# ---- design 1 ----
==> config.mk <==
export PLATFORM = sky130hd
export DESIGN_NAME = pattern_gen_multi
export DESIGN_NICKNAME = d
export VERILOG_FILES = /design/src/rtl/pattern_pkg.sv /design/src/rtl/frame_start_det.sv /design/src/rtl/pattern_gen_multi.sv
export SDC_FILE = /design/constraint.sdc
export NUM_CORES = 1
export LEC_CHECK = 0
export ABC_AREA = 0
export CAP_MARGIN = 20
export CORE_AREA = 3 3 59 61
export DETAILED_ROUTE_END_ITERATION = 8
export DIE_AREA = 0 0 62 64
export PLACE_DENSITY = 0.71
export SETUP_SLACK_MARGIN = 0.15
export SLEW_MARGIN = 0
export SYNTH_ARGS = -nofsm -noshare
export SYNTH_HDL_FRONTEND = slang
export SYNTH_HIERARCHICAL = 1
export SYNTH_SLANG_ARGS = --single-unit
==> constraint.sdc <==
create_clock -name clk -period 3.4 [get_ports clk]
set_clock_uncertainty 0.2 [all_clocks]
set_input_delay 0.34 -clock clk [delete_from_list [all_inputs] [get_ports clk]]
set_output_delay 0.34 -clock clk [all_outputs]
set_load 0.02 [all_outputs]
==> src/rtl/pattern_pkg.sv <==
// Shared types for the VGA test-pattern generator and its frame helpers.
package pattern_pkg;

  localparam int POS_W = 10;

  typedef enum logic [1:0] {
    PAT_SCROLL  = 2'd0,
    PAT_BARS    = 2'd1,
    PAT_CHECKER = 2'd2,
    PAT_SOLID   = 2'd3
  } pattern_mode_t;

endpackage

==> src/rtl/frame_start_det.sv <==
// Flags the first cycle at position (0,0); a held (0,0) only counts once.
module frame_start_det
  import pattern_pkg::*;
(
  input  logic             clk,
  input  logic             rst,
  input  logic [POS_W-1:0] colPos,
  input  logic [POS_W-1:0] rowPos,
  output logic             frame_start
);

  logic is_zero;
  logic prev_zero_q;

  assign is_zero     = (colPos == '0) && (rowPos == '0);
  assign frame_start = is_zero && !prev_zero_q;

  always_ff @(posedge clk or posedge rst) begin
    if (rst) prev_zero_q <= 1'b0;
    else     prev_zero_q <= is_zero;
  end

endmodule

==> src/rtl/pattern_gen_multi.sv <==
// Mode-selectable VGA test-pattern generator with frame-synchronous mode and
// scroll updates, one registered output stage and a frame marker.
module pattern_gen_multi
  import pattern_pkg::*;
#(
  parameter int                 H_ACTIVE    = 640,
  parameter int                 V_ACTIVE    = 480,
  parameter int                 COLOR_W     = 6,
  parameter int                 OFFSET_W    = 8,
  parameter logic [COLOR_W-1:0] SCROLL_MASK = '1,
  parameter int                 BAR_LOG2    = 6,
  parameter int                 SQUARE_LOG2 = 3,
  parameter logic [COLOR_W-1:0] FILL_COLOR  = COLOR_W'(6'b110000)
) (
  input  logic                clk,
  input  logic                rst,
  input  logic [POS_W-1:0]    colPos,
  input  logic [POS_W-1:0]    rowPos,
  input  pattern_mode_t       mode_req,
  input  logic [3:0]          speed,
  output logic                display_enable,
  output logic [COLOR_W-1:0]  color,
  output logic                frame_tick
);

  localparam int                REP   = COLOR_W / 3;
  localparam logic [POS_W-1:0] H_LIM = POS_W'(H_ACTIVE);
  localparam logic [POS_W-1:0] V_LIM = POS_W'(V_ACTIVE);

  logic                frame_start;
  pattern_mode_t       mode_q, mode_d;
  logic [OFFSET_W-1:0] offset_q, offset_d;
  logic [COLOR_W-1:0]  color_q, color_d;
  logic                de_q, de_d;
  logic                tick_q;

  logic [COLOR_W-1:0]  shift;
  logic [POS_W-1:0]    bar_sh, col_sq, row_sq;
  logic [2:0]          bar_idx;

  frame_start_det u_fsd (
    .clk         (clk),
    .rst         (rst),
    .colPos      (colPos),
    .rowPos      (rowPos),
    .frame_start (frame_start)
  );

  // Frame-start values are forwarded so pixel (0,0) already uses them.
  always_comb begin
    mode_d   = mode_q;
    offset_d = offset_q;
    if (frame_start) begin
      mode_d   = mode_req;
      offset_d = offset_q + OFFSET_W'(speed);
    end
  end

  assign shift   = offset_d[OFFSET_W-1 -: COLOR_W];
  assign bar_sh  = colPos >> BAR_LOG2;
  assign bar_idx = bar_sh[2:0];
  assign col_sq  = colPos >> SQUARE_LOG2;
  assign row_sq  = rowPos >> SQUARE_LOG2;

  always_comb begin
    de_d    = (colPos < H_LIM) && (rowPos < V_LIM);
    color_d = '0;
    if (de_d) begin
      case (mode_d)
        PAT_SCROLL:  color_d = ((colPos[COLOR_W-1:0] + shift) ^ rowPos[COLOR_W-1:0])
                               & SCROLL_MASK;
        PAT_BARS:    color_d = {{REP{bar_idx[2]}}, {REP{bar_idx[1]}}, {REP{bar_idx[0]}}};
        PAT_CHECKER: color_d = (col_sq[0] ^ row_sq[0]) ? '1 : '0;
        PAT_SOLID:   color_d = FILL_COLOR;
        default:     color_d = '0;
      endcase
    end
  end

  always_ff @(posedge clk or posedge rst) begin
    if (rst) begin
      mode_q   <= PAT_SCROLL;
      offset_q <= '0;
      color_q  <= '0;
      de_q     <= 1'b0;
      tick_q   <= 1'b0;
    end else begin
      mode_q   <= mode_d;
      offset_q <= offset_d;
      color_q  <= color_d;
      de_q     <= de_d;
      tick_q   <= frame_start;
    end
  end

  assign color          = color_q;
  assign display_enable = de_q;
  assign frame_tick     = tick_q;

endmodule

# ---- design 2 ----
==> src/rtl/bcd_timer_core.sv <==
// Stopwatch/timer core: N-digit BCD up/down counter stepped by an internal
// prescaler, with start/stop toggle, preset load, terminal detect and mode-change reload.
module bcd_timer_core #(
  parameter int NUM_DIGITS    = 4,
  parameter int PRESET_DIGITS = 2,
  parameter int CLK_HZ        = 100_000_000,
  parameter int TICK_HZ       = 100
) (
  input  logic                       clk,
  input  logic                       reset,
  input  logic [1:0]                 mode,
  input  logic                       start_stop,
  input  logic [4*PRESET_DIGITS-1:0] preset,
  output logic [4*NUM_DIGITS-1:0]    count,
  output logic                       running,
  output logic                       done,
  output logic                       tick
);

  localparam int DIV = CLK_HZ / TICK_HZ;
  localparam int PW  = (DIV > 2) ? $clog2(DIV) : 1;
  localparam int CW  = 4 * NUM_DIGITS;
  localparam logic [CW-1:0] MAX_CNT = {NUM_DIGITS{4'd9}};
  localparam logic [PW-1:0] PRE_LAST = PW'(DIV - 1);

  typedef enum logic [1:0] {
    M_UP_ZERO = 2'b00,
    M_UP_PRE  = 2'b01,
    M_DN_MAX  = 2'b10,
    M_DN_PRE  = 2'b11
  } mode_e;

  logic [CW-1:0] count_q, count_d;
  logic          running_q, running_d;
  logic          done_q, done_d;
  logic          tick_q, tick_d;
  logic [PW-1:0] presc_q, presc_d;
  logic          ss_prev_q;
  logic [1:0]    mode_q;

  logic [CW-1:0] init_cnt, step_cnt, term_cnt;
  logic          rise, count_up;

  function automatic logic [CW-1:0] init_of(input logic [1:0] m,
                                             input logic [4*PRESET_DIGITS-1:0] p);
    logic [CW-1:0] r;
    logic [3:0]    nib;
    r = '0;
    case (mode_e'(m))
      M_UP_ZERO: r = '0;
      M_DN_MAX:  r = MAX_CNT;
      default: begin
        for (int i = 0; i < PRESET_DIGITS; i++) begin
          nib = p[4*i +: 4];
          r[4*(i + NUM_DIGITS - PRESET_DIGITS) +: 4] = (nib > 4'd9) ? 4'd9 : nib;
        end
      end
    endcase
    return r;
  endfunction

  function automatic logic [CW-1:0] bcd_inc(input logic [CW-1:0] v);
    logic [CW-1:0] r;
    logic          c;
    r = v;
    c = 1'b1;
    for (int i = 0; i < NUM_DIGITS; i++) begin
      if (c) begin
        if (v[4*i +: 4] == 4'd9) r[4*i +: 4] = 4'd0;
        else begin
          r[4*i +: 4] = v[4*i +: 4] + 4'd1;
          c = 1'b0;
        end
      end
    end
    return r;
  endfunction

  function automatic logic [CW-1:0] bcd_dec(input logic [CW-1:0] v);
    logic [CW-1:0] r;
    logic          b;
    r = v;
    b = 1'b1;
    for (int i = 0; i < NUM_DIGITS; i++) begin
      if (b) begin
        if (v[4*i +: 4] == 4'd0) r[4*i +: 4] = 4'd9;
        else begin
          r[4*i +: 4] = v[4*i +: 4] - 4'd1;
          b = 1'b0;
        end
      end
    end
    return r;
  endfunction

  always_comb begin
    init_cnt = init_of(mode, preset);
    count_up = ~mode[1];
    term_cnt = count_up ? MAX_CNT : '0;
    step_cnt = count_up ? bcd_inc(count_q) : bcd_dec(count_q);
    rise     = start_stop & ~ss_prev_q;
  end

  // Priority: mode change > start/stop edge > prescaler step.
  always_comb begin
    count_d   = count_q;
    running_d = running_q;
    done_d    = done_q;
    presc_d   = presc_q;
    if (mode != mode_q) begin
      count_d   = init_cnt;
      running_d = 1'b0;
      done_d    = 1'b0;
      presc_d   = '0;
    end else if (rise && !done_q) begin
      if (running_q) running_d = 1'b0;
      else if (count_q == term_cnt) done_d = 1'b1;
      else begin
        running_d = 1'b1;
        presc_d   = '0;
      end
    end else if (running_q) begin
      if (presc_q == PRE_LAST) begin
        presc_d = '0;
        count_d = step_cnt;
        if (step_cnt == term_cnt) begin
          running_d = 1'b0;
          done_d    = 1'b1;
        end
      end else begin
        presc_d = presc_q + PW'(1);
      end
    end
    // tick is registered, so it is high during the cycle whose closing edge steps.
    tick_d = running_d && (presc_d == PRE_LAST);
  end

  always_ff @(posedge clk) begin
    if (reset) begin
      count_q   <= init_cnt;
      running_q <= 1'b0;
      done_q    <= 1'b0;
      tick_q    <= 1'b0;
      presc_q   <= '0;
      ss_prev_q <= start_stop;
      mode_q    <= mode;
    end else begin
      count_q   <= count_d;
      running_q <= running_d;
      done_q    <= done_d;
      tick_q    <= tick_d;
      presc_q   <= presc_d;
      ss_prev_q <= start_stop;
      mode_q    <= mode;
    end
  end

  assign count   = count_q;
  assign running = running_q;
  assign done    = done_q;
  assign tick    = tick_q;

endmodule

==> config.mk <==
export PLATFORM = sky130hd
export DESIGN_NAME = bcd_timer_core
export DESIGN_NICKNAME = d
export VERILOG_FILES = /design/src/rtl/bcd_timer_core.sv
export SDC_FILE = /design/constraint.sdc
export NUM_CORES = 1
export LEC_CHECK = 0
export ABC_AREA = 1
export CORE_MARGIN = 3
export CORE_UTILIZATION = 50
export DETAILED_ROUTE_END_ITERATION = 10
export PLACE_DENSITY = 0.71
export SYNTH_ARGS = -nofsm -noshare
export SYNTH_HDL_FRONTEND = slang
export SYNTH_SLANG_ARGS = --single-unit
export TNS_END_PERCENT = 20
==> constraint.sdc <==
create_clock -name clk -period 3.3 [get_ports clk]
set_input_delay 0.66 -clock clk [delete_from_list [all_inputs] [get_ports clk]]
set_output_delay 0.66 -clock clk [all_outputs]
set_load 0.03 [all_outputs]
# ---- design 3 ----
===== src/rtl/lcd_pkg.sv =====
// Shared types and constants for the 4-bit character LCD write path.
// Latency: none (package only).
// Backpressure: none (package only).
package lcd_pkg;

    // Transfer phases, in the order a full byte walks through them
    typedef enum logic [3:0] {
        IDLE,
        HI_SETUP,
        HI_PULSE,
        HI_HOLD,
        GAP,
        LO_SETUP,
        LO_PULSE,
        LO_HOLD,
        WAIT
    } lcd_state_t;

    // Common LCD instruction bytes
    localparam logic [7:0] CLEAR         = 8'h01;
    localparam logic [7:0] HOME          = 8'h02;
    localparam logic [7:0] ENTRY_MODE    = 8'h06;
    localparam logic [7:0] DISPLAY_ON    = 8'h0C;
    localparam logic [7:0] FUNC_SET_4BIT = 8'h28;

    // Default timing for a 50 MHz core clock, in clock cycles
    localparam int T_SETUP_DEF = 2;      // 40 ns
    localparam int T_PULSE_DEF = 12;     // 240 ns
    localparam int T_HOLD_DEF  = 1;      // 20 ns
    localparam int T_GAP_DEF   = 50;     // 1 us
    localparam int T_CMD_DEF   = 2000;   // 40 us
    localparam int T_CLEAR_DEF = 82000;  // 1.64 ms
    localparam int CNT_W_DEF   = 17;

    // Clear/home (0x01..0x03) need the long execution wait, but only as full command bytes
    function automatic logic is_long_cmd(input logic rs, input logic [7:0] data, input logic nibble);
        return !rs && !nibble && (data == CLEAR || data == HOME || data == 8'h03);
    endfunction

endpackage


===== src/rtl/lcd_nibble_tx_if.sv =====
// Request/response handshake between the LCD sequencer and the nibble transmitter.
// Latency: none (signal bundle only).
// Backpressure: in_ready low while a transfer is in flight; requester holds in_valid.
interface lcd_nibble_tx_if;
    logic       in_valid;
    logic       in_ready;
    logic       in_rs;
    logic [7:0] in_data;
    logic       in_nibble;
    logic       done;
    logic       busy;

    // Sequencer side
    modport master (
        output in_valid, in_rs, in_data, in_nibble,
        input  in_ready, done, busy
    );

    // Transmitter side
    modport slave (
        input  in_valid, in_rs, in_data, in_nibble,
        output in_ready, done, busy
    );
endinterface


===== src/rtl/lcd_delay_cnt.sv =====
// Loadable down-counter: a load of N makes expire pulse in the Nth cycle after the load edge.
// Latency: expire is combinational from the count register.
// Backpressure: none; load always wins over counting.
module lcd_delay_cnt #(
    parameter int CNT_W = 17
) (
    input  logic             clk,
    input  logic             rst,
    input  logic             load,
    input  logic [CNT_W-1:0] load_val,
    output logic             expire
);

    logic [CNT_W-1:0] count;
    logic             running;

    // Count down from load_val-1; stop after the zero cycle so expire fires once
    always_ff @(posedge clk) begin
        if (rst) begin
            count   <= '0;
            running <= 1'b0;
        end else if (load) begin
            count   <= load_val - CNT_W'(1);
            running <= 1'b1;
        end else if (running) begin
            if (count == '0) begin
                running <= 1'b0;
            end else begin
                count <= count - CNT_W'(1);
            end
        end
    end

    assign expire = running && (count == '0);

endmodule


===== src/rtl/lcd_nibble_tx.sv =====
// Character-LCD 4-bit write transmitter: byte or single nibble with setup/pulse/hold/gap/exec timing.
// Latency: accept to done = 2*(T_SETUP+T_PULSE+T_HOLD)+T_GAP+wait (byte) or T_SETUP+T_PULSE+T_HOLD+T_CMD (nibble).
// Backpressure: in_ready drops for the whole transfer; requests while busy are ignored, not queued.
module lcd_nibble_tx
    import lcd_pkg::*;
#(
    // Every timing value must be at least 1
    parameter int T_SETUP = T_SETUP_DEF,
    parameter int T_PULSE = T_PULSE_DEF,
    parameter int T_HOLD  = T_HOLD_DEF,
    parameter int T_GAP   = T_GAP_DEF,
    parameter int T_CMD   = T_CMD_DEF,
    parameter int T_CLEAR = T_CLEAR_DEF,
    parameter int CNT_W   = CNT_W_DEF
) (
    input  logic              clk,
    input  logic              rst,
    lcd_nibble_tx_if.slave    req,
    output logic              LCD_E,
    output logic              LCD_RS,
    output logic              LCD_W,
    output logic [3:0]        LCD_DB
);

    localparam logic [CNT_W-1:0] L_SETUP = CNT_W'(T_SETUP);
    localparam logic [CNT_W-1:0] L_PULSE = CNT_W'(T_PULSE);
    localparam logic [CNT_W-1:0] L_HOLD  = CNT_W'(T_HOLD);
    localparam logic [CNT_W-1:0] L_GAP   = CNT_W'(T_GAP);
    localparam logic [CNT_W-1:0] L_CMD   = CNT_W'(T_CMD);
    localparam logic [CNT_W-1:0] L_CLEAR = CNT_W'(T_CLEAR);

    lcd_state_t       state;
    logic [3:0]       lo_q;        // low nibble, sent after the gap
    logic             nibble_q;    // single-nibble transfer
    logic             clear_q;     // long execution wait selected
    logic             in_ready_q;
    logic             busy_q;
    logic             done_q;

    logic             accept;
    logic             cnt_load;
    logic [CNT_W-1:0] cnt_val;
    logic             cnt_expire;

    assign accept       = req.in_valid && in_ready_q;
    assign req.in_ready = in_ready_q;
    assign req.busy     = busy_q;
    assign req.done     = done_q;
    assign LCD_W        = 1'b0;

    // Reload the delay counter on every state change with the duration of the state being entered
    always_comb begin
        cnt_load = 1'b0;
        cnt_val  = '0;
        case (state)
            IDLE: begin
                cnt_load = accept;
                cnt_val  = L_SETUP;
            end
            HI_SETUP: begin
                cnt_load = cnt_expire;
                cnt_val  = L_PULSE;
            end
            HI_PULSE: begin
                cnt_load = cnt_expire;
                cnt_val  = L_HOLD;
            end
            HI_HOLD: begin
                cnt_load = cnt_expire;
                cnt_val  = nibble_q ? L_CMD : L_GAP;
            end
            GAP: begin
                cnt_load = cnt_expire;
                cnt_val  = L_SETUP;
            end
            LO_SETUP: begin
                cnt_load = cnt_expire;
                cnt_val  = L_PULSE;
            end
            LO_PULSE: begin
                cnt_load = cnt_expire;
                cnt_val  = L_HOLD;
            end
            LO_HOLD: begin
                cnt_load = cnt_expire;
                cnt_val  = clear_q ? L_CLEAR : L_CMD;
            end
            default: begin
                cnt_load = 1'b0;
                cnt_val  = '0;
            end
        endcase
    end

    lcd_delay_cnt #(
        .CNT_W (CNT_W)
    ) u_delay (
        .clk      (clk),
        .rst      (rst),
        .load     (cnt_load),
        .load_val (cnt_val),
        .expire   (cnt_expire)
    );

    // Transfer sequencer with registered LCD pins and handshake outputs
    always_ff @(posedge clk) begin
        if (rst) begin
            state      <= IDLE;
            lo_q       <= 4'h0;
            nibble_q   <= 1'b0;
            clear_q    <= 1'b0;
            in_ready_q <= 1'b1;
            busy_q     <= 1'b0;
            done_q     <= 1'b0;
            LCD_E      <= 1'b0;
            LCD_RS     <= 1'b0;
            LCD_DB     <= 4'h0;
        end else begin
            done_q <= 1'b0;
            case (state)
                IDLE: begin
                    if (accept) begin
                        lo_q       <= req.in_data[3:0];
                        nibble_q   <= req.in_nibble;
                        clear_q    <= is_long_cmd(req.in_rs, req.in_data, req.in_nibble);
                        LCD_RS     <= req.in_rs;
                        LCD_DB     <= req.in_data[7:4];
                        LCD_E      <= 1'b0;
                        in_ready_q <= 1'b0;
                        busy_q     <= 1'b1;
                        state      <= HI_SETUP;
                    end
                end
                HI_SETUP: begin
                    if (cnt_expire) begin
                        LCD_E <= 1'b1;
                        state <= HI_PULSE;
                    end
                end
                HI_PULSE: begin
                    if (cnt_expire) begin
                        LCD_E <= 1'b0;
                        state <= HI_HOLD;
                    end
                end
                HI_HOLD: begin
                    if (cnt_expire) begin
                        state <= nibble_q ? WAIT : GAP;
                    end
                end
                GAP: begin
                    if (cnt_expire) begin
                        LCD_DB <= lo_q;
                        state  <= LO_SETUP;
                    end
                end
                LO_SETUP: begin
                    if (cnt_expire) begin
                        LCD_E <= 1'b1;
                        state <= LO_PULSE;
                    end
                end
                LO_PULSE: begin
                    if (cnt_expire) begin
                        LCD_E <= 1'b0;
                        state <= LO_HOLD;
                    end
                end
                LO_HOLD: begin
                    if (cnt_expire) begin
                        state <= WAIT;
                    end
                end
                WAIT: begin
                    if (cnt_expire) begin
                        done_q     <= 1'b1;
                        busy_q     <= 1'b0;
                        in_ready_q <= 1'b1;
                        state      <= IDLE;
                    end
                end
                default: begin
                    LCD_E <= 1'b0;
                    state <= IDLE;
                end
            endcase
        end
    end

endmodule


===== src/flat_wrapper.sv =====
// flat-port wrapper written by rule: the top's interface ports become plain ports
module lcd_nibble_tx_flat import lcd_pkg::*;
#(
                                            
    parameter int T_SETUP = T_SETUP_DEF,
    parameter int T_PULSE = T_PULSE_DEF,
    parameter int T_HOLD  = T_HOLD_DEF,
    parameter int T_GAP   = T_GAP_DEF,
    parameter int T_CMD   = T_CMD_DEF,
    parameter int T_CLEAR = T_CLEAR_DEF,
    parameter int CNT_W   = CNT_W_DEF
)
  (clk, rst, LCD_E, LCD_RS, LCD_W, LCD_DB, req_in_valid, req_in_rs, req_in_data, req_in_nibble, req_in_ready, req_done, req_busy);
  lcd_nibble_tx_if req_i ();
  input  logic clk;
  input  logic rst;
  output logic LCD_E;
  output logic LCD_RS;
  output logic LCD_W;
  output logic [3:0] LCD_DB;
  input wire logic [$bits(req_i.in_valid)-1:0] req_in_valid;
  input wire logic [$bits(req_i.in_rs)-1:0] req_in_rs;
  input wire logic [$bits(req_i.in_data)-1:0] req_in_data;
  input wire logic [$bits(req_i.in_nibble)-1:0] req_in_nibble;
  output wire logic [$bits(req_i.in_ready)-1:0] req_in_ready;
  output wire logic [$bits(req_i.done)-1:0] req_done;
  output wire logic [$bits(req_i.busy)-1:0] req_busy;
  assign req_i.in_valid = req_in_valid;
  assign req_i.in_rs = req_in_rs;
  assign req_i.in_data = req_in_data;
  assign req_i.in_nibble = req_in_nibble;
  assign req_in_ready = req_i.in_ready;
  assign req_done = req_i.done;
  assign req_busy = req_i.busy;
  lcd_nibble_tx #(.T_SETUP(T_SETUP), .T_PULSE(T_PULSE), .T_HOLD(T_HOLD), .T_GAP(T_GAP), .T_CMD(T_CMD), .T_CLEAR(T_CLEAR), .CNT_W(CNT_W)) u_core (.clk(clk), .rst(rst), .req(req_i), .LCD_E(LCD_E), .LCD_RS(LCD_RS), .LCD_W(LCD_W), .LCD_DB(LCD_DB));
endmodule

===== config.mk =====
export PLATFORM = sky130hd
export DESIGN_NAME = lcd_nibble_tx_flat
export DESIGN_NICKNAME = d
export VERILOG_FILES = /design/src/rtl/lcd_pkg.sv /design/src/rtl/lcd_nibble_tx_if.sv /design/src/rtl/lcd_delay_cnt.sv /design/src/rtl/lcd_nibble_tx.sv /design/src/flat_wrapper.sv
export SDC_FILE = /design/constraint.sdc
export NUM_CORES = 1
export LEC_CHECK = 0
export CAP_MARGIN = 20
export CORE_ASPECT_RATIO = 1.25
export CORE_MARGIN = 1
export CORE_UTILIZATION = 45
export DETAILED_ROUTE_END_ITERATION = 10
export GPL_TIMING_DRIVEN = 1
export PLACE_DENSITY_LB_ADDON = 0.1
export SLEW_MARGIN = 20
export SYNTH_ARGS = -nofsm -noshare
export SYNTH_HDL_FRONTEND = slang
export SYNTH_SLANG_ARGS = --single-unit

===== constraint.sdc =====
create_clock -name clk -period 2.7 [get_ports clk]
set_input_delay 0.81 -clock clk [delete_from_list [all_inputs] [get_ports clk]]
set_output_delay 0.81 -clock clk [all_outputs]
set_load 0.05 [all_outputs]


==> notes/layouts.md <==
Pictures saved along the way, in no particular order.

Routed metal, one color a layer.
picture 1
Drawn at 4 px/um.
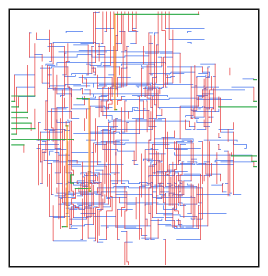
picture 2
Drawn at 4 px/um.
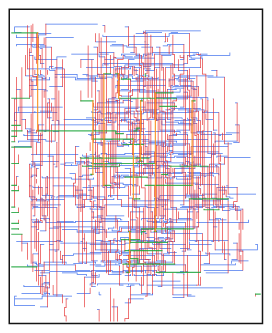
picture 3
Drawn at 3 px/um.
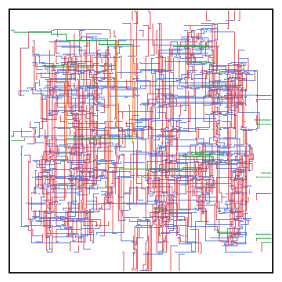
- picture 2 = design 3
- picture 1 = design 1
- picture 3 = design 2
- most wire: picture 3
- least wire: picture 1

Key to picture 3:
layer	color	wire length
met2	red	4680 um
met3	green	367 um
met1	blue	3820 um
met4	orange	136 um

Design 3, track usage over the die:
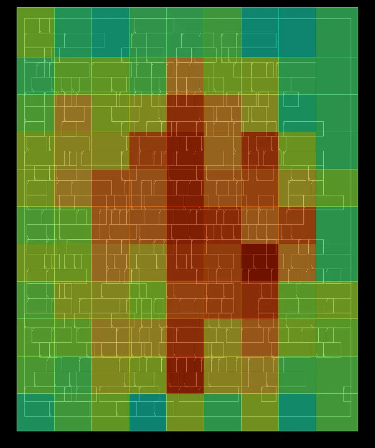
final core occ: 61.29%
Global Route Usage Sum: 26.05%
met3 usage: 4.215%

==> results.sh, design 3 <==
# flow metrics
export IMPL_status="completed"
export IMPL_layout_cells_non_filler=364
export IMPL_drc=0
export IMPL_ff_count=37
export IMPL_final_common_cell="dfxtp_1"
export IMPL_die_area_um2=4919
export IMPL_power_density_nw_per_um2=800.2
export IMPL_ctsRootBufferMaster="clkbuf_8"
export IMPL_synth_edff_count=0
export IMPL_aoi_share_pct=24.93
export IMPL_cts_resized_gates=0
export IMPL_fin_nets=319
export IMPL_top_cells_by_count="dfxtp_1, nand2_1, nor2_1, a21oi_1, nor3_1"
export IMPL_routed_wirelength_um=5929
export IMPL_r2r_start="u_core.u_delay.count[3]"
[design 3: per-stage QoR]
stage	power (mW)	area (um2)
3_5_place_dp	1.636	2567
2_1_floorplan	1.306	2117
4_1_cts	2.145	2688
5_1_grt	2.299	2713
3_3_place_gp	1.634	2567
6_report	2.171	2713
[design 3: per-layer routing]
metal  track usage (%)  share of wire [%]  up-vias
met2             45.27                 52       76
met1             30.24                 40     1035
met4             13.95                2.9        0
met3             4.215                4.5       20
li1                  -                  -     1056
met5                 0                  0        -
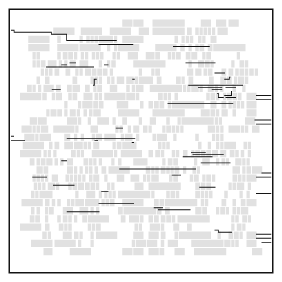
Design 2: the metal 3 layer
Drawn at 3 px/um. Cells faint in the background.
wire length on this layer	367 um
longest straight run	25.3 um
share of all routed wire	4.1%
main direction	horizontal

Design 2, clock wires, drivers and flops:
Drawn at 4 px/um.
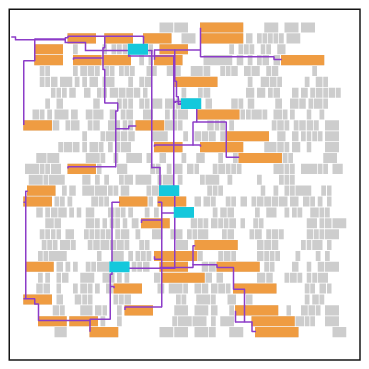
[clock wires] purple | length: 579 um
[flip-flops] orange | count: 42
[cells driving clock nets] cyan | count: 5
routed clock nets	6
flops lie	all over the die

==> results.sh, design 2 <==
# flow metrics
export IMPL_hp_class="register to register"
export IMPL_status="completed"
export IMPL_warnings=26
export IMPL_drtIter0Drc=223
export IMPL_timing_final_crit_share_pct=82.69
export IMPL_grt_max_degree=22
export IMPL_top_cells_by_count="nand2_1, nor2_1, nand3_1, inv_1, dfxtp_1"
export IMPL_area_growth_pct=15.29
export IMPL_seqPwrFrac_pct=46.4
export IMPL_die_area_um2=7626
export IMPL_internal_power_uw=858.5
export IMPL_max_freq_mhz=366.5
export IMPL_yosysCellCount=534
export IMPL_comb_power_share_pct=29.7
export IMPL_logic_area_um2=1971
export IMPL_cp_slowest_cell="clkdlybuf4s50_1"
export IMPL_wl_per_cell_um=13.91
export IMPL_leakagePower_nw=1.580
export IMPL_cts_buffers=5
export IMPL_critPathKind="primary input to register"
export IMPL_power_density_nw_per_um2=351.6
export IMPL_powerClk_uw=320
export IMPL_fin_tns_setup_ps=0
export IMPL_dp_slack_ps=296.6
export IMPL_grt_pass1_wl_um=15150
export IMPL_use_met3_pct=3.122
export IMPL_fp_util_pct=51.78
export IMPL_cp_required_ps=3530
export IMPL_seq_area_frac_synth_pct=30.27
==> design 2: worst reg2reg max path, delay by kind of cell, from the launching register on <==
kind | cells | cell delay, ps
AND/OR/NAND/NOR | 16 | 1690
flip-flops | 1 | 530
==> design 2: cell type report <==
type,instances,share of cell area (%)
Clock buffer,6,1.904
Inverter,72,7.155
Timing Repair Buffer,40,10.24
Multi-Input combinational cell,408,51.69
Tap cell,77,2.527
Clock inverter,2,0.2297
Sequential cell,42,26.26
==> design 2: flip-flops by register name, summed over array words and instances, names as in the netlist <==
name and count:
running 1, mode_q 2, count 16, presc_q 20, tick 1, ss_prev_q 1
done 1
Design 1, track usage over the die:
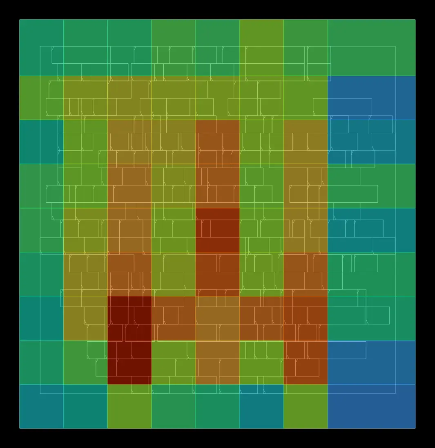
final core occ: 68.35%
met3 usage: 2.828%
met2 Use GR: 35.62%
Most Used Layer, Global Route: met2
met1 usage: 22.60%

==> results.sh, design 1 <==
# flow metrics
export IMPL_status="finished, violations left"
export IMPL_violations="setup timing"
export IMPL_clk_pin_slew_worst_paths_ps=100
export IMPL_wl_met2_um=1949
export IMPL_final_antenna_net_count=0
export IMPL_comb_cells=98
export IMPL_nNonClkBuffers=68
export IMPL_setup_ws_ps=-1.482
export IMPL_ff_count=19
export IMPL_critPathKind="primary input to register"
export IMPL_layout_top_cells="clkdlybuf4s50_1, buf_4, dfrtp_1"
export IMPL_finalSetupViolCount=1
export IMPL_warnings=28
export IMPL_worst_pin_slew_ps=699.5
export IMPL_cp_slowest_cell="clkdlybuf4s50_1"
export IMPL_rrSetupSlack_ps=140
export IMPL_cp_startpoint="speed[0]"
export IMPL_top_layer_used="met4"
export IMPL_gr_total_overflow=0
==> design 1: worst min path at each step <==
stage / to / from / depth (start not counted) / slack, ps
4_1_cts: u_fsd/prev_zero_q / rst / 2 / 5
3_3_place_gp: offset_q[6] / offset_q[6] / 1 / 290
6_report: offset_q[6] / offset_q[6] / 1 / 320
2_1_floorplan: u_fsd/prev_zero_q / rst / 1 / -130
3_5_place_dp: offset_q[6] / offset_q[6] / 1 / 300
5_1_grt: offset_q[6] / offset_q[6] / 1 / 330

# ---- design 4 ----
Design 4, sequential cells colored by netlist name:
Drawn at 4 px/um. Other sequential cells in the stronger gray, the rest of the logic in the fainter gray.
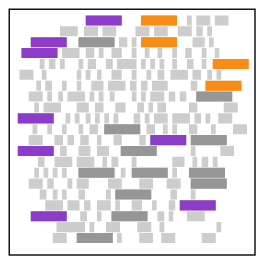

### config.mk
export PLATFORM = sky130hd
export DESIGN_NAME = differentiator_8bit
export DESIGN_NICKNAME = d
export VERILOG_FILES = /design/src/rtl/differentiator_8bit.sv
export SDC_FILE = /design/constraint.sdc
export NUM_CORES = 1
export LEC_CHECK = 0
export ABC_AREA = 1
export CELL_PAD_IN_SITES_DETAIL_PLACEMENT = 1
export CELL_PAD_IN_SITES_GLOBAL_PLACEMENT = 1
export CORE_UTILIZATION = 40
export CTS_CLUSTER_SIZE = 30
export DETAILED_ROUTE_END_ITERATION = 16
export HOLD_SLACK_MARGIN = 0.12
export PLACE_DENSITY = 0.9
export SLEW_MARGIN = 20
export SYNTH_ARGS = -nofsm -noshare
export SYNTH_HDL_FRONTEND = slang
export SYNTH_SLANG_ARGS = --single-unit
### constraint.sdc
create_clock -name i_clk -period 3.2 [get_ports i_clk]
set_input_delay 0.32 -clock i_clk [delete_from_list [all_inputs] [get_ports i_clk]]
set_output_delay 0.32 -clock i_clk [all_outputs]
set_load 0.02 [all_outputs]
### src/rtl/differentiator_8bit.sv
// differentiator_8bit
// Recovers the per-sample increment from a running-sum stream:
// d(n) = s(n) - s(n-1) modulo 2^WIDTH, registered, with unsigned borrow,
// signed overflow and a saturating count of overflow events.
// Optional feature: define DIFF_SAT_EN to clamp o_d to the signed range
// whenever the subtraction overflows. Without it, o_d is the exact wrapped
// inverse of the accumulator.
module differentiator_8bit #(
    parameter int WIDTH = 8,
    parameter int CNT_W = 4
) (
    input  logic             i_clk,
    input  logic             i_rst,
    input  logic             i_clr,
    input  logic             i_valid,
    input  logic [WIDTH-1:0] i_s,
    output logic             o_valid,
    output logic [WIDTH-1:0] o_d,
    output logic             o_borrow,
    output logic             o_ovf,
    output logic [CNT_W-1:0] o_ovf_cnt
);

    typedef enum logic {
        IDLE = 1'b0,
        RUN  = 1'b1
    } state_t;

    localparam logic [CNT_W-1:0] CNT_MAX = '1;
    localparam logic [WIDTH-1:0] POS_MAX = {1'b0, {(WIDTH-1){1'b1}}};
    localparam logic [WIDTH-1:0] NEG_MIN = {1'b1, {(WIDTH-1){1'b0}}};

    state_t             state_q;
    logic [WIDTH-1:0]   prev_q;
    logic               valid_q;
    logic [WIDTH-1:0]   d_q;
    logic               borrow_q;
    logic               ovf_q;
    logic [CNT_W-1:0]   cnt_q;

    logic [WIDTH-1:0]   subPrev_d;
    logic [WIDTH:0]     sub_d;
    logic [WIDTH-1:0]   diff_d;
    logic               borrow_d;
    logic               ovf_d;
    logic [WIDTH-1:0]   dOut_d;

    // Difference of the incoming sample against the previous one; in IDLE the
    // previous sample is taken as zero, matching the accumulator's reset value.
    always_comb begin
        subPrev_d = (state_q == IDLE) ? '0 : prev_q;
        sub_d     = {1'b0, i_s} - {1'b0, subPrev_d};
        diff_d    = sub_d[WIDTH-1:0];
        borrow_d  = sub_d[WIDTH];
        ovf_d     = (i_s[WIDTH-1] != subPrev_d[WIDTH-1]) &&
                    (diff_d[WIDTH-1] != i_s[WIDTH-1]);
`ifdef DIFF_SAT_EN
        if (ovf_d) begin
            dOut_d = i_s[WIDTH-1] ? NEG_MIN : POS_MAX;
        end else begin
            dOut_d = diff_d;
        end
`else
        dOut_d = diff_d;
`endif
    end

    // Sample-tracking FSM with registered outputs; clear outranks a valid
    // sample in the same cycle, and idle cycles only drop the valid pulse.
    always_ff @(posedge i_clk or posedge i_rst) begin
        if (i_rst) begin
            state_q  <= IDLE;
            prev_q   <= '0;
            valid_q  <= 1'b0;
            d_q      <= '0;
            borrow_q <= 1'b0;
            ovf_q    <= 1'b0;
            cnt_q    <= '0;
        end else if (i_clr) begin
            state_q  <= IDLE;
            prev_q   <= '0;
            valid_q  <= 1'b0;
            cnt_q    <= '0;
        end else if (i_valid) begin
            state_q  <= RUN;
            prev_q   <= i_s;
            valid_q  <= 1'b1;
            d_q      <= dOut_d;
            borrow_q <= borrow_d;
            ovf_q    <= ovf_d;
            if (ovf_d && (cnt_q != CNT_MAX)) begin
                cnt_q <= cnt_q + 1'b1;
            end
        end else begin
            valid_q  <= 1'b0;
        end
    end

    assign o_valid   = valid_q;
    assign o_d       = d_q;
    assign o_borrow  = borrow_q;
    assign o_ovf     = ovf_q;
    assign o_ovf_cnt = cnt_q;

endmodule
# ---- design 5 ----
### src/rtl/key_detect.sv
// Per-key fingertip pixel counter with per-frame thresholded publish.
// Optional debounce: define KEY_DETECT_DEBOUNCE_EN.
module key_detect #(
   parameter int NUM_KEYS  = 39,
   parameter int KEY_Y_MIN = 320,
   parameter int THRESH    = 16
) (
   input  logic                clk,
   input  logic                rst,
   input  logic                pix_valid,
   input  logic [31:0]         addr,
   input  logic                is_finger,
   input  logic                frame_end,
   output logic [NUM_KEYS:0]   key_down,
   output logic                key_valid
);

   typedef enum logic {SYNC, ACCUM} state_t;

   state_t            state_q;
   logic [7:0]        cnt_q [NUM_KEYS+1];
   logic [7:0]        cnt_d [NUM_KEYS+1];
   logic [NUM_KEYS:0] raw_d;
   logic [NUM_KEYS:0] key_down_q;
   logic [NUM_KEYS:0] key_down_d;
   logic              key_valid_q;
   logic [15:0]       pix_y;
   logic [11:0]       key_id;
   logic              hit;

   assign pix_y  = addr[31:16];
   assign key_id = addr[15:4];

   assign hit = pix_valid && is_finger
             && (int'({16'd0, pix_y}) > KEY_Y_MIN)
             && (int'({20'd0, key_id}) <= NUM_KEYS);

   // cnt_d already folds in this cycle's hit, so a hit on
   // the frame_end cycle is counted in the ending frame.
   always_comb begin
      for (int i = 0; i <= NUM_KEYS; i++) begin
         cnt_d[i] = cnt_q[i];
         if (hit && key_id == 12'(i) && cnt_q[i] != 8'hFF)
            cnt_d[i] = cnt_q[i] + 8'd1;
         raw_d[i] = int'({24'd0, cnt_d[i]}) >= THRESH;
      end
   end

`ifdef KEY_DETECT_DEBOUNCE_EN
   logic [NUM_KEYS:0] prev_q;

   // Follow raw only when two consecutive publishes agree.
   assign key_down_d = (~(raw_d ^ prev_q) & raw_d)
                     | ((raw_d ^ prev_q) & key_down_q);
`else
   assign key_down_d = raw_d;
`endif

   always_ff @(posedge clk or posedge rst) begin
      if (rst) begin
         state_q     <= SYNC;
         key_down_q  <= '0;
         key_valid_q <= 1'b0;
         for (int i = 0; i <= NUM_KEYS; i++)
            cnt_q[i] <= 8'd0;
`ifdef KEY_DETECT_DEBOUNCE_EN
         prev_q      <= '0;
`endif
      end else begin
         key_valid_q <= 1'b0;
         unique case (state_q)
            SYNC: begin
               for (int i = 0; i <= NUM_KEYS; i++)
                  cnt_q[i] <= 8'd0;
               if (frame_end)
                  state_q <= ACCUM;
            end
            ACCUM: begin
               if (frame_end) begin
                  key_down_q  <= key_down_d;
                  key_valid_q <= 1'b1;
                  for (int i = 0; i <= NUM_KEYS; i++)
                     cnt_q[i] <= 8'd0;
`ifdef KEY_DETECT_DEBOUNCE_EN
                  prev_q      <= raw_d;
`endif
               end else begin
                  for (int i = 0; i <= NUM_KEYS; i++)
                     cnt_q[i] <= cnt_d[i];
               end
            end
         endcase
      end
   end

   assign key_down  = key_down_q;
   assign key_valid = key_valid_q;

endmodule

### config.mk
export PLATFORM = sky130hd
export DESIGN_NAME = key_detect
export DESIGN_NICKNAME = d
export VERILOG_FILES = /design/src/rtl/key_detect.sv
export SDC_FILE = /design/constraint.sdc
export NUM_CORES = 1
export LEC_CHECK = 0
export ABC_CLOCK_PERIOD_IN_PS = 19100
export CORE_MARGIN = 4
export CORE_UTILIZATION = 62
export DETAILED_ROUTE_END_ITERATION = 12
export GPL_TIMING_DRIVEN = 1
export PLACE_DENSITY = 0.78
export SYNTH_ARGS = -nofsm -noshare
export SYNTH_HDL_FRONTEND = slang
export SYNTH_SLANG_ARGS = --single-unit
### constraint.sdc
create_clock -name clk -period 19.1 [get_ports clk]
set_input_delay 5.73 -clock clk [delete_from_list [all_inputs] [get_ports clk]]
set_output_delay 5.73 -clock clk [all_outputs]
set_load 0.03 [all_outputs]
# ---- design 6 ----
**config.mk**
```make
export PLATFORM = sky130hd
export DESIGN_NAME = sub_serial
export DESIGN_NICKNAME = d
export VERILOG_FILES = /design/src/rtl/sub_serial.sv
export SDC_FILE = /design/constraint.sdc
export NUM_CORES = 1
export LEC_CHECK = 0
export ABC_AREA = 1
export CAP_MARGIN = 20
export CORE_ASPECT_RATIO = 0.7
export CORE_MARGIN = 2
export CORE_UTILIZATION = 51
export CTS_CLUSTER_DIAMETER = 100
export DETAILED_ROUTE_END_ITERATION = 16
export HOLD_SLACK_MARGIN = 0.02
export PLACE_DENSITY_LB_ADDON = 0.3
export SYNTH_ARGS = -nofsm -noshare
export SYNTH_HDL_FRONTEND = slang
export SYNTH_SLANG_ARGS = --single-unit
```
**constraint.sdc**
```tcl
create_clock -name clk -period 1.4 [get_ports clk]
set_input_delay 0.14 -clock clk [delete_from_list [all_inputs] [get_ports clk]]
set_output_delay 0.14 -clock clk [all_outputs]
set_load 0.02 [all_outputs]
```
**src/rtl/sub_serial.sv**
```systemverilog
// Bit-serial subtractor: out = a - b, LSB first, one bit per clock.
// Shares FSM, start/done handshake and output shift style with the serial adder
// so both can sit behind the same serial-arithmetic controller.
module sub_serial #(
  parameter int WIDTH = 8,
  parameter int CW    = $clog2(WIDTH)
) (
  input  logic             clk,
  input  logic             rst,
  input  logic             en,
  input  logic [WIDTH-1:0] a,
  input  logic [WIDTH-1:0] b,
  output logic [WIDTH-1:0] out,
  output logic             borrow,
  output logic             busy,
  output logic             done
);

  typedef enum logic [1:0] {
    IDLE = 2'd0,
    SUB  = 2'd1,
    DONE = 2'd2,
    BAD  = 2'd3
  } state_t;

  localparam logic [CW-1:0] LAST = CW'(WIDTH - 1);

  state_t           state;
  logic [WIDTH-1:0] a_reg;
  logic [WIDTH-1:0] b_reg;
  logic [CW-1:0]    count;
  logic             borrow_r;
  logic             diff_bit;
  logic             borrow_nxt;

  // Difference bit of a one-bit full subtractor.
  function automatic logic diff_of(input logic x, input logic y, input logic bi);
    return x ^ y ^ bi;
  endfunction

  // Borrow-out of a one-bit full subtractor (x - y - bi).
  function automatic logic borrow_of(input logic x, input logic y, input logic bi);
    return (~x & y) | (~(x ^ y) & bi);
  endfunction

  assign diff_bit   = diff_of(a_reg[0], b_reg[0], borrow_r);
  assign borrow_nxt = borrow_of(a_reg[0], b_reg[0], borrow_r);

  // Status is decoded from the registered state only, so no input reaches these.
  assign busy = (state == SUB);
  assign done = (state == DONE);

  // FSM plus operand/result shift registers; one result bit per SUB cycle.
  always_ff @(posedge clk or negedge rst) begin
    if (!rst) begin
      state    <= IDLE;
      out      <= '0;
      a_reg    <= '0;
      b_reg    <= '0;
      count    <= '0;
      borrow_r <= 1'b0;
      borrow   <= 1'b0;
    end else begin
      case (state)
        IDLE: begin
          if (en) begin
            a_reg    <= a;
            b_reg    <= b;
            out      <= '0;
            count    <= '0;
            borrow_r <= 1'b0;
            borrow   <= 1'b0;
            state    <= SUB;
          end
        end
        SUB: begin
          // Result enters at the MSB and walks right, so after WIDTH shifts
          // the first (LSB) difference bit lands in out[0].
          out      <= {diff_bit, out[WIDTH-1:1]};
          borrow_r <= borrow_nxt;
          a_reg    <= a_reg >> 1;
          b_reg    <= b_reg >> 1;
          count    <= count + CW'(1);
          if (count == LAST) begin
            borrow <= borrow_nxt;
            state  <= DONE;
          end
        end
        DONE: begin
          // Start requests are deliberately ignored here; the next one is
          // taken from IDLE, giving the WIDTH+2 start-to-start spacing.
          state <= IDLE;
        end
        default: begin
          state <= IDLE;
        end
      endcase
    end
  end

endmodule

```
# ---- design 7 ----
$ cat config.mk
export PLATFORM = sky130hd
export DESIGN_NAME = cnn_load_ctrl_flat
export DESIGN_NICKNAME = d
export VERILOG_FILES = /design/src/rtl/cnn_load_ctrl_if.sv /design/src/rtl/cnn_load_ctrl.sv /design/src/flat_wrapper.sv
export SDC_FILE = /design/constraint.sdc
export NUM_CORES = 1
export LEC_CHECK = 0
export CAP_MARGIN = 40
export CORE_UTILIZATION = 35
export CTS_BUF_LIST = sky130_fd_sc_hd__clkbuf_4
export CTS_CLUSTER_DIAMETER = 120
export DETAILED_ROUTE_END_ITERATION = 16
export HOLD_SLACK_MARGIN = 0.06
export PLACE_DENSITY = 0.56
export SLEW_MARGIN = 0
export SYNTH_ARGS = -nofsm -noshare
export SYNTH_HDL_FRONTEND = slang
export SYNTH_SLANG_ARGS = --single-unit
$ cat constraint.sdc
create_clock -name clk -period 3.71 [get_ports clk]
set_clock_uncertainty 0.05 [all_clocks]
set_input_delay 0.742 -clock clk [delete_from_list [all_inputs] [get_ports clk]]
set_output_delay 0.742 -clock clk [all_outputs]
set_load 0.01 [all_outputs]
$ cat src/rtl/cnn_load_ctrl_if.sv
// rtl/cnn_load_ctrl_if.sv - Control, memory-port and buffer-write bundle of cnn_load_ctrl
interface cnn_load_ctrl_if #(
    parameter int ADDR_WIDTH  = 20,
    parameter int DATA_WIDTH  = 16,
    parameter int BLOCK_SIZE  = 150,
    parameter int IMG_WORDS   = 1024,
    parameter int NUM_FILTERS = 6
);
    localparam int LW = $clog2(BLOCK_SIZE + 1);
    localparam int IW = (IMG_WORDS > 1) ? $clog2(IMG_WORDS) : 1;
    localparam int FW = (NUM_FILTERS > 1) ? $clog2(NUM_FILTERS) : 1;

    logic                  start;
    logic [ADDR_WIDTH-1:0] img_base;
    logic [ADDR_WIDTH-1:0] flt_base;
    logic                  mem_req;
    logic [ADDR_WIDTH-1:0] mem_addr;
    logic [LW-1:0]         mem_len;
    logic                  mem_ack;
    logic                  mem_rvalid;
    logic [DATA_WIDTH-1:0] mem_rdata;
    logic                  mem_rready;
    logic                  img_wr_en;
    logic [IW-1:0]         img_wr_addr;
    logic [DATA_WIDTH-1:0] img_wr_data;
    logic                  flt_wr_en;
    logic [DATA_WIDTH-1:0] flt_wr_data;
    logic [FW-1:0]         flt_sel;
    logic                  flt_last;
    logic                  flt_full;
    logic                  busy;
    logic                  done;
    logic [DATA_WIDTH-1:0] checksum;

    modport master (
        input  start, img_base, flt_base, mem_ack, mem_rvalid, mem_rdata, flt_full,
        output mem_req, mem_addr, mem_len, mem_rready, img_wr_en, img_wr_addr, img_wr_data,
               flt_wr_en, flt_wr_data, flt_sel, flt_last, busy, done, checksum
    );

    modport slave (
        output start, img_base, flt_base, mem_ack, mem_rvalid, mem_rdata, flt_full,
        input  mem_req, mem_addr, mem_len, mem_rready, img_wr_en, img_wr_addr, img_wr_data,
               flt_wr_en, flt_wr_data, flt_sel, flt_last, busy, done, checksum
    );
endinterface

$ cat src/rtl/cnn_load_ctrl.sv
// rtl/cnn_load_ctrl.sv - CNN image/filter buffer load sequencer (optional running checksum: CNN_LOAD_CHECKSUM_EN)
module cnn_load_ctrl #(
    parameter int ADDR_WIDTH   = 20,
    parameter int DATA_WIDTH   = 16,
    parameter int BLOCK_SIZE   = 150,
    parameter int IMG_WORDS    = 1024,
    parameter int FILTER_WORDS = 25,
    parameter int NUM_FILTERS  = 6
) (
    input logic             clk,
    input logic             reset,
    cnn_load_ctrl_if.master bus
);
    localparam int LW = $clog2(BLOCK_SIZE + 1);
    localparam int IW = (IMG_WORDS > 1) ? $clog2(IMG_WORDS) : 1;
    localparam int FW = (NUM_FILTERS > 1) ? $clog2(NUM_FILTERS) : 1;
    // Counters must be able to hold their terminal value.
    localparam int CW = $clog2(IMG_WORDS + 1);
    localparam int NW = $clog2(NUM_FILTERS + 1);

    localparam logic [CW-1:0]         IMG_TOTAL  = CW'(IMG_WORDS);
    localparam logic [NW-1:0]         FLT_TOTAL  = NW'(NUM_FILTERS);
    localparam logic [LW-1:0]         FIRST_LEN  = LW'((IMG_WORDS > BLOCK_SIZE) ? BLOCK_SIZE : IMG_WORDS);
    localparam logic [LW-1:0]         FLT_LEN    = LW'(FILTER_WORDS);
    localparam logic [ADDR_WIDTH-1:0] FLT_STRIDE = ADDR_WIDTH'(FILTER_WORDS);

    typedef enum logic [2:0] {
        S_IDLE,
        S_IMG_REQ,
        S_IMG_DATA,
        S_FLT_REQ,
        S_FLT_DATA,
        S_FIN,
        S_DONE
    } state_t;

    state_t                state;
    logic [ADDR_WIDTH-1:0] img_base_q;
    logic [ADDR_WIDTH-1:0] flt_base_q;
    logic [CW-1:0]         img_cnt;
    logic [LW-1:0]         beat_cnt;
    logic [NW-1:0]         flt_idx;

    logic                  mem_req_q;
    logic [ADDR_WIDTH-1:0] mem_addr_q;
    logic [LW-1:0]         mem_len_q;
    logic                  img_wr_en_q;
    logic [IW-1:0]         img_wr_addr_q;
    logic [DATA_WIDTH-1:0] img_wr_data_q;
    logic                  flt_wr_en_q;
    logic [DATA_WIDTH-1:0] flt_wr_data_q;
    logic [FW-1:0]         flt_sel_q;
    logic                  flt_last_q;
    logic                  busy_q;
    logic                  done_q;

    logic                  rready;
    logic                  beat;
    logic                  burst_end;
    logic [CW-1:0]         img_cnt_inc;
    logic [LW-1:0]         beat_cnt_inc;
    logic [NW-1:0]         flt_idx_inc;
    logic [31:0]           img_rem;
    logic [LW-1:0]         img_len_next;

    // rready is combinational so that filter-buffer backpressure stalls the
    // memory in the same cycle it is raised.
    always_comb begin
        rready       = (state == S_IMG_DATA) || ((state == S_FLT_DATA) && !bus.flt_full);
        beat         = bus.mem_rvalid && rready;
        img_cnt_inc  = img_cnt + CW'(1);
        beat_cnt_inc = beat_cnt + LW'(1);
        flt_idx_inc  = flt_idx + NW'(1);
        burst_end    = (beat_cnt_inc == mem_len_q);
        img_rem      = 32'(IMG_TOTAL - img_cnt_inc);
        img_len_next = (img_rem > 32'(BLOCK_SIZE)) ? LW'(BLOCK_SIZE) : LW'(img_rem);
    end

    always_ff @(posedge clk) begin
        if (reset) begin
            state         <= S_IDLE;
            img_base_q    <= '0;
            flt_base_q    <= '0;
            img_cnt       <= '0;
            beat_cnt      <= '0;
            flt_idx       <= '0;
            mem_req_q     <= 1'b0;
            mem_addr_q    <= '0;
            mem_len_q     <= '0;
            img_wr_en_q   <= 1'b0;
            img_wr_addr_q <= '0;
            img_wr_data_q <= '0;
            flt_wr_en_q   <= 1'b0;
            flt_wr_data_q <= '0;
            flt_sel_q     <= '0;
            flt_last_q    <= 1'b0;
            busy_q        <= 1'b0;
            done_q        <= 1'b0;
        end else begin
            img_wr_en_q <= 1'b0;
            flt_wr_en_q <= 1'b0;
            flt_last_q  <= 1'b0;
            done_q      <= 1'b0;

            case (state)
                S_IDLE: begin
                    if (bus.start) begin
                        state      <= S_IMG_REQ;
                        busy_q     <= 1'b1;
                        img_base_q <= bus.img_base;
                        flt_base_q <= bus.flt_base;
                        img_cnt    <= '0;
                        beat_cnt   <= '0;
                        flt_idx    <= '0;
                        mem_req_q  <= 1'b1;
                        mem_addr_q <= bus.img_base;
                        mem_len_q  <= FIRST_LEN;
                    end
                end

                S_IMG_REQ: begin
                    if (bus.mem_ack) begin
                        mem_req_q <= 1'b0;
                        state     <= S_IMG_DATA;
                    end
                end

                S_IMG_DATA: begin
                    if (beat) begin
                        img_wr_en_q   <= 1'b1;
                        img_wr_addr_q <= img_cnt[IW-1:0];
                        img_wr_data_q <= bus.mem_rdata;
                        img_cnt       <= img_cnt_inc;
                        if (burst_end) begin
                            beat_cnt  <= '0;
                            mem_req_q <= 1'b1;
                            if (img_cnt_inc < IMG_TOTAL) begin
                                state      <= S_IMG_REQ;
                                mem_addr_q <= img_base_q + ADDR_WIDTH'(img_cnt_inc);
                                mem_len_q  <= img_len_next;
                            end else begin
                                state      <= S_FLT_REQ;
                                mem_addr_q <= flt_base_q;
                                mem_len_q  <= FLT_LEN;
                            end
                        end else begin
                            beat_cnt <= beat_cnt_inc;
                        end
                    end
                end

                S_FLT_REQ: begin
                    if (bus.mem_ack) begin
                        mem_req_q <= 1'b0;
                        state     <= S_FLT_DATA;
                    end
                end

                S_FLT_DATA: begin
                    if (beat) begin
                        // flt_sel travels with the write so the last word of a
                        // filter is tagged with its own index, not the next one.
                        flt_wr_en_q   <= 1'b1;
                        flt_wr_data_q <= bus.mem_rdata;
                        flt_sel_q     <= flt_idx[FW-1:0];
                        flt_last_q    <= burst_end;
                        if (burst_end) begin
                            beat_cnt <= '0;
                            flt_idx  <= flt_idx_inc;
                            if (flt_idx_inc < FLT_TOTAL) begin
                                state      <= S_FLT_REQ;
                                mem_req_q  <= 1'b1;
                                mem_addr_q <= mem_addr_q + FLT_STRIDE;
                            end else begin
                                state <= S_FIN;
                            end
                        end else begin
                            beat_cnt <= beat_cnt_inc;
                        end
                    end
                end

                // One cycle for the final buffer write to land before done.
                S_FIN: begin
                    state  <= S_DONE;
                    done_q <= 1'b1;
                end

                S_DONE: begin
                    state  <= S_IDLE;
                    busy_q <= 1'b0;
                end

                default: state <= S_IDLE;
            endcase
        end
    end

`ifdef CNN_LOAD_CHECKSUM_EN
    logic [DATA_WIDTH-1:0] sum_q;

    always_ff @(posedge clk) begin
        if (reset) begin
            sum_q <= '0;
        end else if ((state == S_IDLE) && bus.start) begin
            sum_q <= '0;
        end else if (beat) begin
            sum_q <= sum_q + bus.mem_rdata;
        end
    end

    assign bus.checksum = sum_q;
`else
    assign bus.checksum = '0;
`endif

    assign bus.mem_req     = mem_req_q;
    assign bus.mem_addr    = mem_addr_q;
    assign bus.mem_len     = mem_len_q;
    assign bus.mem_rready  = rready;
    assign bus.img_wr_en   = img_wr_en_q;
    assign bus.img_wr_addr = img_wr_addr_q;
    assign bus.img_wr_data = img_wr_data_q;
    assign bus.flt_wr_en   = flt_wr_en_q;
    assign bus.flt_wr_data = flt_wr_data_q;
    assign bus.flt_sel     = flt_sel_q;
    assign bus.flt_last    = flt_last_q;
    assign bus.busy        = busy_q;
    assign bus.done        = done_q;
endmodule

$ cat src/flat_wrapper.sv
// flat-port wrapper written by rule: the top's interface ports become plain ports
module cnn_load_ctrl_flat 
#(
    parameter int ADDR_WIDTH   = 20,
    parameter int DATA_WIDTH   = 16,
    parameter int BLOCK_SIZE   = 150,
    parameter int IMG_WORDS    = 1024,
    parameter int FILTER_WORDS = 25,
    parameter int NUM_FILTERS  = 6
)
  (clk, reset, bus_start, bus_img_base, bus_flt_base, bus_mem_ack, bus_mem_rvalid, bus_mem_rdata, bus_flt_full, bus_mem_req, bus_mem_addr, bus_mem_len, bus_mem_rready, bus_img_wr_en, bus_img_wr_addr, bus_img_wr_data, bus_flt_wr_en, bus_flt_wr_data, bus_flt_sel, bus_flt_last, bus_busy, bus_done, bus_checksum);
  cnn_load_ctrl_if #(.ADDR_WIDTH(ADDR_WIDTH), .DATA_WIDTH(DATA_WIDTH), .BLOCK_SIZE(BLOCK_SIZE), .IMG_WORDS(IMG_WORDS), .NUM_FILTERS(NUM_FILTERS)) bus_i ();
  input logic clk;
  input logic reset;
  input wire logic [$bits(bus_i.start)-1:0] bus_start;
  input wire logic [$bits(bus_i.img_base)-1:0] bus_img_base;
  input wire logic [$bits(bus_i.flt_base)-1:0] bus_flt_base;
  input wire logic [$bits(bus_i.mem_ack)-1:0] bus_mem_ack;
  input wire logic [$bits(bus_i.mem_rvalid)-1:0] bus_mem_rvalid;
  input wire logic [$bits(bus_i.mem_rdata)-1:0] bus_mem_rdata;
  input wire logic [$bits(bus_i.flt_full)-1:0] bus_flt_full;
  output wire logic [$bits(bus_i.mem_req)-1:0] bus_mem_req;
  output wire logic [$bits(bus_i.mem_addr)-1:0] bus_mem_addr;
  output wire logic [$bits(bus_i.mem_len)-1:0] bus_mem_len;
  output wire logic [$bits(bus_i.mem_rready)-1:0] bus_mem_rready;
  output wire logic [$bits(bus_i.img_wr_en)-1:0] bus_img_wr_en;
  output wire logic [$bits(bus_i.img_wr_addr)-1:0] bus_img_wr_addr;
  output wire logic [$bits(bus_i.img_wr_data)-1:0] bus_img_wr_data;
  output wire logic [$bits(bus_i.flt_wr_en)-1:0] bus_flt_wr_en;
  output wire logic [$bits(bus_i.flt_wr_data)-1:0] bus_flt_wr_data;
  output wire logic [$bits(bus_i.flt_sel)-1:0] bus_flt_sel;
  output wire logic [$bits(bus_i.flt_last)-1:0] bus_flt_last;
  output wire logic [$bits(bus_i.busy)-1:0] bus_busy;
  output wire logic [$bits(bus_i.done)-1:0] bus_done;
  output wire logic [$bits(bus_i.checksum)-1:0] bus_checksum;
  assign bus_i.start = bus_start;
  assign bus_i.img_base = bus_img_base;
  assign bus_i.flt_base = bus_flt_base;
  assign bus_i.mem_ack = bus_mem_ack;
  assign bus_i.mem_rvalid = bus_mem_rvalid;
  assign bus_i.mem_rdata = bus_mem_rdata;
  assign bus_i.flt_full = bus_flt_full;
  assign bus_mem_req = bus_i.mem_req;
  assign bus_mem_addr = bus_i.mem_addr;
  assign bus_mem_len = bus_i.mem_len;
  assign bus_mem_rready = bus_i.mem_rready;
  assign bus_img_wr_en = bus_i.img_wr_en;
  assign bus_img_wr_addr = bus_i.img_wr_addr;
  assign bus_img_wr_data = bus_i.img_wr_data;
  assign bus_flt_wr_en = bus_i.flt_wr_en;
  assign bus_flt_wr_data = bus_i.flt_wr_data;
  assign bus_flt_sel = bus_i.flt_sel;
  assign bus_flt_last = bus_i.flt_last;
  assign bus_busy = bus_i.busy;
  assign bus_done = bus_i.done;
  assign bus_checksum = bus_i.checksum;
  cnn_load_ctrl #(.ADDR_WIDTH(ADDR_WIDTH), .DATA_WIDTH(DATA_WIDTH), .BLOCK_SIZE(BLOCK_SIZE), .IMG_WORDS(IMG_WORDS), .FILTER_WORDS(FILTER_WORDS), .NUM_FILTERS(NUM_FILTERS)) u_core (.clk(clk), .reset(reset), .bus(bus_i));
endmodule
Design 4, routed metal, one color a layer:
Drawn at 4 px/um.
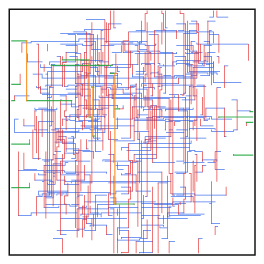
layer	color	wire length
met3	green	72.1 um
met4	orange	74.1 um
met2	red	1910 um
met1	blue	1560 um

About 'sequential cells colored by netlist name' of design 4:
netlist name	color	sequential cells
prev_q	purple	8
o_ovf_cnt	orange	4

==> results.sh, design 4 <==
# flow metrics
export IMPL_die_x_um=61.09
export IMPL_yosysCellCount=171
export IMPL_layout_cells_non_filler=244
export IMPL_clockBufferDepth=2
export IMPL_finalPower_uw=754.6
export IMPL_final_antenna_net_count=0
export IMPL_hold_viol=0
export IMPL_wl_met1_um=1555
export IMPL_ys_area_um2=1396
export IMPL_cts_buffers=3
export IMPL_layout_top_cells="nand2_1, clkdlybuf4s50_1, dfrtp_1"
export IMPL_dpl_hpwl_um=2700
export IMPL_pwr_share_clk_pct=23.4
export IMPL_drc=0
export IMPL_drv_slew=0
export IMPL_switching_share_pct=33.56
export IMPL_crit_path_start_kind="register"
export IMPL_worst_pin_slew_ps=940.4
export IMPL_status="completed"
export IMPL_syn_avg_cell_area_um2=8.166
export IMPL_powerSeq_uw=356
export IMPL_p_comb_uw=222
export IMPL_synthCells=171
export IMPL_dp_slack_ps=1027
export IMPL_final_common_cell="nand2_1"
export IMPL_logic_family="simple AND/OR/NAND/NOR gates"
export IMPL_ys_warn_count=0
export IMPL_aoi_share_pct=7.079
export IMPL_ff_count=24
==> design 4: how the worst max path moves through the flow <==
stage	cells past startpoint	start	end
floorplan	13	state_q	o_ovf_cnt[0]
global placement	12	i_s[2]	o_ovf_cnt[0]
detailed placement	12	i_s[5]	o_ovf_cnt[0]
CTS	10	state_q	o_d[6]
global route	11	state_q	o_ovf_cnt[1]
finish	10	state_q	o_d[6]
==> design 4: worst max-delay path: stages (launching register included) <==
cell     delay (ps)
dfrtp_1         580
nand2_1         100
inv_1            80
ha_1            150
inv_1            70
fa_1            440
nand4_1         130
nand2_1          90
or2_0           220
nand3_1          80
nand2_1          60
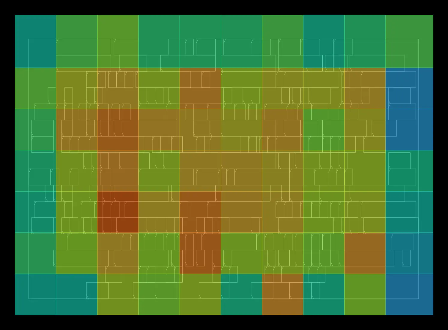
Design 6: track usage over the die
final core occ: 68.93%
met1 usage: 26.85%

==> results.sh, design 6 <==
# flow metrics
export IMPL_largest_class="sequential cells"
export IMPL_gr_total_overflow=0
export IMPL_power_density_nw_per_um2=2051
export IMPL_crit_chain="clkdlybuf4s50_1"
export IMPL_syn_cell_area_um2=1558
export IMPL_cts_buffers=5
export IMPL_first_pass_iters=4
export IMPL_r2r_start="state[0]"
export IMPL_internal_power_mw=2.381
export IMPL_routed_wirelength_um=2935
export IMPL_ios=30
export IMPL_drive_gt1_share_pct=8.155
export IMPL_power_switching_mw=1.637
export IMPL_powerSeq_mw=1.54
export IMPL_status="completed"
export IMPL_area_leaders="dfrtp_1, nand2_1, inv_1"
export IMPL_cpPeakStageDelay_ps=600
export IMPL_top_power_group="combinational cells"
export IMPL_cts_resized_gates=5
export IMPL_seqPwrFrac_pct=38.4
export IMPL_fill_cells=246
export IMPL_logic_area_um2=573.1
export IMPL_fp_util_pct=54.80
export IMPL_reg2reg_to="borrow_r"
design 6: routing by layer:
layer / track usage, % / part of all wire (%) / vias to the layer above
li1: - / - / 658
met1: 26.85 / 52 / 565
met2: 29.52 / 43 / 23
met3: 5.422 / 4.4 / 4
met4: 3.846 / 0.55 / 0
met5: 0 / 0 / -
design 6: cell families (layout without fill, tap and decap cells):
group / Yosys count / after routing / synth area share, %
compound gates: 10 / 10 / 3.213
fa+ha+maj: 3 / 3 / 2.891
buf+inv: 43 / 79 / 13.41
flops: 31 / 31 / 49.80
simple gates: 110 / 110 / 30.68
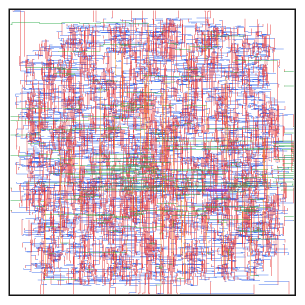
Design 5: routed metal, one color a layer
Drawn at 1.5 px/um.
layer	color	wire length
met3	green	3240 um
met4	orange	1360 um
met2	red	24.3 mm
met1	blue	21.1 mm
met5	purple	13.8 um

==> results.sh, design 5 <==
# flow metrics
export IMPL_end_kind="register"
export IMPL_drc=0
export IMPL_cts_hold_fix_buffers=0
export IMPL_cts_setup_buffers=0
export IMPL_seqPwrFrac_pct=45.3
export IMPL_ys_ff=362
export IMPL_wl_per_cell_um=18.19
export IMPL_mux_area_share_pct=3.226
export IMPL_synth_main_ff_cell="dfrtp_1"
export IMPL_synth_async_reset_ratio_pct=100.0
export IMPL_comb_power_share_pct=5.1
export IMPL_status="completed"
export IMPL_reg2reg_to="cnt_q[106]"
export IMPL_synth_top_cell_area_share_pct=44.24
export IMPL_use_met3_pct=4.569
export IMPL_routed_wirelength_um=49990
export IMPL_final_common_cell="nor2_1"
export IMPL_regArea_um2=9059
export IMPL_met1_usage_pct=37.40
export IMPL_area_growth_pct=12.72
export IMPL_n_all_inverters=38
export IMPL_power_switching_uw=385.8
export IMPL_grt_pass1_wl_um=83280
export IMPL_rr_worst_depth=4
export IMPL_period_needed_ps=9033
export IMPL_ys_sh_simple_pct=26.76
export IMPL_buffer_area_share_pct=3.914
export IMPL_gr_total_overflow=0
export IMPL_max_freq_mhz=110.7
[design 5: sequential cells by signal (all words and copies together), names as in the netlist]
| register | cells |
|---|---|
| cnt_q | 320 |
| key_down | 40 |
| key_valid | 1 |
| state_q | 1 |
[design 5: critical path: cells and delay by family]
kind                   cells  cell delay (ps)
and+or+nand+nor            4             2250
buffers and inverters      2              840
AOI/OAI and AO/OA          2              670
[design 5: layer usage]
metal	vias to the layer above	part of all wire, %
met1	8381	42
li1	8079	-
met2	540	49
met4	2	2.7
met5	-	0.026
met3	107	6.5
Design 7, the metal 3 layer:
Drawn at 2 px/um. Cells faint in the background.
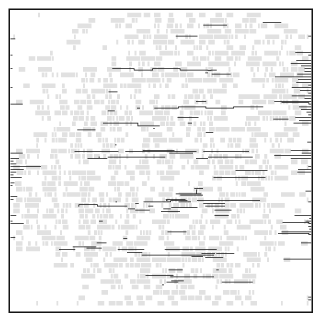
nets with wire on the layer	116
longest straight run	35.9 um

==> results.sh, design 7 <==
# flow metrics
export IMPL_gr_total_overflow=0
export IMPL_cts_resized_gates=0
export IMPL_ctsRootBufferMaster="clkbuf_4"
export IMPL_max_freq_mhz=295.7
export IMPL_std_cell_rows=54
export IMPL_fill_cells=2291
export IMPL_final_util_pct=44.36
export IMPL_clkLatencyLatePin_ps=560
export IMPL_r2r_start="u_core.img_cnt[5]"
export IMPL_yosysCellCount=1012
export IMPL_seq_area_frac_synth_pct=37.23
export IMPL_vias_per_cell=5.225
export IMPL_logic_area_um2=4436
export IMPL_status="completed"
export IMPL_cts_sinks=144
export IMPL_regArea_um2=2884
export IMPL_ys_area_um2=7742
export IMPL_rrSetupSlack_ps=340
export IMPL_power_density_nw_per_um2=414.7
export IMPL_drv_slew=0
export IMPL_drc=0
export IMPL_pwr_share_clk_pct=25.9
export IMPL_fin_nets=1209
export IMPL_nNonClkBuffers=168
export IMPL_synth_area_leader_cell="dfxtp_1"
export IMPL_fa_ha_area_share_pct=3.006
export IMPL_ff_count=144
[design 7: layer usage]
metal | up-vias | track usage (%) | share of wire [%]
li1 | 3749 | - | -
met1 | 3465 | 28.06 | 47
met2 | 219 | 32.71 | 47
met3 | 23 | 3.424 | 5.4
met4 | 0 | 6.000 | 1.4
met5 | - | 0 | 0
[design 7: critical path, delay by kind of cell, from the launching register on]
kind | cells | cell delay, ps
AND-OR/OR-AND | 1 | 270
buffers and inverters | 1 | 610
flip-flops | 1 | 510
AND/OR/NAND/NOR | 1 | 650

==> layout pictures side by side <==
Clock wires, drivers and flops.
panel A
Drawn at 2 px/um.
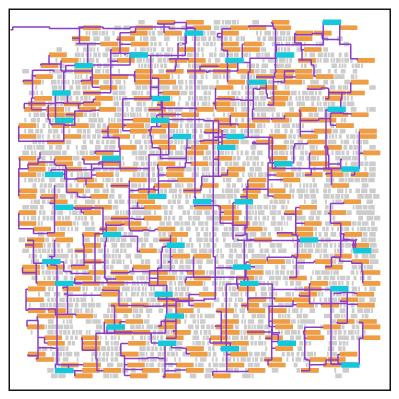
panel B
Drawn at 6 px/um.
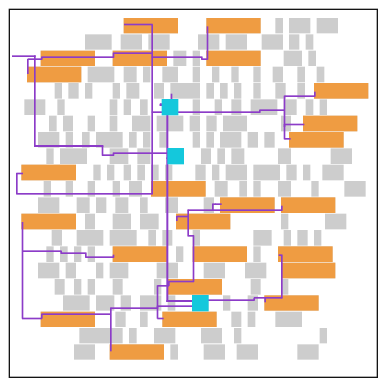
panel C
Drawn at 2 px/um.
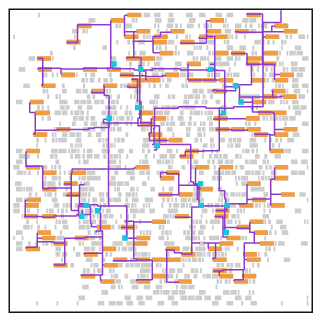
panel D
Drawn at 6 px/um.
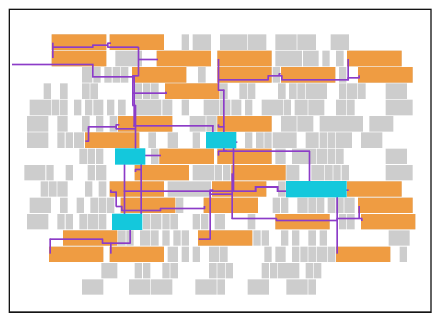
panel D -> design 6
panel A -> design 5
panel C -> design 7
panel B -> design 4


# ---- design 8 ----
Design 8, clock wires, drivers and flops:
Drawn at 6 px/um.
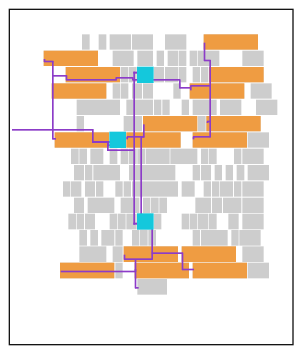

<file path="src/rtl/dp_fifo_ctrl.sv">
// dp_fifo_ctrl: single-clock FIFO controller for a 16x4 dual-port EBR RAM.
// Turns push/pop requests into RAM write/read strobes and addresses, tracks
// occupancy, and optionally generates/checks even parity on the RAM EDI/EDO lane.
//
// Optional feature macro: DP_FIFO_PARITY_EN
//   defined   -> RamEDI carries even parity of Data; ParityErr flags EDO mismatch
//   undefined -> RamEDI = 0, RamEDO ignored, ParityErr = 0
//
// Ports:
//   Clock, ResetN         clock and asynchronous active-low reset
//   Data, WrReq, RdReq    push data, push request, pop request
//   Q, QValid, ParityErr  pop data (one cycle after accepted pop), valid, parity error
//   Empty, Full           occupancy flags (registered-state decodes)
//   Overflow, Underflow   one-cycle pulse after a rejected push / pop
//   RamData, RamWrAddress, RamWrEn, RamEDI   RAM write port
//   RamRdAddress, RamRdEn                    RAM read port
//   RamQ, RamEDO                             RAM registered read data / parity
module dp_fifo_ctrl #(
  parameter int unsigned lpm_width        = 4,
  parameter int unsigned lpm_widthad      = 4,
  parameter int unsigned lpm_parity_width = 1
) (
  input  logic                        Clock,
  input  logic                        ResetN,
  input  logic [lpm_width-1:0]        Data,
  input  logic                        WrReq,
  input  logic                        RdReq,
  output logic [lpm_width-1:0]        Q,
  output logic                        QValid,
  output logic                        ParityErr,
  output logic                        Empty,
  output logic                        Full,
  output logic                        Overflow,
  output logic                        Underflow,
  output logic [lpm_width-1:0]        RamData,
  output logic [lpm_widthad-1:0]      RamWrAddress,
  output logic [lpm_widthad-1:0]      RamRdAddress,
  output logic                        RamWrEn,
  output logic                        RamRdEn,
  output logic [lpm_parity_width-1:0] RamEDI,
  input  logic [lpm_width-1:0]        RamQ,
  input  logic [lpm_parity_width-1:0] RamEDO
);

  localparam int unsigned CNT_W = lpm_widthad + 1;
  localparam int unsigned DEPTH = 2 ** lpm_widthad;

  logic [lpm_widthad-1:0] wr_ptr;
  logic [lpm_widthad-1:0] rd_ptr;
  logic [CNT_W-1:0]       count;
  logic                   rd_pend;
  logic                   push_ok;
  logic                   pop_ok;

  // Flags decode registered count only; accepts follow from them.
  always_comb begin
    Empty   = (count == '0);
    Full    = (count == CNT_W'(DEPTH));
    push_ok = WrReq & ~Full;
    pop_ok  = RdReq & ~Empty;
  end

  // RAM port drive: strobes are the accept terms themselves.
  always_comb begin
    RamWrEn      = push_ok;
    RamWrAddress = wr_ptr;
    RamData      = Data;
    RamRdEn      = pop_ok;
    RamRdAddress = rd_ptr;
  end

  // Pointers, occupancy, read-pending and error pulses.
  always_ff @(posedge Clock or negedge ResetN) begin
    if (!ResetN) begin
      wr_ptr    <= '0;
      rd_ptr    <= '0;
      count     <= '0;
      rd_pend   <= 1'b0;
      Overflow  <= 1'b0;
      Underflow <= 1'b0;
    end else begin
      if (push_ok) wr_ptr <= wr_ptr + lpm_widthad'(1);
      if (pop_ok)  rd_ptr <= rd_ptr + lpm_widthad'(1);
      case ({push_ok, pop_ok})
        2'b10:   count <= count + CNT_W'(1);
        2'b01:   count <= count - CNT_W'(1);
        default: count <= count;
      endcase
      rd_pend   <= pop_ok;
      Overflow  <= WrReq & Full;
      Underflow <= RdReq & Empty;
    end
  end

  // Read data comes straight from the RAM's registered output.
  assign Q      = RamQ;
  assign QValid = rd_pend;

`ifdef DP_FIFO_PARITY_EN
  // Even parity on lane bit 0; upper lane bits (if any) zero-extended.
  assign RamEDI    = lpm_parity_width'(^Data);
  assign ParityErr = rd_pend & ((^RamQ) != RamEDO[0]);
`else
  logic unused_edo;
  assign unused_edo = ^RamEDO;
  assign RamEDI     = '0;
  assign ParityErr  = 1'b0;
`endif

endmodule

</file>
<file path="config.mk">
export PLATFORM = sky130hd
export DESIGN_NAME = dp_fifo_ctrl
export DESIGN_NICKNAME = d
export VERILOG_FILES = /design/src/rtl/dp_fifo_ctrl.sv
export SDC_FILE = /design/constraint.sdc
export NUM_CORES = 1
export LEC_CHECK = 0
export ABC_AREA = 1
export CORE_ASPECT_RATIO = 1.2
export CORE_MARGIN = 2
export CORE_UTILIZATION = 45
export CTS_CLUSTER_SIZE = 8
export DETAILED_ROUTE_END_ITERATION = 10
export PLACE_DENSITY = 0.93
export SYNTH_ARGS = -nofsm -noshare
export SYNTH_HDL_FRONTEND = slang
export SYNTH_SLANG_ARGS = --single-unit
export TNS_END_PERCENT = 1
</file>
<file path="constraint.sdc">
create_clock -name Clock -period 6.3 [get_ports Clock]
set_input_delay 0.945 -clock Clock [delete_from_list [all_inputs] [get_ports Clock]]
set_output_delay 0.945 -clock Clock [all_outputs]
set_load 0.02 [all_outputs]
</file>
# ---- design 9 ----
==> config.mk <==
export PLATFORM = sky130hd
export DESIGN_NAME = multi_rate_en_gen
export DESIGN_NICKNAME = d
export VERILOG_FILES = /design/src/rtl/multi_rate_en_gen_pkg.sv /design/src/rtl/multi_rate_en_gen_channel.sv /design/src/rtl/multi_rate_en_gen.sv
export SDC_FILE = /design/constraint.sdc
export NUM_CORES = 1
export LEC_CHECK = 0
export CORE_MARGIN = 4
export CORE_UTILIZATION = 60
export DETAILED_ROUTE_END_ITERATION = 10
export PLACE_DENSITY = 0.77
export SKIP_LAST_GASP = 1
export SLEW_MARGIN = 25
export SYNTH_ARGS = -nofsm -noshare
export SYNTH_HDL_FRONTEND = slang
export SYNTH_SLANG_ARGS = --single-unit
==> constraint.sdc <==
create_clock -name clk -period 8.3 [get_ports clk]
set_input_delay 1.66 -clock clk [delete_from_list [all_inputs] [get_ports clk]]
set_output_delay 1.66 -clock clk [all_outputs]
set_load 0.02 [all_outputs]
==> src/rtl/multi_rate_en_gen_pkg.sv <==
// Shared constants for the multi-rate enable generator: core clock rate,
// the default 8 MHz divisor and the parameter limits.
package multi_rate_en_gen_pkg;

    localparam int CORE_CLK_HZ = 200_000_000;
    localparam int DIV_8MHZ    = 25;
    localparam int MAX_NCH     = 16;
    localparam int MAX_CW      = 16;

    // Width of a channel-select field; never narrower than one bit.
    function automatic int ch_sel_width(input int nch);
        return (nch > 1) ? $clog2(nch) : 1;
    endfunction

endpackage

==> src/rtl/multi_rate_en_gen_channel.sv <==
// One enable channel: free-running divider counter, active and shadow
// divisor/phase, pending flag and phase compare. Optional count tap under
// MULTI_RATE_EN_GEN_DBG_COUNT_EN.
module en_gen_channel
    import multi_rate_en_gen_pkg::*;
#(
    parameter int CW      = 8,
    parameter int DEF_DIV = DIV_8MHZ
) (
`ifdef MULTI_RATE_EN_GEN_DBG_COUNT_EN
    output logic [CW-1:0] o_dbg_cnt,
`endif
    input  logic          i_clk,
    input  logic          i_reset,
    input  logic          i_en,
    input  logic          i_load,
    input  logic          i_wr,
    input  logic [CW-1:0] i_wr_div,
    input  logic [CW-1:0] i_wr_phase,
    output logic          o_pending,
    output logic          o_en_out
);

    localparam logic [CW-1:0] DEF_DIV_W = CW'(DEF_DIV);

    logic [CW-1:0] r_cnt;
    logic [CW-1:0] r_div;
    logic [CW-1:0] r_phase;
    logic [CW-1:0] r_sh_div;
    logic [CW-1:0] r_sh_phase;
    logic          r_pend;
    logic          w_wrap;

    assign w_wrap = i_en && (r_cnt == (r_div - CW'(1)));

    always_ff @(posedge i_clk) begin
        if (i_reset) begin
            r_cnt      <= '0;
            r_div      <= DEF_DIV_W;
            r_phase    <= '0;
            r_sh_div   <= DEF_DIV_W;
            r_sh_phase <= '0;
            r_pend     <= 1'b0;
        end else if (i_load) begin
            // A write landing with load bypasses the shadow wait entirely.
            r_cnt  <= '0;
            r_pend <= 1'b0;
            if (i_wr) begin
                r_div      <= i_wr_div;
                r_phase    <= i_wr_phase;
                r_sh_div   <= i_wr_div;
                r_sh_phase <= i_wr_phase;
            end else if (r_pend) begin
                r_div   <= r_sh_div;
                r_phase <= r_sh_phase;
            end
        end else begin
            if (i_en) begin
                r_cnt <= w_wrap ? '0 : (r_cnt + CW'(1));
            end
            if (w_wrap && r_pend) begin
                r_div   <= r_sh_div;
                r_phase <= r_sh_phase;
                r_pend  <= 1'b0;
            end
            // Placed last so a write on the wrap edge re-arms pending.
            if (i_wr) begin
                r_sh_div   <= i_wr_div;
                r_sh_phase <= i_wr_phase;
                r_pend     <= 1'b1;
            end
        end
    end

    assign o_pending = r_pend;
    assign o_en_out  = i_en && (r_cnt == r_phase);

`ifdef MULTI_RATE_EN_GEN_DBG_COUNT_EN
    assign o_dbg_cnt = r_cnt;
`endif

endmodule

==> src/rtl/multi_rate_en_gen.sv <==
// Multi-rate enable generator top: config write validation, per-channel
// write steering and the cfg_err pulse. MULTI_RATE_EN_GEN_DBG_COUNT_EN adds dbg_cnt.
module multi_rate_en_gen
    import multi_rate_en_gen_pkg::*;
#(
    parameter int NCH     = 4,
    parameter int CW      = 8,
    parameter int DEF_DIV = DIV_8MHZ,
    localparam int CHW    = ch_sel_width(NCH)
) (
    input  logic           clk,
    input  logic           reset,
    input  logic           en,
    input  logic           load,
    input  logic           cfg_we,
    input  logic [CHW-1:0] cfg_ch,
    input  logic [CW-1:0]  cfg_div,
    input  logic [CW-1:0]  cfg_phase,
    output logic           cfg_err,
    output logic [NCH-1:0] cfg_pending,
    output logic [NCH-1:0] en_out
`ifdef MULTI_RATE_EN_GEN_DBG_COUNT_EN
    ,
    output logic [NCH*CW-1:0] dbg_cnt
`endif
);

    localparam logic [CHW:0] NCH_L = (CHW+1)'(NCH);

    logic           w_valid;
    logic [NCH-1:0] w_wr_ch;
    logic           r_cfg_err;

    assign w_valid = cfg_we
                   && ({1'b0, cfg_ch} < NCH_L)
                   && (cfg_div >= CW'(2))
                   && (cfg_phase < cfg_div);

    always_comb begin
        w_wr_ch = '0;
        for (int i = 0; i < NCH; i++) begin
            w_wr_ch[i] = w_valid && (cfg_ch == CHW'(i));
        end
    end

    always_ff @(posedge clk) begin
        if (reset) begin
            r_cfg_err <= 1'b0;
        end else begin
            r_cfg_err <= cfg_we && !w_valid;
        end
    end

    assign cfg_err = r_cfg_err;

    for (genvar i = 0; i < NCH; i++) begin : g_ch
        en_gen_channel #(
            .CW      (CW),
            .DEF_DIV (DEF_DIV)
        ) u_ch (
`ifdef MULTI_RATE_EN_GEN_DBG_COUNT_EN
            .o_dbg_cnt  (dbg_cnt[i*CW +: CW]),
`endif
            .i_clk      (clk),
            .i_reset    (reset),
            .i_en       (en),
            .i_load     (load),
            .i_wr       (w_wr_ch[i]),
            .i_wr_div   (cfg_div),
            .i_wr_phase (cfg_phase),
            .o_pending  (cfg_pending[i]),
            .o_en_out   (en_out[i])
        );
    end

endmodule
Design 9, wiring heat map:
Drawn at 3 px/um. 25 x 25 tiles, from dark purple (low) to yellow (high), scaled to the fullest tile. Values are wire area over tile area, all layers added.
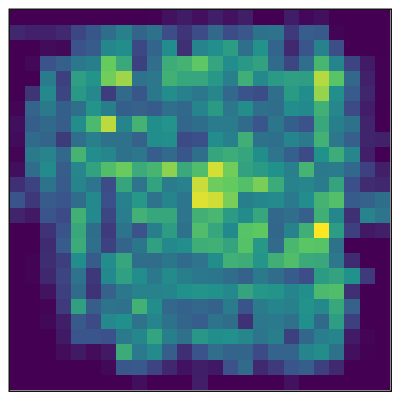
fullest tile	0.59
nearly empty tiles	17%
densest ninth of the die	center
mean over tiles	0.19
emptiest ninth of the die	lower left

==> results.sh, design 9 <==
# flow metrics
export IMPL_status="completed"
export IMPL_finalPower_mw=1.866
export IMPL_vias_per_cell=5.992
export IMPL_p_comb_uw=155
export IMPL_rrSetupSlack_ps=5230
export IMPL_fin_nets=947
export IMPL_coreArea_um2=13830
export IMPL_buffer_area_share_pct=3.854
export IMPL_period_needed_ps=5392
export IMPL_antenna_found_initial=0
export IMPL_final_util_pct=67.61
export IMPL_layout_top_cells="dfxtp_1, nor2_1, mux2i_1"
export IMPL_path_common_cell="clkdlybuf4s50_1"
export IMPL_seqPwrFrac_pct=44.3
export IMPL_clk_pin_slew_worst_paths_ps=60
export IMPL_crit_family="buffers and inverters"
export IMPL_comb_cells=664
export IMPL_hold_slack_ps=454.4
export IMPL_powerSeq_uw=827
## design 9: metal layers
layer | up-vias | track usage (%) | wire length, um
met5 | - | 0 | 0
met4 | 0 | 7.319 | 296
met3 | 22 | 4.463 | 1029
met2 | 173 | 40.85 | 9407
met1 | 3144 | 33.62 | 8938
li1 | 3264 | - | -
## design 9: kinds of logic (layout without fill, tap and decap cells)
family	after synthesis	count (layout)	share of synthesized area (%)
DFF	165	165	39.00
muxes	75	75	8.938
and+or+nand+nor	299	299	18.20
xor gates and xnor gates	90	90	9.307
AOI/OAI and AO/OA	185	185	16.74
buffers and inverters	104	93	5.599
adders and majority gates	15	15	2.216
Design 8, routed metal, one color a layer:
Drawn at 4 px/um.
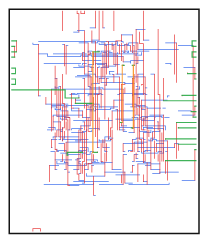
layer	color	wire length
met3	green	93.0 um
met2	red	938 um
met4	orange	55.1 um
met1	blue	706 um

Design 8, sequential cells colored by netlist name:
Drawn at 4 px/um. Other sequential cells in the stronger gray, the rest of the logic in the fainter gray.
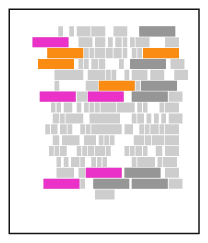
netlist name	color	sequential cells
RamRdAddress	orange	4
count	magenta	5
not colored	7

## Picture notes: 'clock wires, drivers and flops' of design 8
[cells driving clock nets] cyan | count: 3
[clock wires] purple | length: 179 um
[flip-flops] orange | count: 16
routed clock nets	4

==> results.sh, design 8 <==
# flow metrics
export IMPL_status="completed"
export IMPL_crit_buf_inv=3
export IMPL_ctsRootBufferMaster="clkbuf_4"
export IMPL_leakagePower_nw=0.6248
export IMPL_met1_usage_pct=20.65
export IMPL_syn_cell_area_um2=1001
export IMPL_min_path_cells=2
export IMPL_synthDistinctLibCells=20
export IMPL_io_buffers=18
export IMPL_hold_end="RamWrAddress[3]"
export IMPL_period_needed_ps=3322
export IMPL_wl_per_cell_um=10.99
export IMPL_synth_main_ff_cell="dfrtp_1"
export IMPL_cts_setup_buffers=0
export IMPL_drv_cap=0
export IMPL_yosysCellCount=120
export IMPL_grt_usage_pct=16.44
export IMPL_vias_per_cell=4.890
## design 8: layer usage
metal / wire length [um] / part of all wire [%]
met1: 706 / 39
met5: 0 / 0
met4: 55 / 3.1
met3: 93 / 5.2
met2: 937 / 52
## design 8: area by class of cell
class | count | share of cell area, %
flip-flops and latches | 16 | 33.83
clock buffers | 4 | 3.066
well taps | 30 | 3.171
multi-input cells | 79 | 39.64
inverters | 16 | 5.074
repair buffers | 18 | 15.22
## design 8: power breakdown
group / total [mW] / internal (mW) / switching, mW
Sequential: 0.201 / 0.145 / 0.0557
Clock: 0.0680 / 0.0353 / 0.0327
Combinational: 0.302 / 0.134 / 0.168

# ---- design 10 ----
Design 10, routed metal, one color a layer:
Drawn at 1.5 px/um.
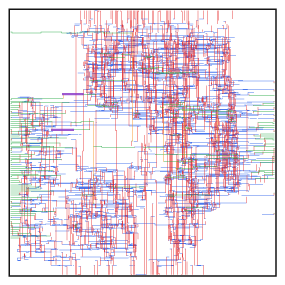

<file path="src/rtl/mem_copy_engine.sv">
// -----------------------------------------------------------------------------
// mem_copy_engine
//
// Bus-master word copy engine for the data memory's single port. A Start
// request seen while idle copies WordCount consecutive 32-bit words from
// SrcAddr to DstAddr in ascending address order. Each word takes one read
// cycle followed by one write cycle. A one-cycle Done pulse follows the
// last write. The memory port mux outside this block hands the port to the
// engine whenever Busy is high.
//
// Ports:
//   Clk           clock, all state updates on the rising edge
//   Reset         synchronous, active-high reset
//   Start         transfer request, only looked at while idle
//   SrcAddr       source byte address (low two bits ignored)
//   DstAddr       destination byte address (low two bits ignored)
//   WordCount     number of words to copy, zero is legal
//   Busy          high while the engine owns the memory port
//   Done          one-cycle completion pulse
//   MemAddress    address to data memory
//   MemWriteData  write data to data memory (zero outside write cycles)
//   MemWrite      memory write strobe
//   MemRead       memory read enable
//   MemReadData   combinational read data, valid in the MemRead cycle
// -----------------------------------------------------------------------------
module mem_copy_engine #(
    parameter int COUNT_WIDTH = 16
) (
    input  logic                   Clk,
    input  logic                   Reset,
    input  logic                   Start,
    input  logic [31:0]            SrcAddr,
    input  logic [31:0]            DstAddr,
    input  logic [COUNT_WIDTH-1:0] WordCount,
    output logic                   Busy,
    output logic                   Done,
    output logic [31:0]            MemAddress,
    output logic [31:0]            MemWriteData,
    output logic                   MemWrite,
    output logic                   MemRead,
    input  logic [31:0]            MemReadData
);

    typedef enum logic [1:0] {
        ST_IDLE  = 2'd0,
        ST_READ  = 2'd1,
        ST_WRITE = 2'd2,
        ST_DONE  = 2'd3
    } state_t;

    // Word alignment mask applied when the addresses are latched.
    localparam logic [31:0] ALIGN_MASK = 32'hFFFF_FFFC;
    localparam logic [31:0] WORD_STEP  = 32'd4;

    state_t                 state_reg,     state_next;
    logic [31:0]            src_reg,       src_next;
    logic [31:0]            dst_reg,       dst_next;
    logic [COUNT_WIDTH-1:0] remaining_reg, remaining_next;
    logic [31:0]            buffer_reg,    buffer_next;

    // -------------------------------------------------------------------------
    // State and datapath registers
    // -------------------------------------------------------------------------
    always_ff @(posedge Clk) begin
        if (Reset) begin
            state_reg     <= ST_IDLE;
            src_reg       <= '0;
            dst_reg       <= '0;
            remaining_reg <= '0;
            buffer_reg    <= '0;
        end else begin
            state_reg     <= state_next;
            src_reg       <= src_next;
            dst_reg       <= dst_next;
            remaining_reg <= remaining_next;
            buffer_reg    <= buffer_next;
        end
    end

    // -------------------------------------------------------------------------
    // Next-state and datapath update
    // -------------------------------------------------------------------------
    always_comb begin
        state_next     = state_reg;
        src_next       = src_reg;
        dst_next       = dst_reg;
        remaining_next = remaining_reg;
        buffer_next    = buffer_reg;

        case (state_reg)
            ST_IDLE: begin
                if (Start) begin
                    if (WordCount != '0) begin
                        src_next       = SrcAddr & ALIGN_MASK;
                        dst_next       = DstAddr & ALIGN_MASK;
                        remaining_next = WordCount;
                        state_next     = ST_READ;
                    end else begin
                        // Empty transfer: report completion without
                        // touching memory.
                        state_next = ST_DONE;
                    end
                end
            end

            ST_READ: begin
                buffer_next = MemReadData;
                state_next  = ST_WRITE;
            end

            ST_WRITE: begin
                // 32-bit adds wrap naturally past 0xFFFFFFFC.
                src_next       = src_reg + WORD_STEP;
                dst_next       = dst_reg + WORD_STEP;
                remaining_next = remaining_reg - COUNT_WIDTH'(1);
                if (remaining_reg == COUNT_WIDTH'(1)) begin
                    state_next = ST_DONE;
                end else begin
                    state_next = ST_READ;
                end
            end

            ST_DONE: begin
                state_next = ST_IDLE;
            end

            default: begin
                state_next = ST_IDLE;
            end
        endcase
    end

    // -------------------------------------------------------------------------
    // Output decode. Only registered state feeds the outputs, so the memory
    // port never sees a combinational path from Start or the address inputs.
    // -------------------------------------------------------------------------
    always_comb begin
        Busy         = 1'b0;
        Done         = 1'b0;
        MemAddress   = '0;
        MemWriteData = '0;
        MemWrite     = 1'b0;
        MemRead      = 1'b0;

        case (state_reg)
            ST_READ: begin
                Busy       = 1'b1;
                MemRead    = 1'b1;
                MemAddress = src_reg;
            end
            ST_WRITE: begin
                Busy         = 1'b1;
                MemWrite     = 1'b1;
                MemAddress   = dst_reg;
                MemWriteData = buffer_reg;
            end
            ST_DONE: begin
                Done = 1'b1;
            end
            default: begin
            end
        endcase
    end

endmodule

</file>
<file path="config.mk">
export PLATFORM = sky130hd
export DESIGN_NAME = mem_copy_engine
export DESIGN_NICKNAME = d
export VERILOG_FILES = /design/src/rtl/mem_copy_engine.sv
export SDC_FILE = /design/constraint.sdc
export NUM_CORES = 1
export LEC_CHECK = 0
export ABC_AREA = 0
export CORE_MARGIN = 5
export CORE_UTILIZATION = 25
export CTS_BUF_LIST = sky130_fd_sc_hd__clkbuf_4 sky130_fd_sc_hd__clkbuf_8
export CTS_CLUSTER_DIAMETER = 150
export DETAILED_ROUTE_END_ITERATION = 6
export PLACE_DENSITY = 0.49
export SLEW_MARGIN = 20
export SYNTH_ARGS = -nofsm -noshare
export SYNTH_HDL_FRONTEND = slang
export SYNTH_SLANG_ARGS = --single-unit
</file>
<file path="constraint.sdc">
create_clock -name Clk -period 2.4 [get_ports Clk]
set_input_delay 0.48 -clock Clk [delete_from_list [all_inputs] [get_ports Clk]]
set_output_delay 0.48 -clock Clk [all_outputs]
set_load 0.02 [all_outputs]
</file>
# ---- design 11 ----
<file path="config.mk">
export PLATFORM = sky130hd
export DESIGN_NAME = fp_post_normalizer_flat
export DESIGN_NICKNAME = d
export VERILOG_FILES = /design/src/rtl/fp_post_normalizer_if.sv /design/src/rtl/fp_post_normalizer.sv /design/src/flat_wrapper.sv
export SDC_FILE = /design/constraint.sdc
export NUM_CORES = 1
export LEC_CHECK = 0
export CAP_MARGIN = 0
export CORE_ASPECT_RATIO = 1.75
export CORE_UTILIZATION = 51
export DETAILED_ROUTE_END_ITERATION = 8
export GPL_TIMING_DRIVEN = 0
export PLACE_DENSITY = 0.8
export SKIP_LAST_GASP = 1
export SYNTH_ARGS = -nofsm -noshare
export SYNTH_HDL_FRONTEND = slang
export SYNTH_SLANG_ARGS = --single-unit
</file>
<file path="constraint.sdc">
create_clock -name clk -period 2.7 [get_ports clk]
set_input_delay 0.81 -clock clk [delete_from_list [all_inputs] [get_ports clk]]
set_output_delay 0.81 -clock clk [all_outputs]
set_load 0.01 [all_outputs]
</file>
<file path="src/rtl/fp_post_normalizer_if.sv">
// fp_post_normalizer_if: operand/result handshake bundle for the post-addition normalizer
interface fp_post_normalizer_if #(
  parameter int EXP_W  = 8,
  parameter int MANT_W = 23
);
  logic                    in_valid;
  logic                    in_ready;
  logic                    in_sign;
  logic [EXP_W-1:0]        in_exp;
  logic [MANT_W+1:0]       in_mant;
  logic                    out_valid;
  logic                    out_ready;
  logic [EXP_W+MANT_W:0]   out_result;
  logic                    out_zero;
  logic                    out_overflow;
  logic                    out_underflow;
  logic                    busy;
  modport master (
    output in_valid, in_sign, in_exp, in_mant, out_ready,
    input  in_ready, out_valid, out_result, out_zero, out_overflow, out_underflow, busy
  );
  modport slave (
    input  in_valid, in_sign, in_exp, in_mant, out_ready,
    output in_ready, out_valid, out_result, out_zero, out_overflow, out_underflow, busy
  );
endinterface

</file>
<file path="src/rtl/fp_post_normalizer.sv">
// fp_post_normalizer: iterative post-add normalizer packing {sign, exp, frac} with zero/overflow/underflow flags
// Ports: clk, rst_n (async, active-low); bus.slave carries the in_* operand handshake,
// the out_* result handshake with flags, and busy (state not IDLE).
module fp_post_normalizer #(
  parameter int EXP_W  = 8,
  parameter int MANT_W = 23
) (
  input logic                 clk,
  input logic                 rst_n,
  fp_post_normalizer_if.slave bus
);
  localparam int RW = 1 + EXP_W + MANT_W;
  localparam int MW = MANT_W + 2;
  localparam logic [EXP_W-1:0] EMAX = {EXP_W{1'b1}};
  typedef enum logic [1:0] {IDLE, NORM, DONE} state_t;
  state_t            r_state, w_state;
  logic              r_sign, w_sign;
  logic [EXP_W-1:0]  r_exp, w_exp;
  logic [MW-1:0]     r_mant, w_mant;
  logic [RW-1:0]     r_result, w_result;
  logic              r_zero, w_zero, r_ovf, w_ovf, r_unf, w_unf;
  always_ff @(posedge clk or negedge rst_n) begin
    if (!rst_n) begin
      r_state  <= IDLE;
      r_sign   <= 1'b0;
      r_exp    <= '0;
      r_mant   <= '0;
      r_result <= '0;
      r_zero   <= 1'b0;
      r_ovf    <= 1'b0;
      r_unf    <= 1'b0;
    end else begin
      r_state  <= w_state;
      r_sign   <= w_sign;
      r_exp    <= w_exp;
      r_mant   <= w_mant;
      r_result <= w_result;
      r_zero   <= w_zero;
      r_ovf    <= w_ovf;
      r_unf    <= w_unf;
    end
  end
  // One rule per NORM cycle, first match wins; only the plain left shift stays in NORM.
  always_comb begin
    w_state  = r_state;
    w_sign   = r_sign;
    w_exp    = r_exp;
    w_mant   = r_mant;
    w_result = r_result;
    w_zero   = r_zero;
    w_ovf    = r_ovf;
    w_unf    = r_unf;
    case (r_state)
      IDLE: if (bus.in_valid) begin
        w_state = NORM;
        w_sign  = bus.in_sign;
        w_exp   = bus.in_exp;
        w_mant  = bus.in_mant;
      end
      NORM: begin
        w_state = DONE;
        w_zero  = 1'b0;
        w_ovf   = 1'b0;
        w_unf   = 1'b0;
        if (r_exp == EMAX || (r_mant[MW-1] && r_exp >= EMAX - 1'b1)) begin
          w_result = {r_sign, EMAX, {MANT_W{1'b0}}};
          w_ovf    = 1'b1;
        end else if (r_mant == '0) begin
          w_result = '0;
          w_zero   = 1'b1;
        end else if (r_mant[MW-1]) begin
          // carry-out: drop the LSB (truncation) and bump the exponent
          w_result = {r_sign, r_exp + 1'b1, r_mant[MANT_W:1]};
        end else if (r_exp == '0) begin
          w_result = {r_sign, {(RW-1){1'b0}}};
          w_unf    = 1'b1;
        end else if (r_mant[MANT_W]) begin
          w_result = {r_sign, r_exp, r_mant[MANT_W-1:0]};
        end else if (r_exp == EXP_W'(1)) begin
          w_result = {r_sign, {(RW-1){1'b0}}};
          w_unf    = 1'b1;
        end else begin
          w_state = NORM;
          w_mant  = r_mant << 1;
          w_exp   = r_exp - 1'b1;
        end
      end
      DONE: w_state = bus.out_ready ? IDLE : DONE;
      default: w_state = IDLE;
    endcase
  end
  assign bus.in_ready      = r_state == IDLE;
  assign bus.out_valid     = r_state == DONE;
  assign bus.busy          = r_state != IDLE;
  assign bus.out_result    = r_result;
  assign bus.out_zero      = r_zero;
  assign bus.out_overflow  = r_ovf;
  assign bus.out_underflow = r_unf;
endmodule

</file>
<file path="src/flat_wrapper.sv">
// flat-port wrapper written by rule: the top's interface ports become plain ports
module fp_post_normalizer_flat 
#(
  parameter int EXP_W  = 8,
  parameter int MANT_W = 23
)
  (clk, rst_n, bus_in_valid, bus_in_sign, bus_in_exp, bus_in_mant, bus_out_ready, bus_in_ready, bus_out_valid, bus_out_result, bus_out_zero, bus_out_overflow, bus_out_underflow, bus_busy);
  fp_post_normalizer_if #(.EXP_W(EXP_W), .MANT_W(MANT_W)) bus_i ();
  input logic clk;
  input logic rst_n;
  input wire logic [$bits(bus_i.in_valid)-1:0] bus_in_valid;
  input wire logic [$bits(bus_i.in_sign)-1:0] bus_in_sign;
  input wire logic [$bits(bus_i.in_exp)-1:0] bus_in_exp;
  input wire logic [$bits(bus_i.in_mant)-1:0] bus_in_mant;
  input wire logic [$bits(bus_i.out_ready)-1:0] bus_out_ready;
  output wire logic [$bits(bus_i.in_ready)-1:0] bus_in_ready;
  output wire logic [$bits(bus_i.out_valid)-1:0] bus_out_valid;
  output wire logic [$bits(bus_i.out_result)-1:0] bus_out_result;
  output wire logic [$bits(bus_i.out_zero)-1:0] bus_out_zero;
  output wire logic [$bits(bus_i.out_overflow)-1:0] bus_out_overflow;
  output wire logic [$bits(bus_i.out_underflow)-1:0] bus_out_underflow;
  output wire logic [$bits(bus_i.busy)-1:0] bus_busy;
  assign bus_i.in_valid = bus_in_valid;
  assign bus_i.in_sign = bus_in_sign;
  assign bus_i.in_exp = bus_in_exp;
  assign bus_i.in_mant = bus_in_mant;
  assign bus_i.out_ready = bus_out_ready;
  assign bus_in_ready = bus_i.in_ready;
  assign bus_out_valid = bus_i.out_valid;
  assign bus_out_result = bus_i.out_result;
  assign bus_out_zero = bus_i.out_zero;
  assign bus_out_overflow = bus_i.out_overflow;
  assign bus_out_underflow = bus_i.out_underflow;
  assign bus_busy = bus_i.busy;
  fp_post_normalizer #(.EXP_W(EXP_W), .MANT_W(MANT_W)) u_core (.clk(clk), .rst_n(rst_n), .bus(bus_i));
endmodule
</file>
# ---- design 12 ----
==> src/rtl/game_pkg.sv <==
// Shared encodings for the number-game round controller and its display.
package game_pkg;

  localparam int TIME_W = 5;

  localparam logic [1:0] GS_IDLE = 2'd0;
  localparam logic [1:0] GS_PLAY = 2'd1;
  localparam logic [1:0] GS_WIN  = 2'd2;
  localparam logic [1:0] GS_OVER = 2'd3;

  localparam logic [2:0] S_IDLE  = 3'd0;
  localparam logic [2:0] S_GEN   = 3'd1;
  localparam logic [2:0] S_LOAD  = 3'd2;
  localparam logic [2:0] S_BLANK = 3'd3;
  localparam logic [2:0] S_PLAY  = 3'd4;
  localparam logic [2:0] S_SHOW  = 3'd5;
  localparam logic [2:0] S_OVER  = 3'd6;

  typedef enum logic [2:0] {
    ST_IDLE  = S_IDLE,
    ST_GEN   = S_GEN,
    ST_LOAD  = S_LOAD,
    ST_BLANK = S_BLANK,
    ST_PLAY  = S_PLAY,
    ST_SHOW  = S_SHOW,
    ST_OVER  = S_OVER
  } state_t;

  // Shorter round time, clamped at min_t without wrapping below zero.
  function automatic logic [TIME_W-1:0] next_time(input logic [TIME_W-1:0] cur,
                                                  input logic [TIME_W-1:0] min_t,
                                                  input logic [TIME_W-1:0] step);
    logic [TIME_W:0] floor_step;
    floor_step = {1'b0, min_t} + {1'b0, step};
    return ({1'b0, cur} >= floor_step) ? cur - step : min_t;
  endfunction

endpackage

==> src/rtl/hold_counter.sv <==
// Loadable down-counter that stops at zero; used for timed indications.
module hold_counter #(
  parameter int WIDTH = 8
) (
  input  logic             clk,
  input  logic             rst,
  input  logic             load,
  input  logic             en,
  input  logic [WIDTH-1:0] load_val,
  output logic [WIDTH-1:0] count,
  output logic             zero
);

  assign zero = (count == '0);

  always_ff @(posedge clk) begin
    if (rst)              count <= '0;
    else if (load)        count <= load_val;
    else if (en && !zero) count <= count - WIDTH'(1);
  end

endmodule

==> src/rtl/game_round_controller.sv <==
// Round sequencer: generate number, load timer, judge guess, advance level.
module game_round_controller
  import game_pkg::*;
#(
  parameter int START_TIME  = 20,
  parameter int MIN_TIME    = 5,
  parameter int TIME_STEP   = 1,
  parameter int MAX_LEVEL   = 99,
  parameter int SHOW_CYCLES = 50000000
) (
  input  logic              clk,
  input  logic              rst,
  input  logic              guess_b,
  input  logic              match,
  input  logic              end_f,
  output logic              g_enable,
  output logic              time_f,
  output logic [TIME_W-1:0] time_v,
  output logic [7:0]        level,
  output logic [1:0]        game_state,
  output logic              won
);

  localparam int CNT_W = (SHOW_CYCLES > 1) ? $clog2(SHOW_CYCLES) : 1;
  localparam logic [CNT_W-1:0]  SHOW_LOAD = CNT_W'(SHOW_CYCLES - 1);
  localparam logic [TIME_W-1:0] T_START   = TIME_W'(START_TIME);
  localparam logic [TIME_W-1:0] T_MIN     = TIME_W'(MIN_TIME);
  localparam logic [TIME_W-1:0] T_STEP    = TIME_W'(TIME_STEP);
  localparam logic [7:0]        LV_MAX    = 8'(MAX_LEVEL);

  state_t            state;
  logic [TIME_W-1:0] cur_time;
  logic [CNT_W-1:0]  show_cnt;
  logic              show_done;
  logic              hit;

  assign hit    = (state == ST_PLAY) && guess_b && match;
  assign time_v = cur_time;

  hold_counter #(.WIDTH(CNT_W)) u_show (
    .clk      (clk),
    .rst      (rst),
    .load     (hit),
    .en       (state == ST_SHOW),
    .load_val (SHOW_LOAD),
    .count    (show_cnt),
    .zero     (show_done)
  );

  always_ff @(posedge clk) begin
    if (rst) begin
      state      <= ST_IDLE;
      level      <= '0;
      cur_time   <= T_START;
      g_enable   <= 1'b0;
      time_f     <= 1'b0;
      game_state <= GS_IDLE;
      won        <= 1'b0;
    end else begin
      g_enable <= 1'b0;
      time_f   <= 1'b0;
      case (state)
        ST_IDLE: if (guess_b) begin
          state      <= ST_GEN;
          g_enable   <= 1'b1;
          game_state <= GS_PLAY;
        end
        ST_GEN: begin
          state  <= ST_LOAD;
          time_f <= 1'b1;
        end
        ST_LOAD:  state <= ST_BLANK;
        // end_f may still be high from the previous round here
        ST_BLANK: state <= ST_PLAY;
        ST_PLAY: begin
          if (hit) begin
            state      <= ST_SHOW;
            game_state <= GS_WIN;
            if (level < LV_MAX) level <= level + 8'd1;
            cur_time   <= next_time(cur_time, T_MIN, T_STEP);
          end else if (guess_b || end_f) begin
            state      <= ST_OVER;
            game_state <= GS_OVER;
          end
        end
        ST_SHOW: if (show_done) begin
          if (level == LV_MAX) begin
            state      <= ST_OVER;
            game_state <= GS_OVER;
            won        <= 1'b1;
          end else begin
            state      <= ST_GEN;
            g_enable   <= 1'b1;
            game_state <= GS_PLAY;
          end
        end
        ST_OVER: if (guess_b) begin
          state      <= ST_IDLE;
          game_state <= GS_IDLE;
          level      <= '0;
          cur_time   <= T_START;
          won        <= 1'b0;
        end
        default: state <= ST_IDLE;
      endcase
    end
  end

endmodule

==> config.mk <==
export PLATFORM = sky130hd
export DESIGN_NAME = game_round_controller
export DESIGN_NICKNAME = d
export VERILOG_FILES = /design/src/rtl/game_pkg.sv /design/src/rtl/hold_counter.sv /design/src/rtl/game_round_controller.sv
export SDC_FILE = /design/constraint.sdc
export NUM_CORES = 1
export LEC_CHECK = 0
export CAP_MARGIN = 20
export CORE_MARGIN = 2
export CORE_UTILIZATION = 46
export CTS_CLUSTER_SIZE = 20
export DETAILED_ROUTE_END_ITERATION = 7
export MAX_ROUTING_LAYER = met4
export PLACE_DENSITY = 0.71
export SLEW_MARGIN = 20
export SYNTH_ARGS = -nofsm -noshare
export SYNTH_HDL_FRONTEND = slang
export SYNTH_SLANG_ARGS = --single-unit
==> constraint.sdc <==
create_clock -name clk -period 7.5 [get_ports clk]
set_input_delay 2.25 -clock clk [delete_from_list [all_inputs] [get_ports clk]]
set_output_delay 2.25 -clock clk [all_outputs]
set_load 0.01 [all_outputs]
# ---- design 13 ----
**src/rtl/lut_mask_loader.sv**
```systemverilog
// Streams WORD_W-bit configuration words into M-bit LUT masks and writes
// NUM_LUTS of them, one per strobe, to an external LUT mask store.
module lut_mask_loader #(
  parameter  int K        = 6,
  parameter  int NUM_LUTS = 16,
  parameter  int WORD_W   = 32,
  localparam int M        = 1 << K,
  localparam int AW       = (NUM_LUTS > 1) ? $clog2(NUM_LUTS) : 1
) (
  input  logic              clock,
  input  logic              reset,
  input  logic              start,
  input  logic [WORD_W-1:0] in_data,
  input  logic              in_valid,
  output logic              in_ready,
  output logic              cfg_we,
  output logic [AW-1:0]     cfg_addr,
  output logic [M-1:0]      cfg_mask,
  output logic              busy,
  output logic              done
);

  localparam int W  = M / WORD_W;
  localparam int CW = (W > 1) ? $clog2(W) : 1;

  localparam logic [CW-1:0] WORD_LAST = CW'(W - 1);
  localparam logic [AW-1:0] LUT_LAST  = AW'(NUM_LUTS - 1);

  typedef enum logic [1:0] {
    IDLE  = 2'd0,
    LOAD  = 2'd1,
    WRITE = 2'd2,
    DONE  = 2'd3
  } state_t;

  state_t          state;
  state_t          state_next;
  logic [CW-1:0]   word_cnt;
  logic [AW-1:0]   lut_cnt;
  logic            xfer;
  logic            last_word;
  logic            restart;
  logic [M-1:0]    mask_full;

  assign xfer      = in_ready && in_valid;
  assign last_word = (word_cnt == WORD_LAST);
  assign restart   = ((state == IDLE) || (state == DONE)) && start;

  // NOTE: state and datapath registers use non-blocking assignments so every
  // flop samples the pre-edge values of the others, independent of block order.
  always_ff @(posedge clock or posedge reset) begin
    if (reset) begin
      state <= IDLE;
    end else begin
      state <= state_next;
    end
  end

  // in_ready is decoded from state alone, so it never depends on in_valid.
  // NOTE: every output of this block is defaulted first; a path that left one
  // unassigned would infer a latch.
  always_comb begin
    state_next = state;
    in_ready   = 1'b0;
    cfg_we     = 1'b0;
    busy       = 1'b0;
    done       = 1'b0;
    case (state)
      IDLE: begin
        if (start) state_next = LOAD;
      end
      LOAD: begin
        in_ready = 1'b1;
        busy     = 1'b1;
        if (in_valid && last_word) state_next = WRITE;
      end
      WRITE: begin
        cfg_we     = 1'b1;
        busy       = 1'b1;
        state_next = (lut_cnt == LUT_LAST) ? DONE : LOAD;
      end
      DONE: begin
        done = 1'b1;
        if (start) state_next = LOAD;
      end
      default: state_next = IDLE;
    endcase
  end

  always_ff @(posedge clock or posedge reset) begin
    if (reset) begin
      word_cnt <= '0;
      lut_cnt  <= '0;
    end else if (restart) begin
      word_cnt <= '0;
      lut_cnt  <= '0;
    end else if (xfer) begin
      word_cnt <= last_word ? '0 : word_cnt + 1'b1;
    end else if ((state == WRITE) && (lut_cnt != LUT_LAST)) begin
      lut_cnt <= lut_cnt + 1'b1;
    end
  end

  // The first W-1 words of a mask wait here; the last word joins them
  // directly from in_data, so the earliest word ends up in the top bits.
  if (W > 1) begin : g_multi_word
    logic [M-WORD_W-1:0] shift_q;

    // NOTE: no reset here on purpose; all W-1 words are rewritten before any
    // mask is assembled, so stale contents after reset are never observed.
    always_ff @(posedge clock) begin
      if (xfer) shift_q <= (M - WORD_W)'({shift_q, in_data});
    end

    assign mask_full = {shift_q, in_data};
  end else begin : g_single_word
    assign mask_full = in_data;
  end

  always_ff @(posedge clock or posedge reset) begin
    if (reset) begin
      cfg_mask <= '0;
      cfg_addr <= '0;
    end else if (xfer && last_word) begin
      cfg_mask <= mask_full;
      cfg_addr <= lut_cnt;
    end
  end

endmodule

```
**config.mk**
```make
export PLATFORM = sky130hd
export DESIGN_NAME = lut_mask_loader
export DESIGN_NICKNAME = d
export VERILOG_FILES = /design/src/rtl/lut_mask_loader.sv
export SDC_FILE = /design/constraint.sdc
export NUM_CORES = 1
export LEC_CHECK = 0
export CORE_ASPECT_RATIO = 0.5
export CORE_UTILIZATION = 35
export DETAILED_ROUTE_END_ITERATION = 12
export SETUP_SLACK_MARGIN = 0.3
export SLEW_MARGIN = 20
export SYNTH_ARGS = -nofsm -noshare
export SYNTH_HDL_FRONTEND = slang
export SYNTH_SLANG_ARGS = --single-unit
```
**constraint.sdc**
```tcl
create_clock -name clock -period 2.9 [get_ports clock]
set_input_delay 0.29 -clock clock [delete_from_list [all_inputs] [get_ports clock]]
set_output_delay 0.29 -clock clock [all_outputs]
set_load 0.01 [all_outputs]
```
Design 11, track usage over the die:
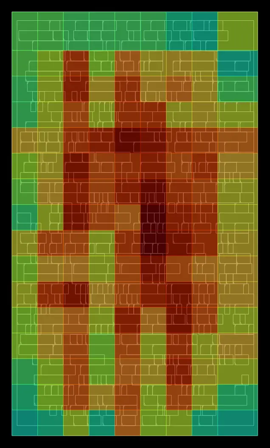
Global Route Usage Sum: 33.11%
Most Used Layer, Global Route: met2
drt wl/cell: 20.12 um
met2 Use GR: 56.94%

Design 11, routed metal, one color a layer:
Drawn at 3 px/um.
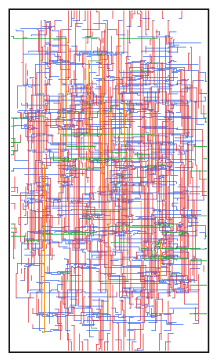
layer	color	wire length
met3	green	525 um
met2	red	6000 um
met4	orange	773 um
met1	blue	3990 um

==> results.sh, design 11 <==
# flow metrics
export IMPL_status="completed"
export IMPL_antenna_found_initial=0
export IMPL_cts_setup_buffers=2
export IMPL_leakagePower_nw=2.028
export IMPL_cp_required_ps=2910
export IMPL_hp_class="register to register"
export IMPL_num_tap_cells=84
export IMPL_fa_ha_area_share_pct=1.716
export IMPL_num_vias=3462
export IMPL_drc=0
export IMPL_die_area_um2=7504
export IMPL_gr_total_overflow=0
export IMPL_finalSetupViolCount=0
export IMPL_max_freq_mhz=384.0
export IMPL_hold_slack_ps=484.5
export IMPL_crit_cells=8
export IMPL_r2r_start="u_core.r_exp[4]"
export IMPL_comb_share_pct=35.53
export IMPL_clk_pin_slew_worst_paths_ps=60
export IMPL_grt_pass1_wl_um=18040
export IMPL_synth_async_reset_ratio_pct=100.0
export IMPL_ff_count=71
export IMPL_coreArea_um2=6907
export IMPL_synth_area_leader_cell="dfrtp_1"
export IMPL_crit_buf_inv=3
export IMPL_powerSeq_mw=2.09
export IMPL_rr_worst_depth=8
export IMPL_cts_resized_gates=7
export IMPL_setup_ws_ps=95.66
export IMPL_synthCells=387
design 11: routing by layer:
metal	vias to the layer above	routed length, um	track usage (%)
met4	0	772	26.38
met5	-	0	0
met1	1667	3988	33.79
met3	51	524	6.200
li1	1585	-	-
met2	159	6003	56.94
design 11: worst register-to-register path, stage by stage (launching register included):
cell      delay, ps
dfrtp_1         350
clkbuf_1        190
or4_4           600
or4_4           550
a31oi_4         290
inv_4           120
buf_2           210
nor2_1          110
nor2_1           60
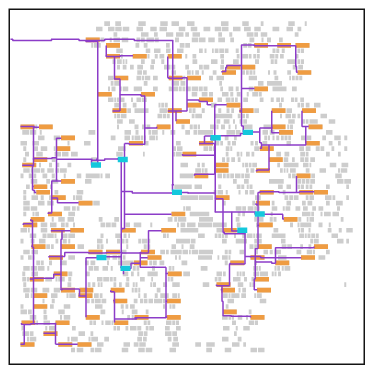
Design 10: clock wires, drivers and flops
Drawn at 2 px/um.
[clock wires] purple | length: 1830 um
[flip-flops] orange | count: 110
[cells driving clock nets] cyan | count: 9
routed clock nets	10

## Picture notes: 'routed metal, one color a layer' of design 10
layer	color	wire length
met1	blue	11700 um
met4	orange	246 um
met3	green	1930 um
met5	purple	26.7 um
met2	red	11700 um

==> results.sh, design 10 <==
# flow metrics
export IMPL_status="completed"
export IMPL_switching_share_pct=41.11
export IMPL_final_antenna_net_count=0
export IMPL_num_vias=7374
export IMPL_synth_top_cell_area_share_pct=31.67
export IMPL_std_cell_rows=61
export IMPL_end_kind="output pin"
export IMPL_mux_area_share_pct=5.218
export IMPL_rsz0062_at_grt="yes"
export IMPL_postPlaceCellArea_um2=9525
export IMPL_powerSeq_mw=2.55
export IMPL_slew_limit_headroom_pct=59.21
export IMPL_setup_ws_ps=72.85
export IMPL_drtIter0Drc=488
export IMPL_die_x_um=176.8
export IMPL_yosysCellCount=901
export IMPL_cp_required_ps=1920
export IMPL_logic_area_um2=4380
export IMPL_cts_buffers=9
export IMPL_crit_chain="inv_2 -> ha_4 -> buf_12 -> nand2_1 -> a21boi_2 -> clkdlybuf4s15_2"
export IMPL_fin_nets=1200
export IMPL_nNonClkBuffers=245
export IMPL_crit_family="buffers and inverters"
export IMPL_coreArea_um2=27630
-- design 10: per-layer routing --
metal | up-vias | part of all wire (%) | GRT usage (%)
li1 | 3661 | - | -
met2 | 224 | 46 | 25.87
met1 | 3465 | 46 | 21.06
met3 | 20 | 7.5 | 4.529
met4 | 4 | 0.96 | 2.837
met5 | - | 0.10 | 0
-- design 10: logic make-up after synthesis --
| family | after synthesis |
|---|---|
| flops | 110 |
| compound gates | 302 |
| mux | 36 |
| buf+inv | 102 |
| fa+ha+maj | 9 |
| other cells | 1 |
| simple gates | 341 |
Design 13, clock wires, drivers and flops:
Drawn at 3 px/um.
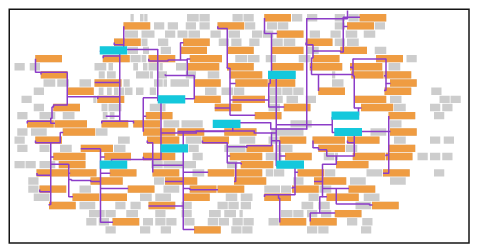
[flip-flops] orange | count: 107
[cells driving clock nets] cyan | count: 9
[clock wires] purple | length: 1160 um
routed clock nets	10
flops lie	all over the die

Design 13, routed metal, one color a layer:
Drawn at 2 px/um.
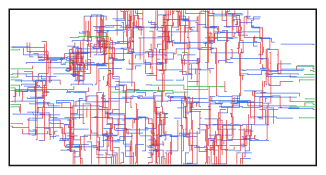
layer	color	wire length
met1	blue	3280 um
met3	green	280 um
met2	red	3880 um
met4	orange	84.3 um

==> results.sh, design 13 <==
# flow metrics
export IMPL_status="finished, violations left"
export IMPL_grt_usage_pct=13.51
export IMPL_cp_arrival_ps=1770
export IMPL_drc=2
export IMPL_wl_per_cell_um=15.54
export IMPL_dpl_hpwl_um=5285
export IMPL_hold_slack_ps=277.7
export IMPL_final_antenna_net_count=0
export IMPL_violations="DRC"
export IMPL_std_cell_rows=27
export IMPL_regArea_um2=2838
export IMPL_die_area_um2=11820
export IMPL_fin_nets=374
export IMPL_synth_main_ff_cell="dfrtp_1"
export IMPL_ys_area_um2=3979
export IMPL_ys_sh_simple_pct=2.075
export IMPL_critPathKind="register to output pin"
export IMPL_synth_top_cell_area_share_pct=47.17
design 13: registers in the layout (all words and copies together) (netlist names):
name and flops:
cfg_addr 4, cfg_mask 64, g_multi_word.shift_q 32, last_word 1, lut_cnt 4, state 2
design 13: cell type report:
cell class / count / area share (%)
well taps: 145 / 3.253
multi-input cells: 100 / 19.36
clock buffers: 12 / 4.420
flip-flops and latches: 107 / 50.89
clock inverters: 4 / 1.324
inverters: 5 / 0.3365
repair buffers: 111 / 20.42
Design 12, track usage over the die:
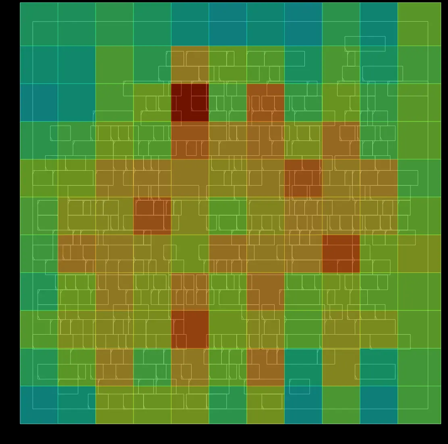
met2 Use GR: 29.56%
final core occ: 54.63%

Design 12, routed metal, one color a layer:
Drawn at 4 px/um.
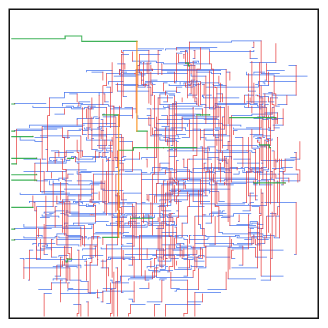
layer	color	wire length
met1	blue	2630 um
met2	red	2440 um
met3	green	134 um
met4	orange	53.0 um

==> results.sh, design 12 <==
# flow metrics
export IMPL_ys_warn_count=0
export IMPL_cp_arrival_ps=4310
export IMPL_area_growth_pct=14.18
export IMPL_fin_nets=310
export IMPL_cp_required_ps=7740
export IMPL_hp_class="register to register"
export IMPL_ios=23
export IMPL_largest_register="u_show.count"
export IMPL_r2r_start="u_show.count[0]"
export IMPL_dp_slack_ps=3140
export IMPL_most_common_cell="dfxtp_1"
export IMPL_status="completed"
export IMPL_grt_max_degree=33
export IMPL_period_needed_ps=4072
export IMPL_hold_viol=0
export IMPL_grt_pass1_wl_um=9121
export IMPL_synth_async_reset_ratio_pct=0
export IMPL_clkLatencyLatePin_ps=310
export IMPL_drc=0
export IMPL_max_freq_mhz=245.6
export IMPL_switching_share_pct=39.86
design 12: through the flow:
step	power, mW	cell area, um2	std cells	utilization [%]	hold WS, ps
3_5_place_dp	0.6308	2678	364	52.43	459.9
4_1_cts	0.8184	2790	372	54.63	475.9
5_1_grt	0.8777	2790	372	54.63	501.7
2_1_floorplan	0.5835	2444	292	-	441.0
3_3_place_gp	0.6287	2678	364	52.43	452.7
6_report	0.8160	2790	372	54.63	469.0
design 12: per-layer routing:
layer / up-vias / share of wire (%)
met2: 32 / 46
met1: 1016 / 50
met4: 0 / 1.0
li1: 1104 / -
met5: - / 0
met3: 5 / 2.5

==> layout pictures side by side <==
The metal 3 layer.
shot_01.png
Drawn at 3 px/um. Cells faint in the background.
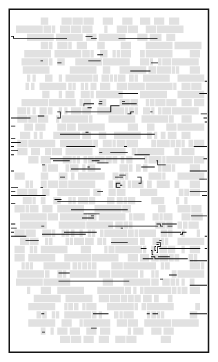
shot_02.png
Drawn at 2 px/um. Cells faint in the background.
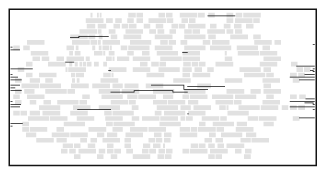
shot_03.png
Drawn at 1.5 px/um. Cells faint in the background.
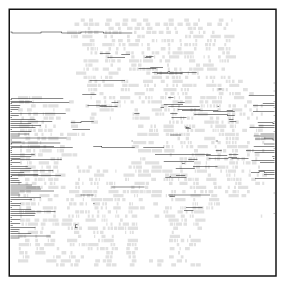
shot_04.png
Drawn at 4 px/um. Cells faint in the background.
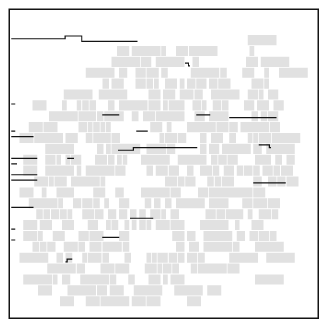
design 10 -> shot_03.png
design 11 -> shot_01.png
design 12 -> shot_04.png
design 13 -> shot_02.png
- smallest die: shot_04.png
- largest die: shot_03.png



==> gallery <==
The metal 3 layer.
Plate I
Drawn at 4 px/um. Cells faint in the background.
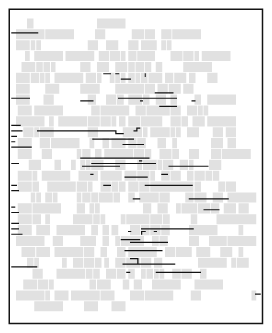
Plate II
Drawn at 4 px/um. Cells faint in the background.
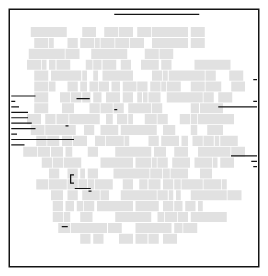
Plate III
Drawn at 1.5 px/um. Cells faint in the background.
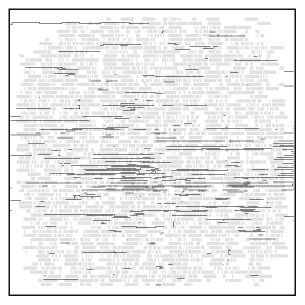
Plate IV
Drawn at 4 px/um. Cells faint in the background.
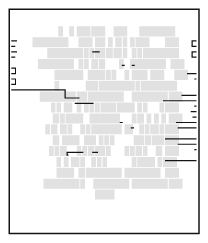
Plate V
Drawn at 4 px/um. Cells faint in the background.
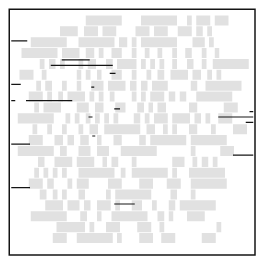
Plate VI
Drawn at 4 px/um. Cells faint in the background.
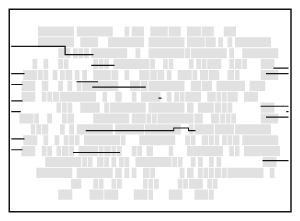
- smallest die: Plate IV
- largest die: Plate III
design 5: Plate III
design 4: Plate V
design 6: Plate VI
design 8: Plate IV
design 1: Plate II
design 3: Plate I

Key to Plate IV:
wire length on this layer	93.0 um
nets with wire on the layer	24


==> gallery <==
Routed metal, one color a layer.
(a)
Drawn at 2 px/um.
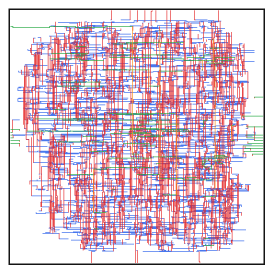
(b)
Drawn at 4 px/um.
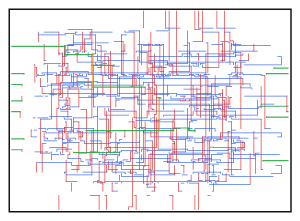
(c)
Drawn at 2 px/um.
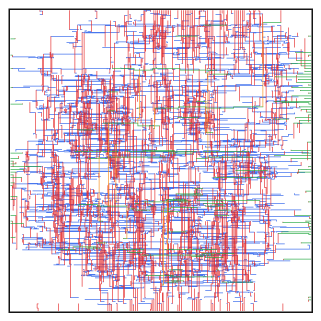
Of these, most wire: (c)
(c) is design 7.
(b) is design 6.
(a) is design 9.

Power is estimated from default activity; no workload was simulated.
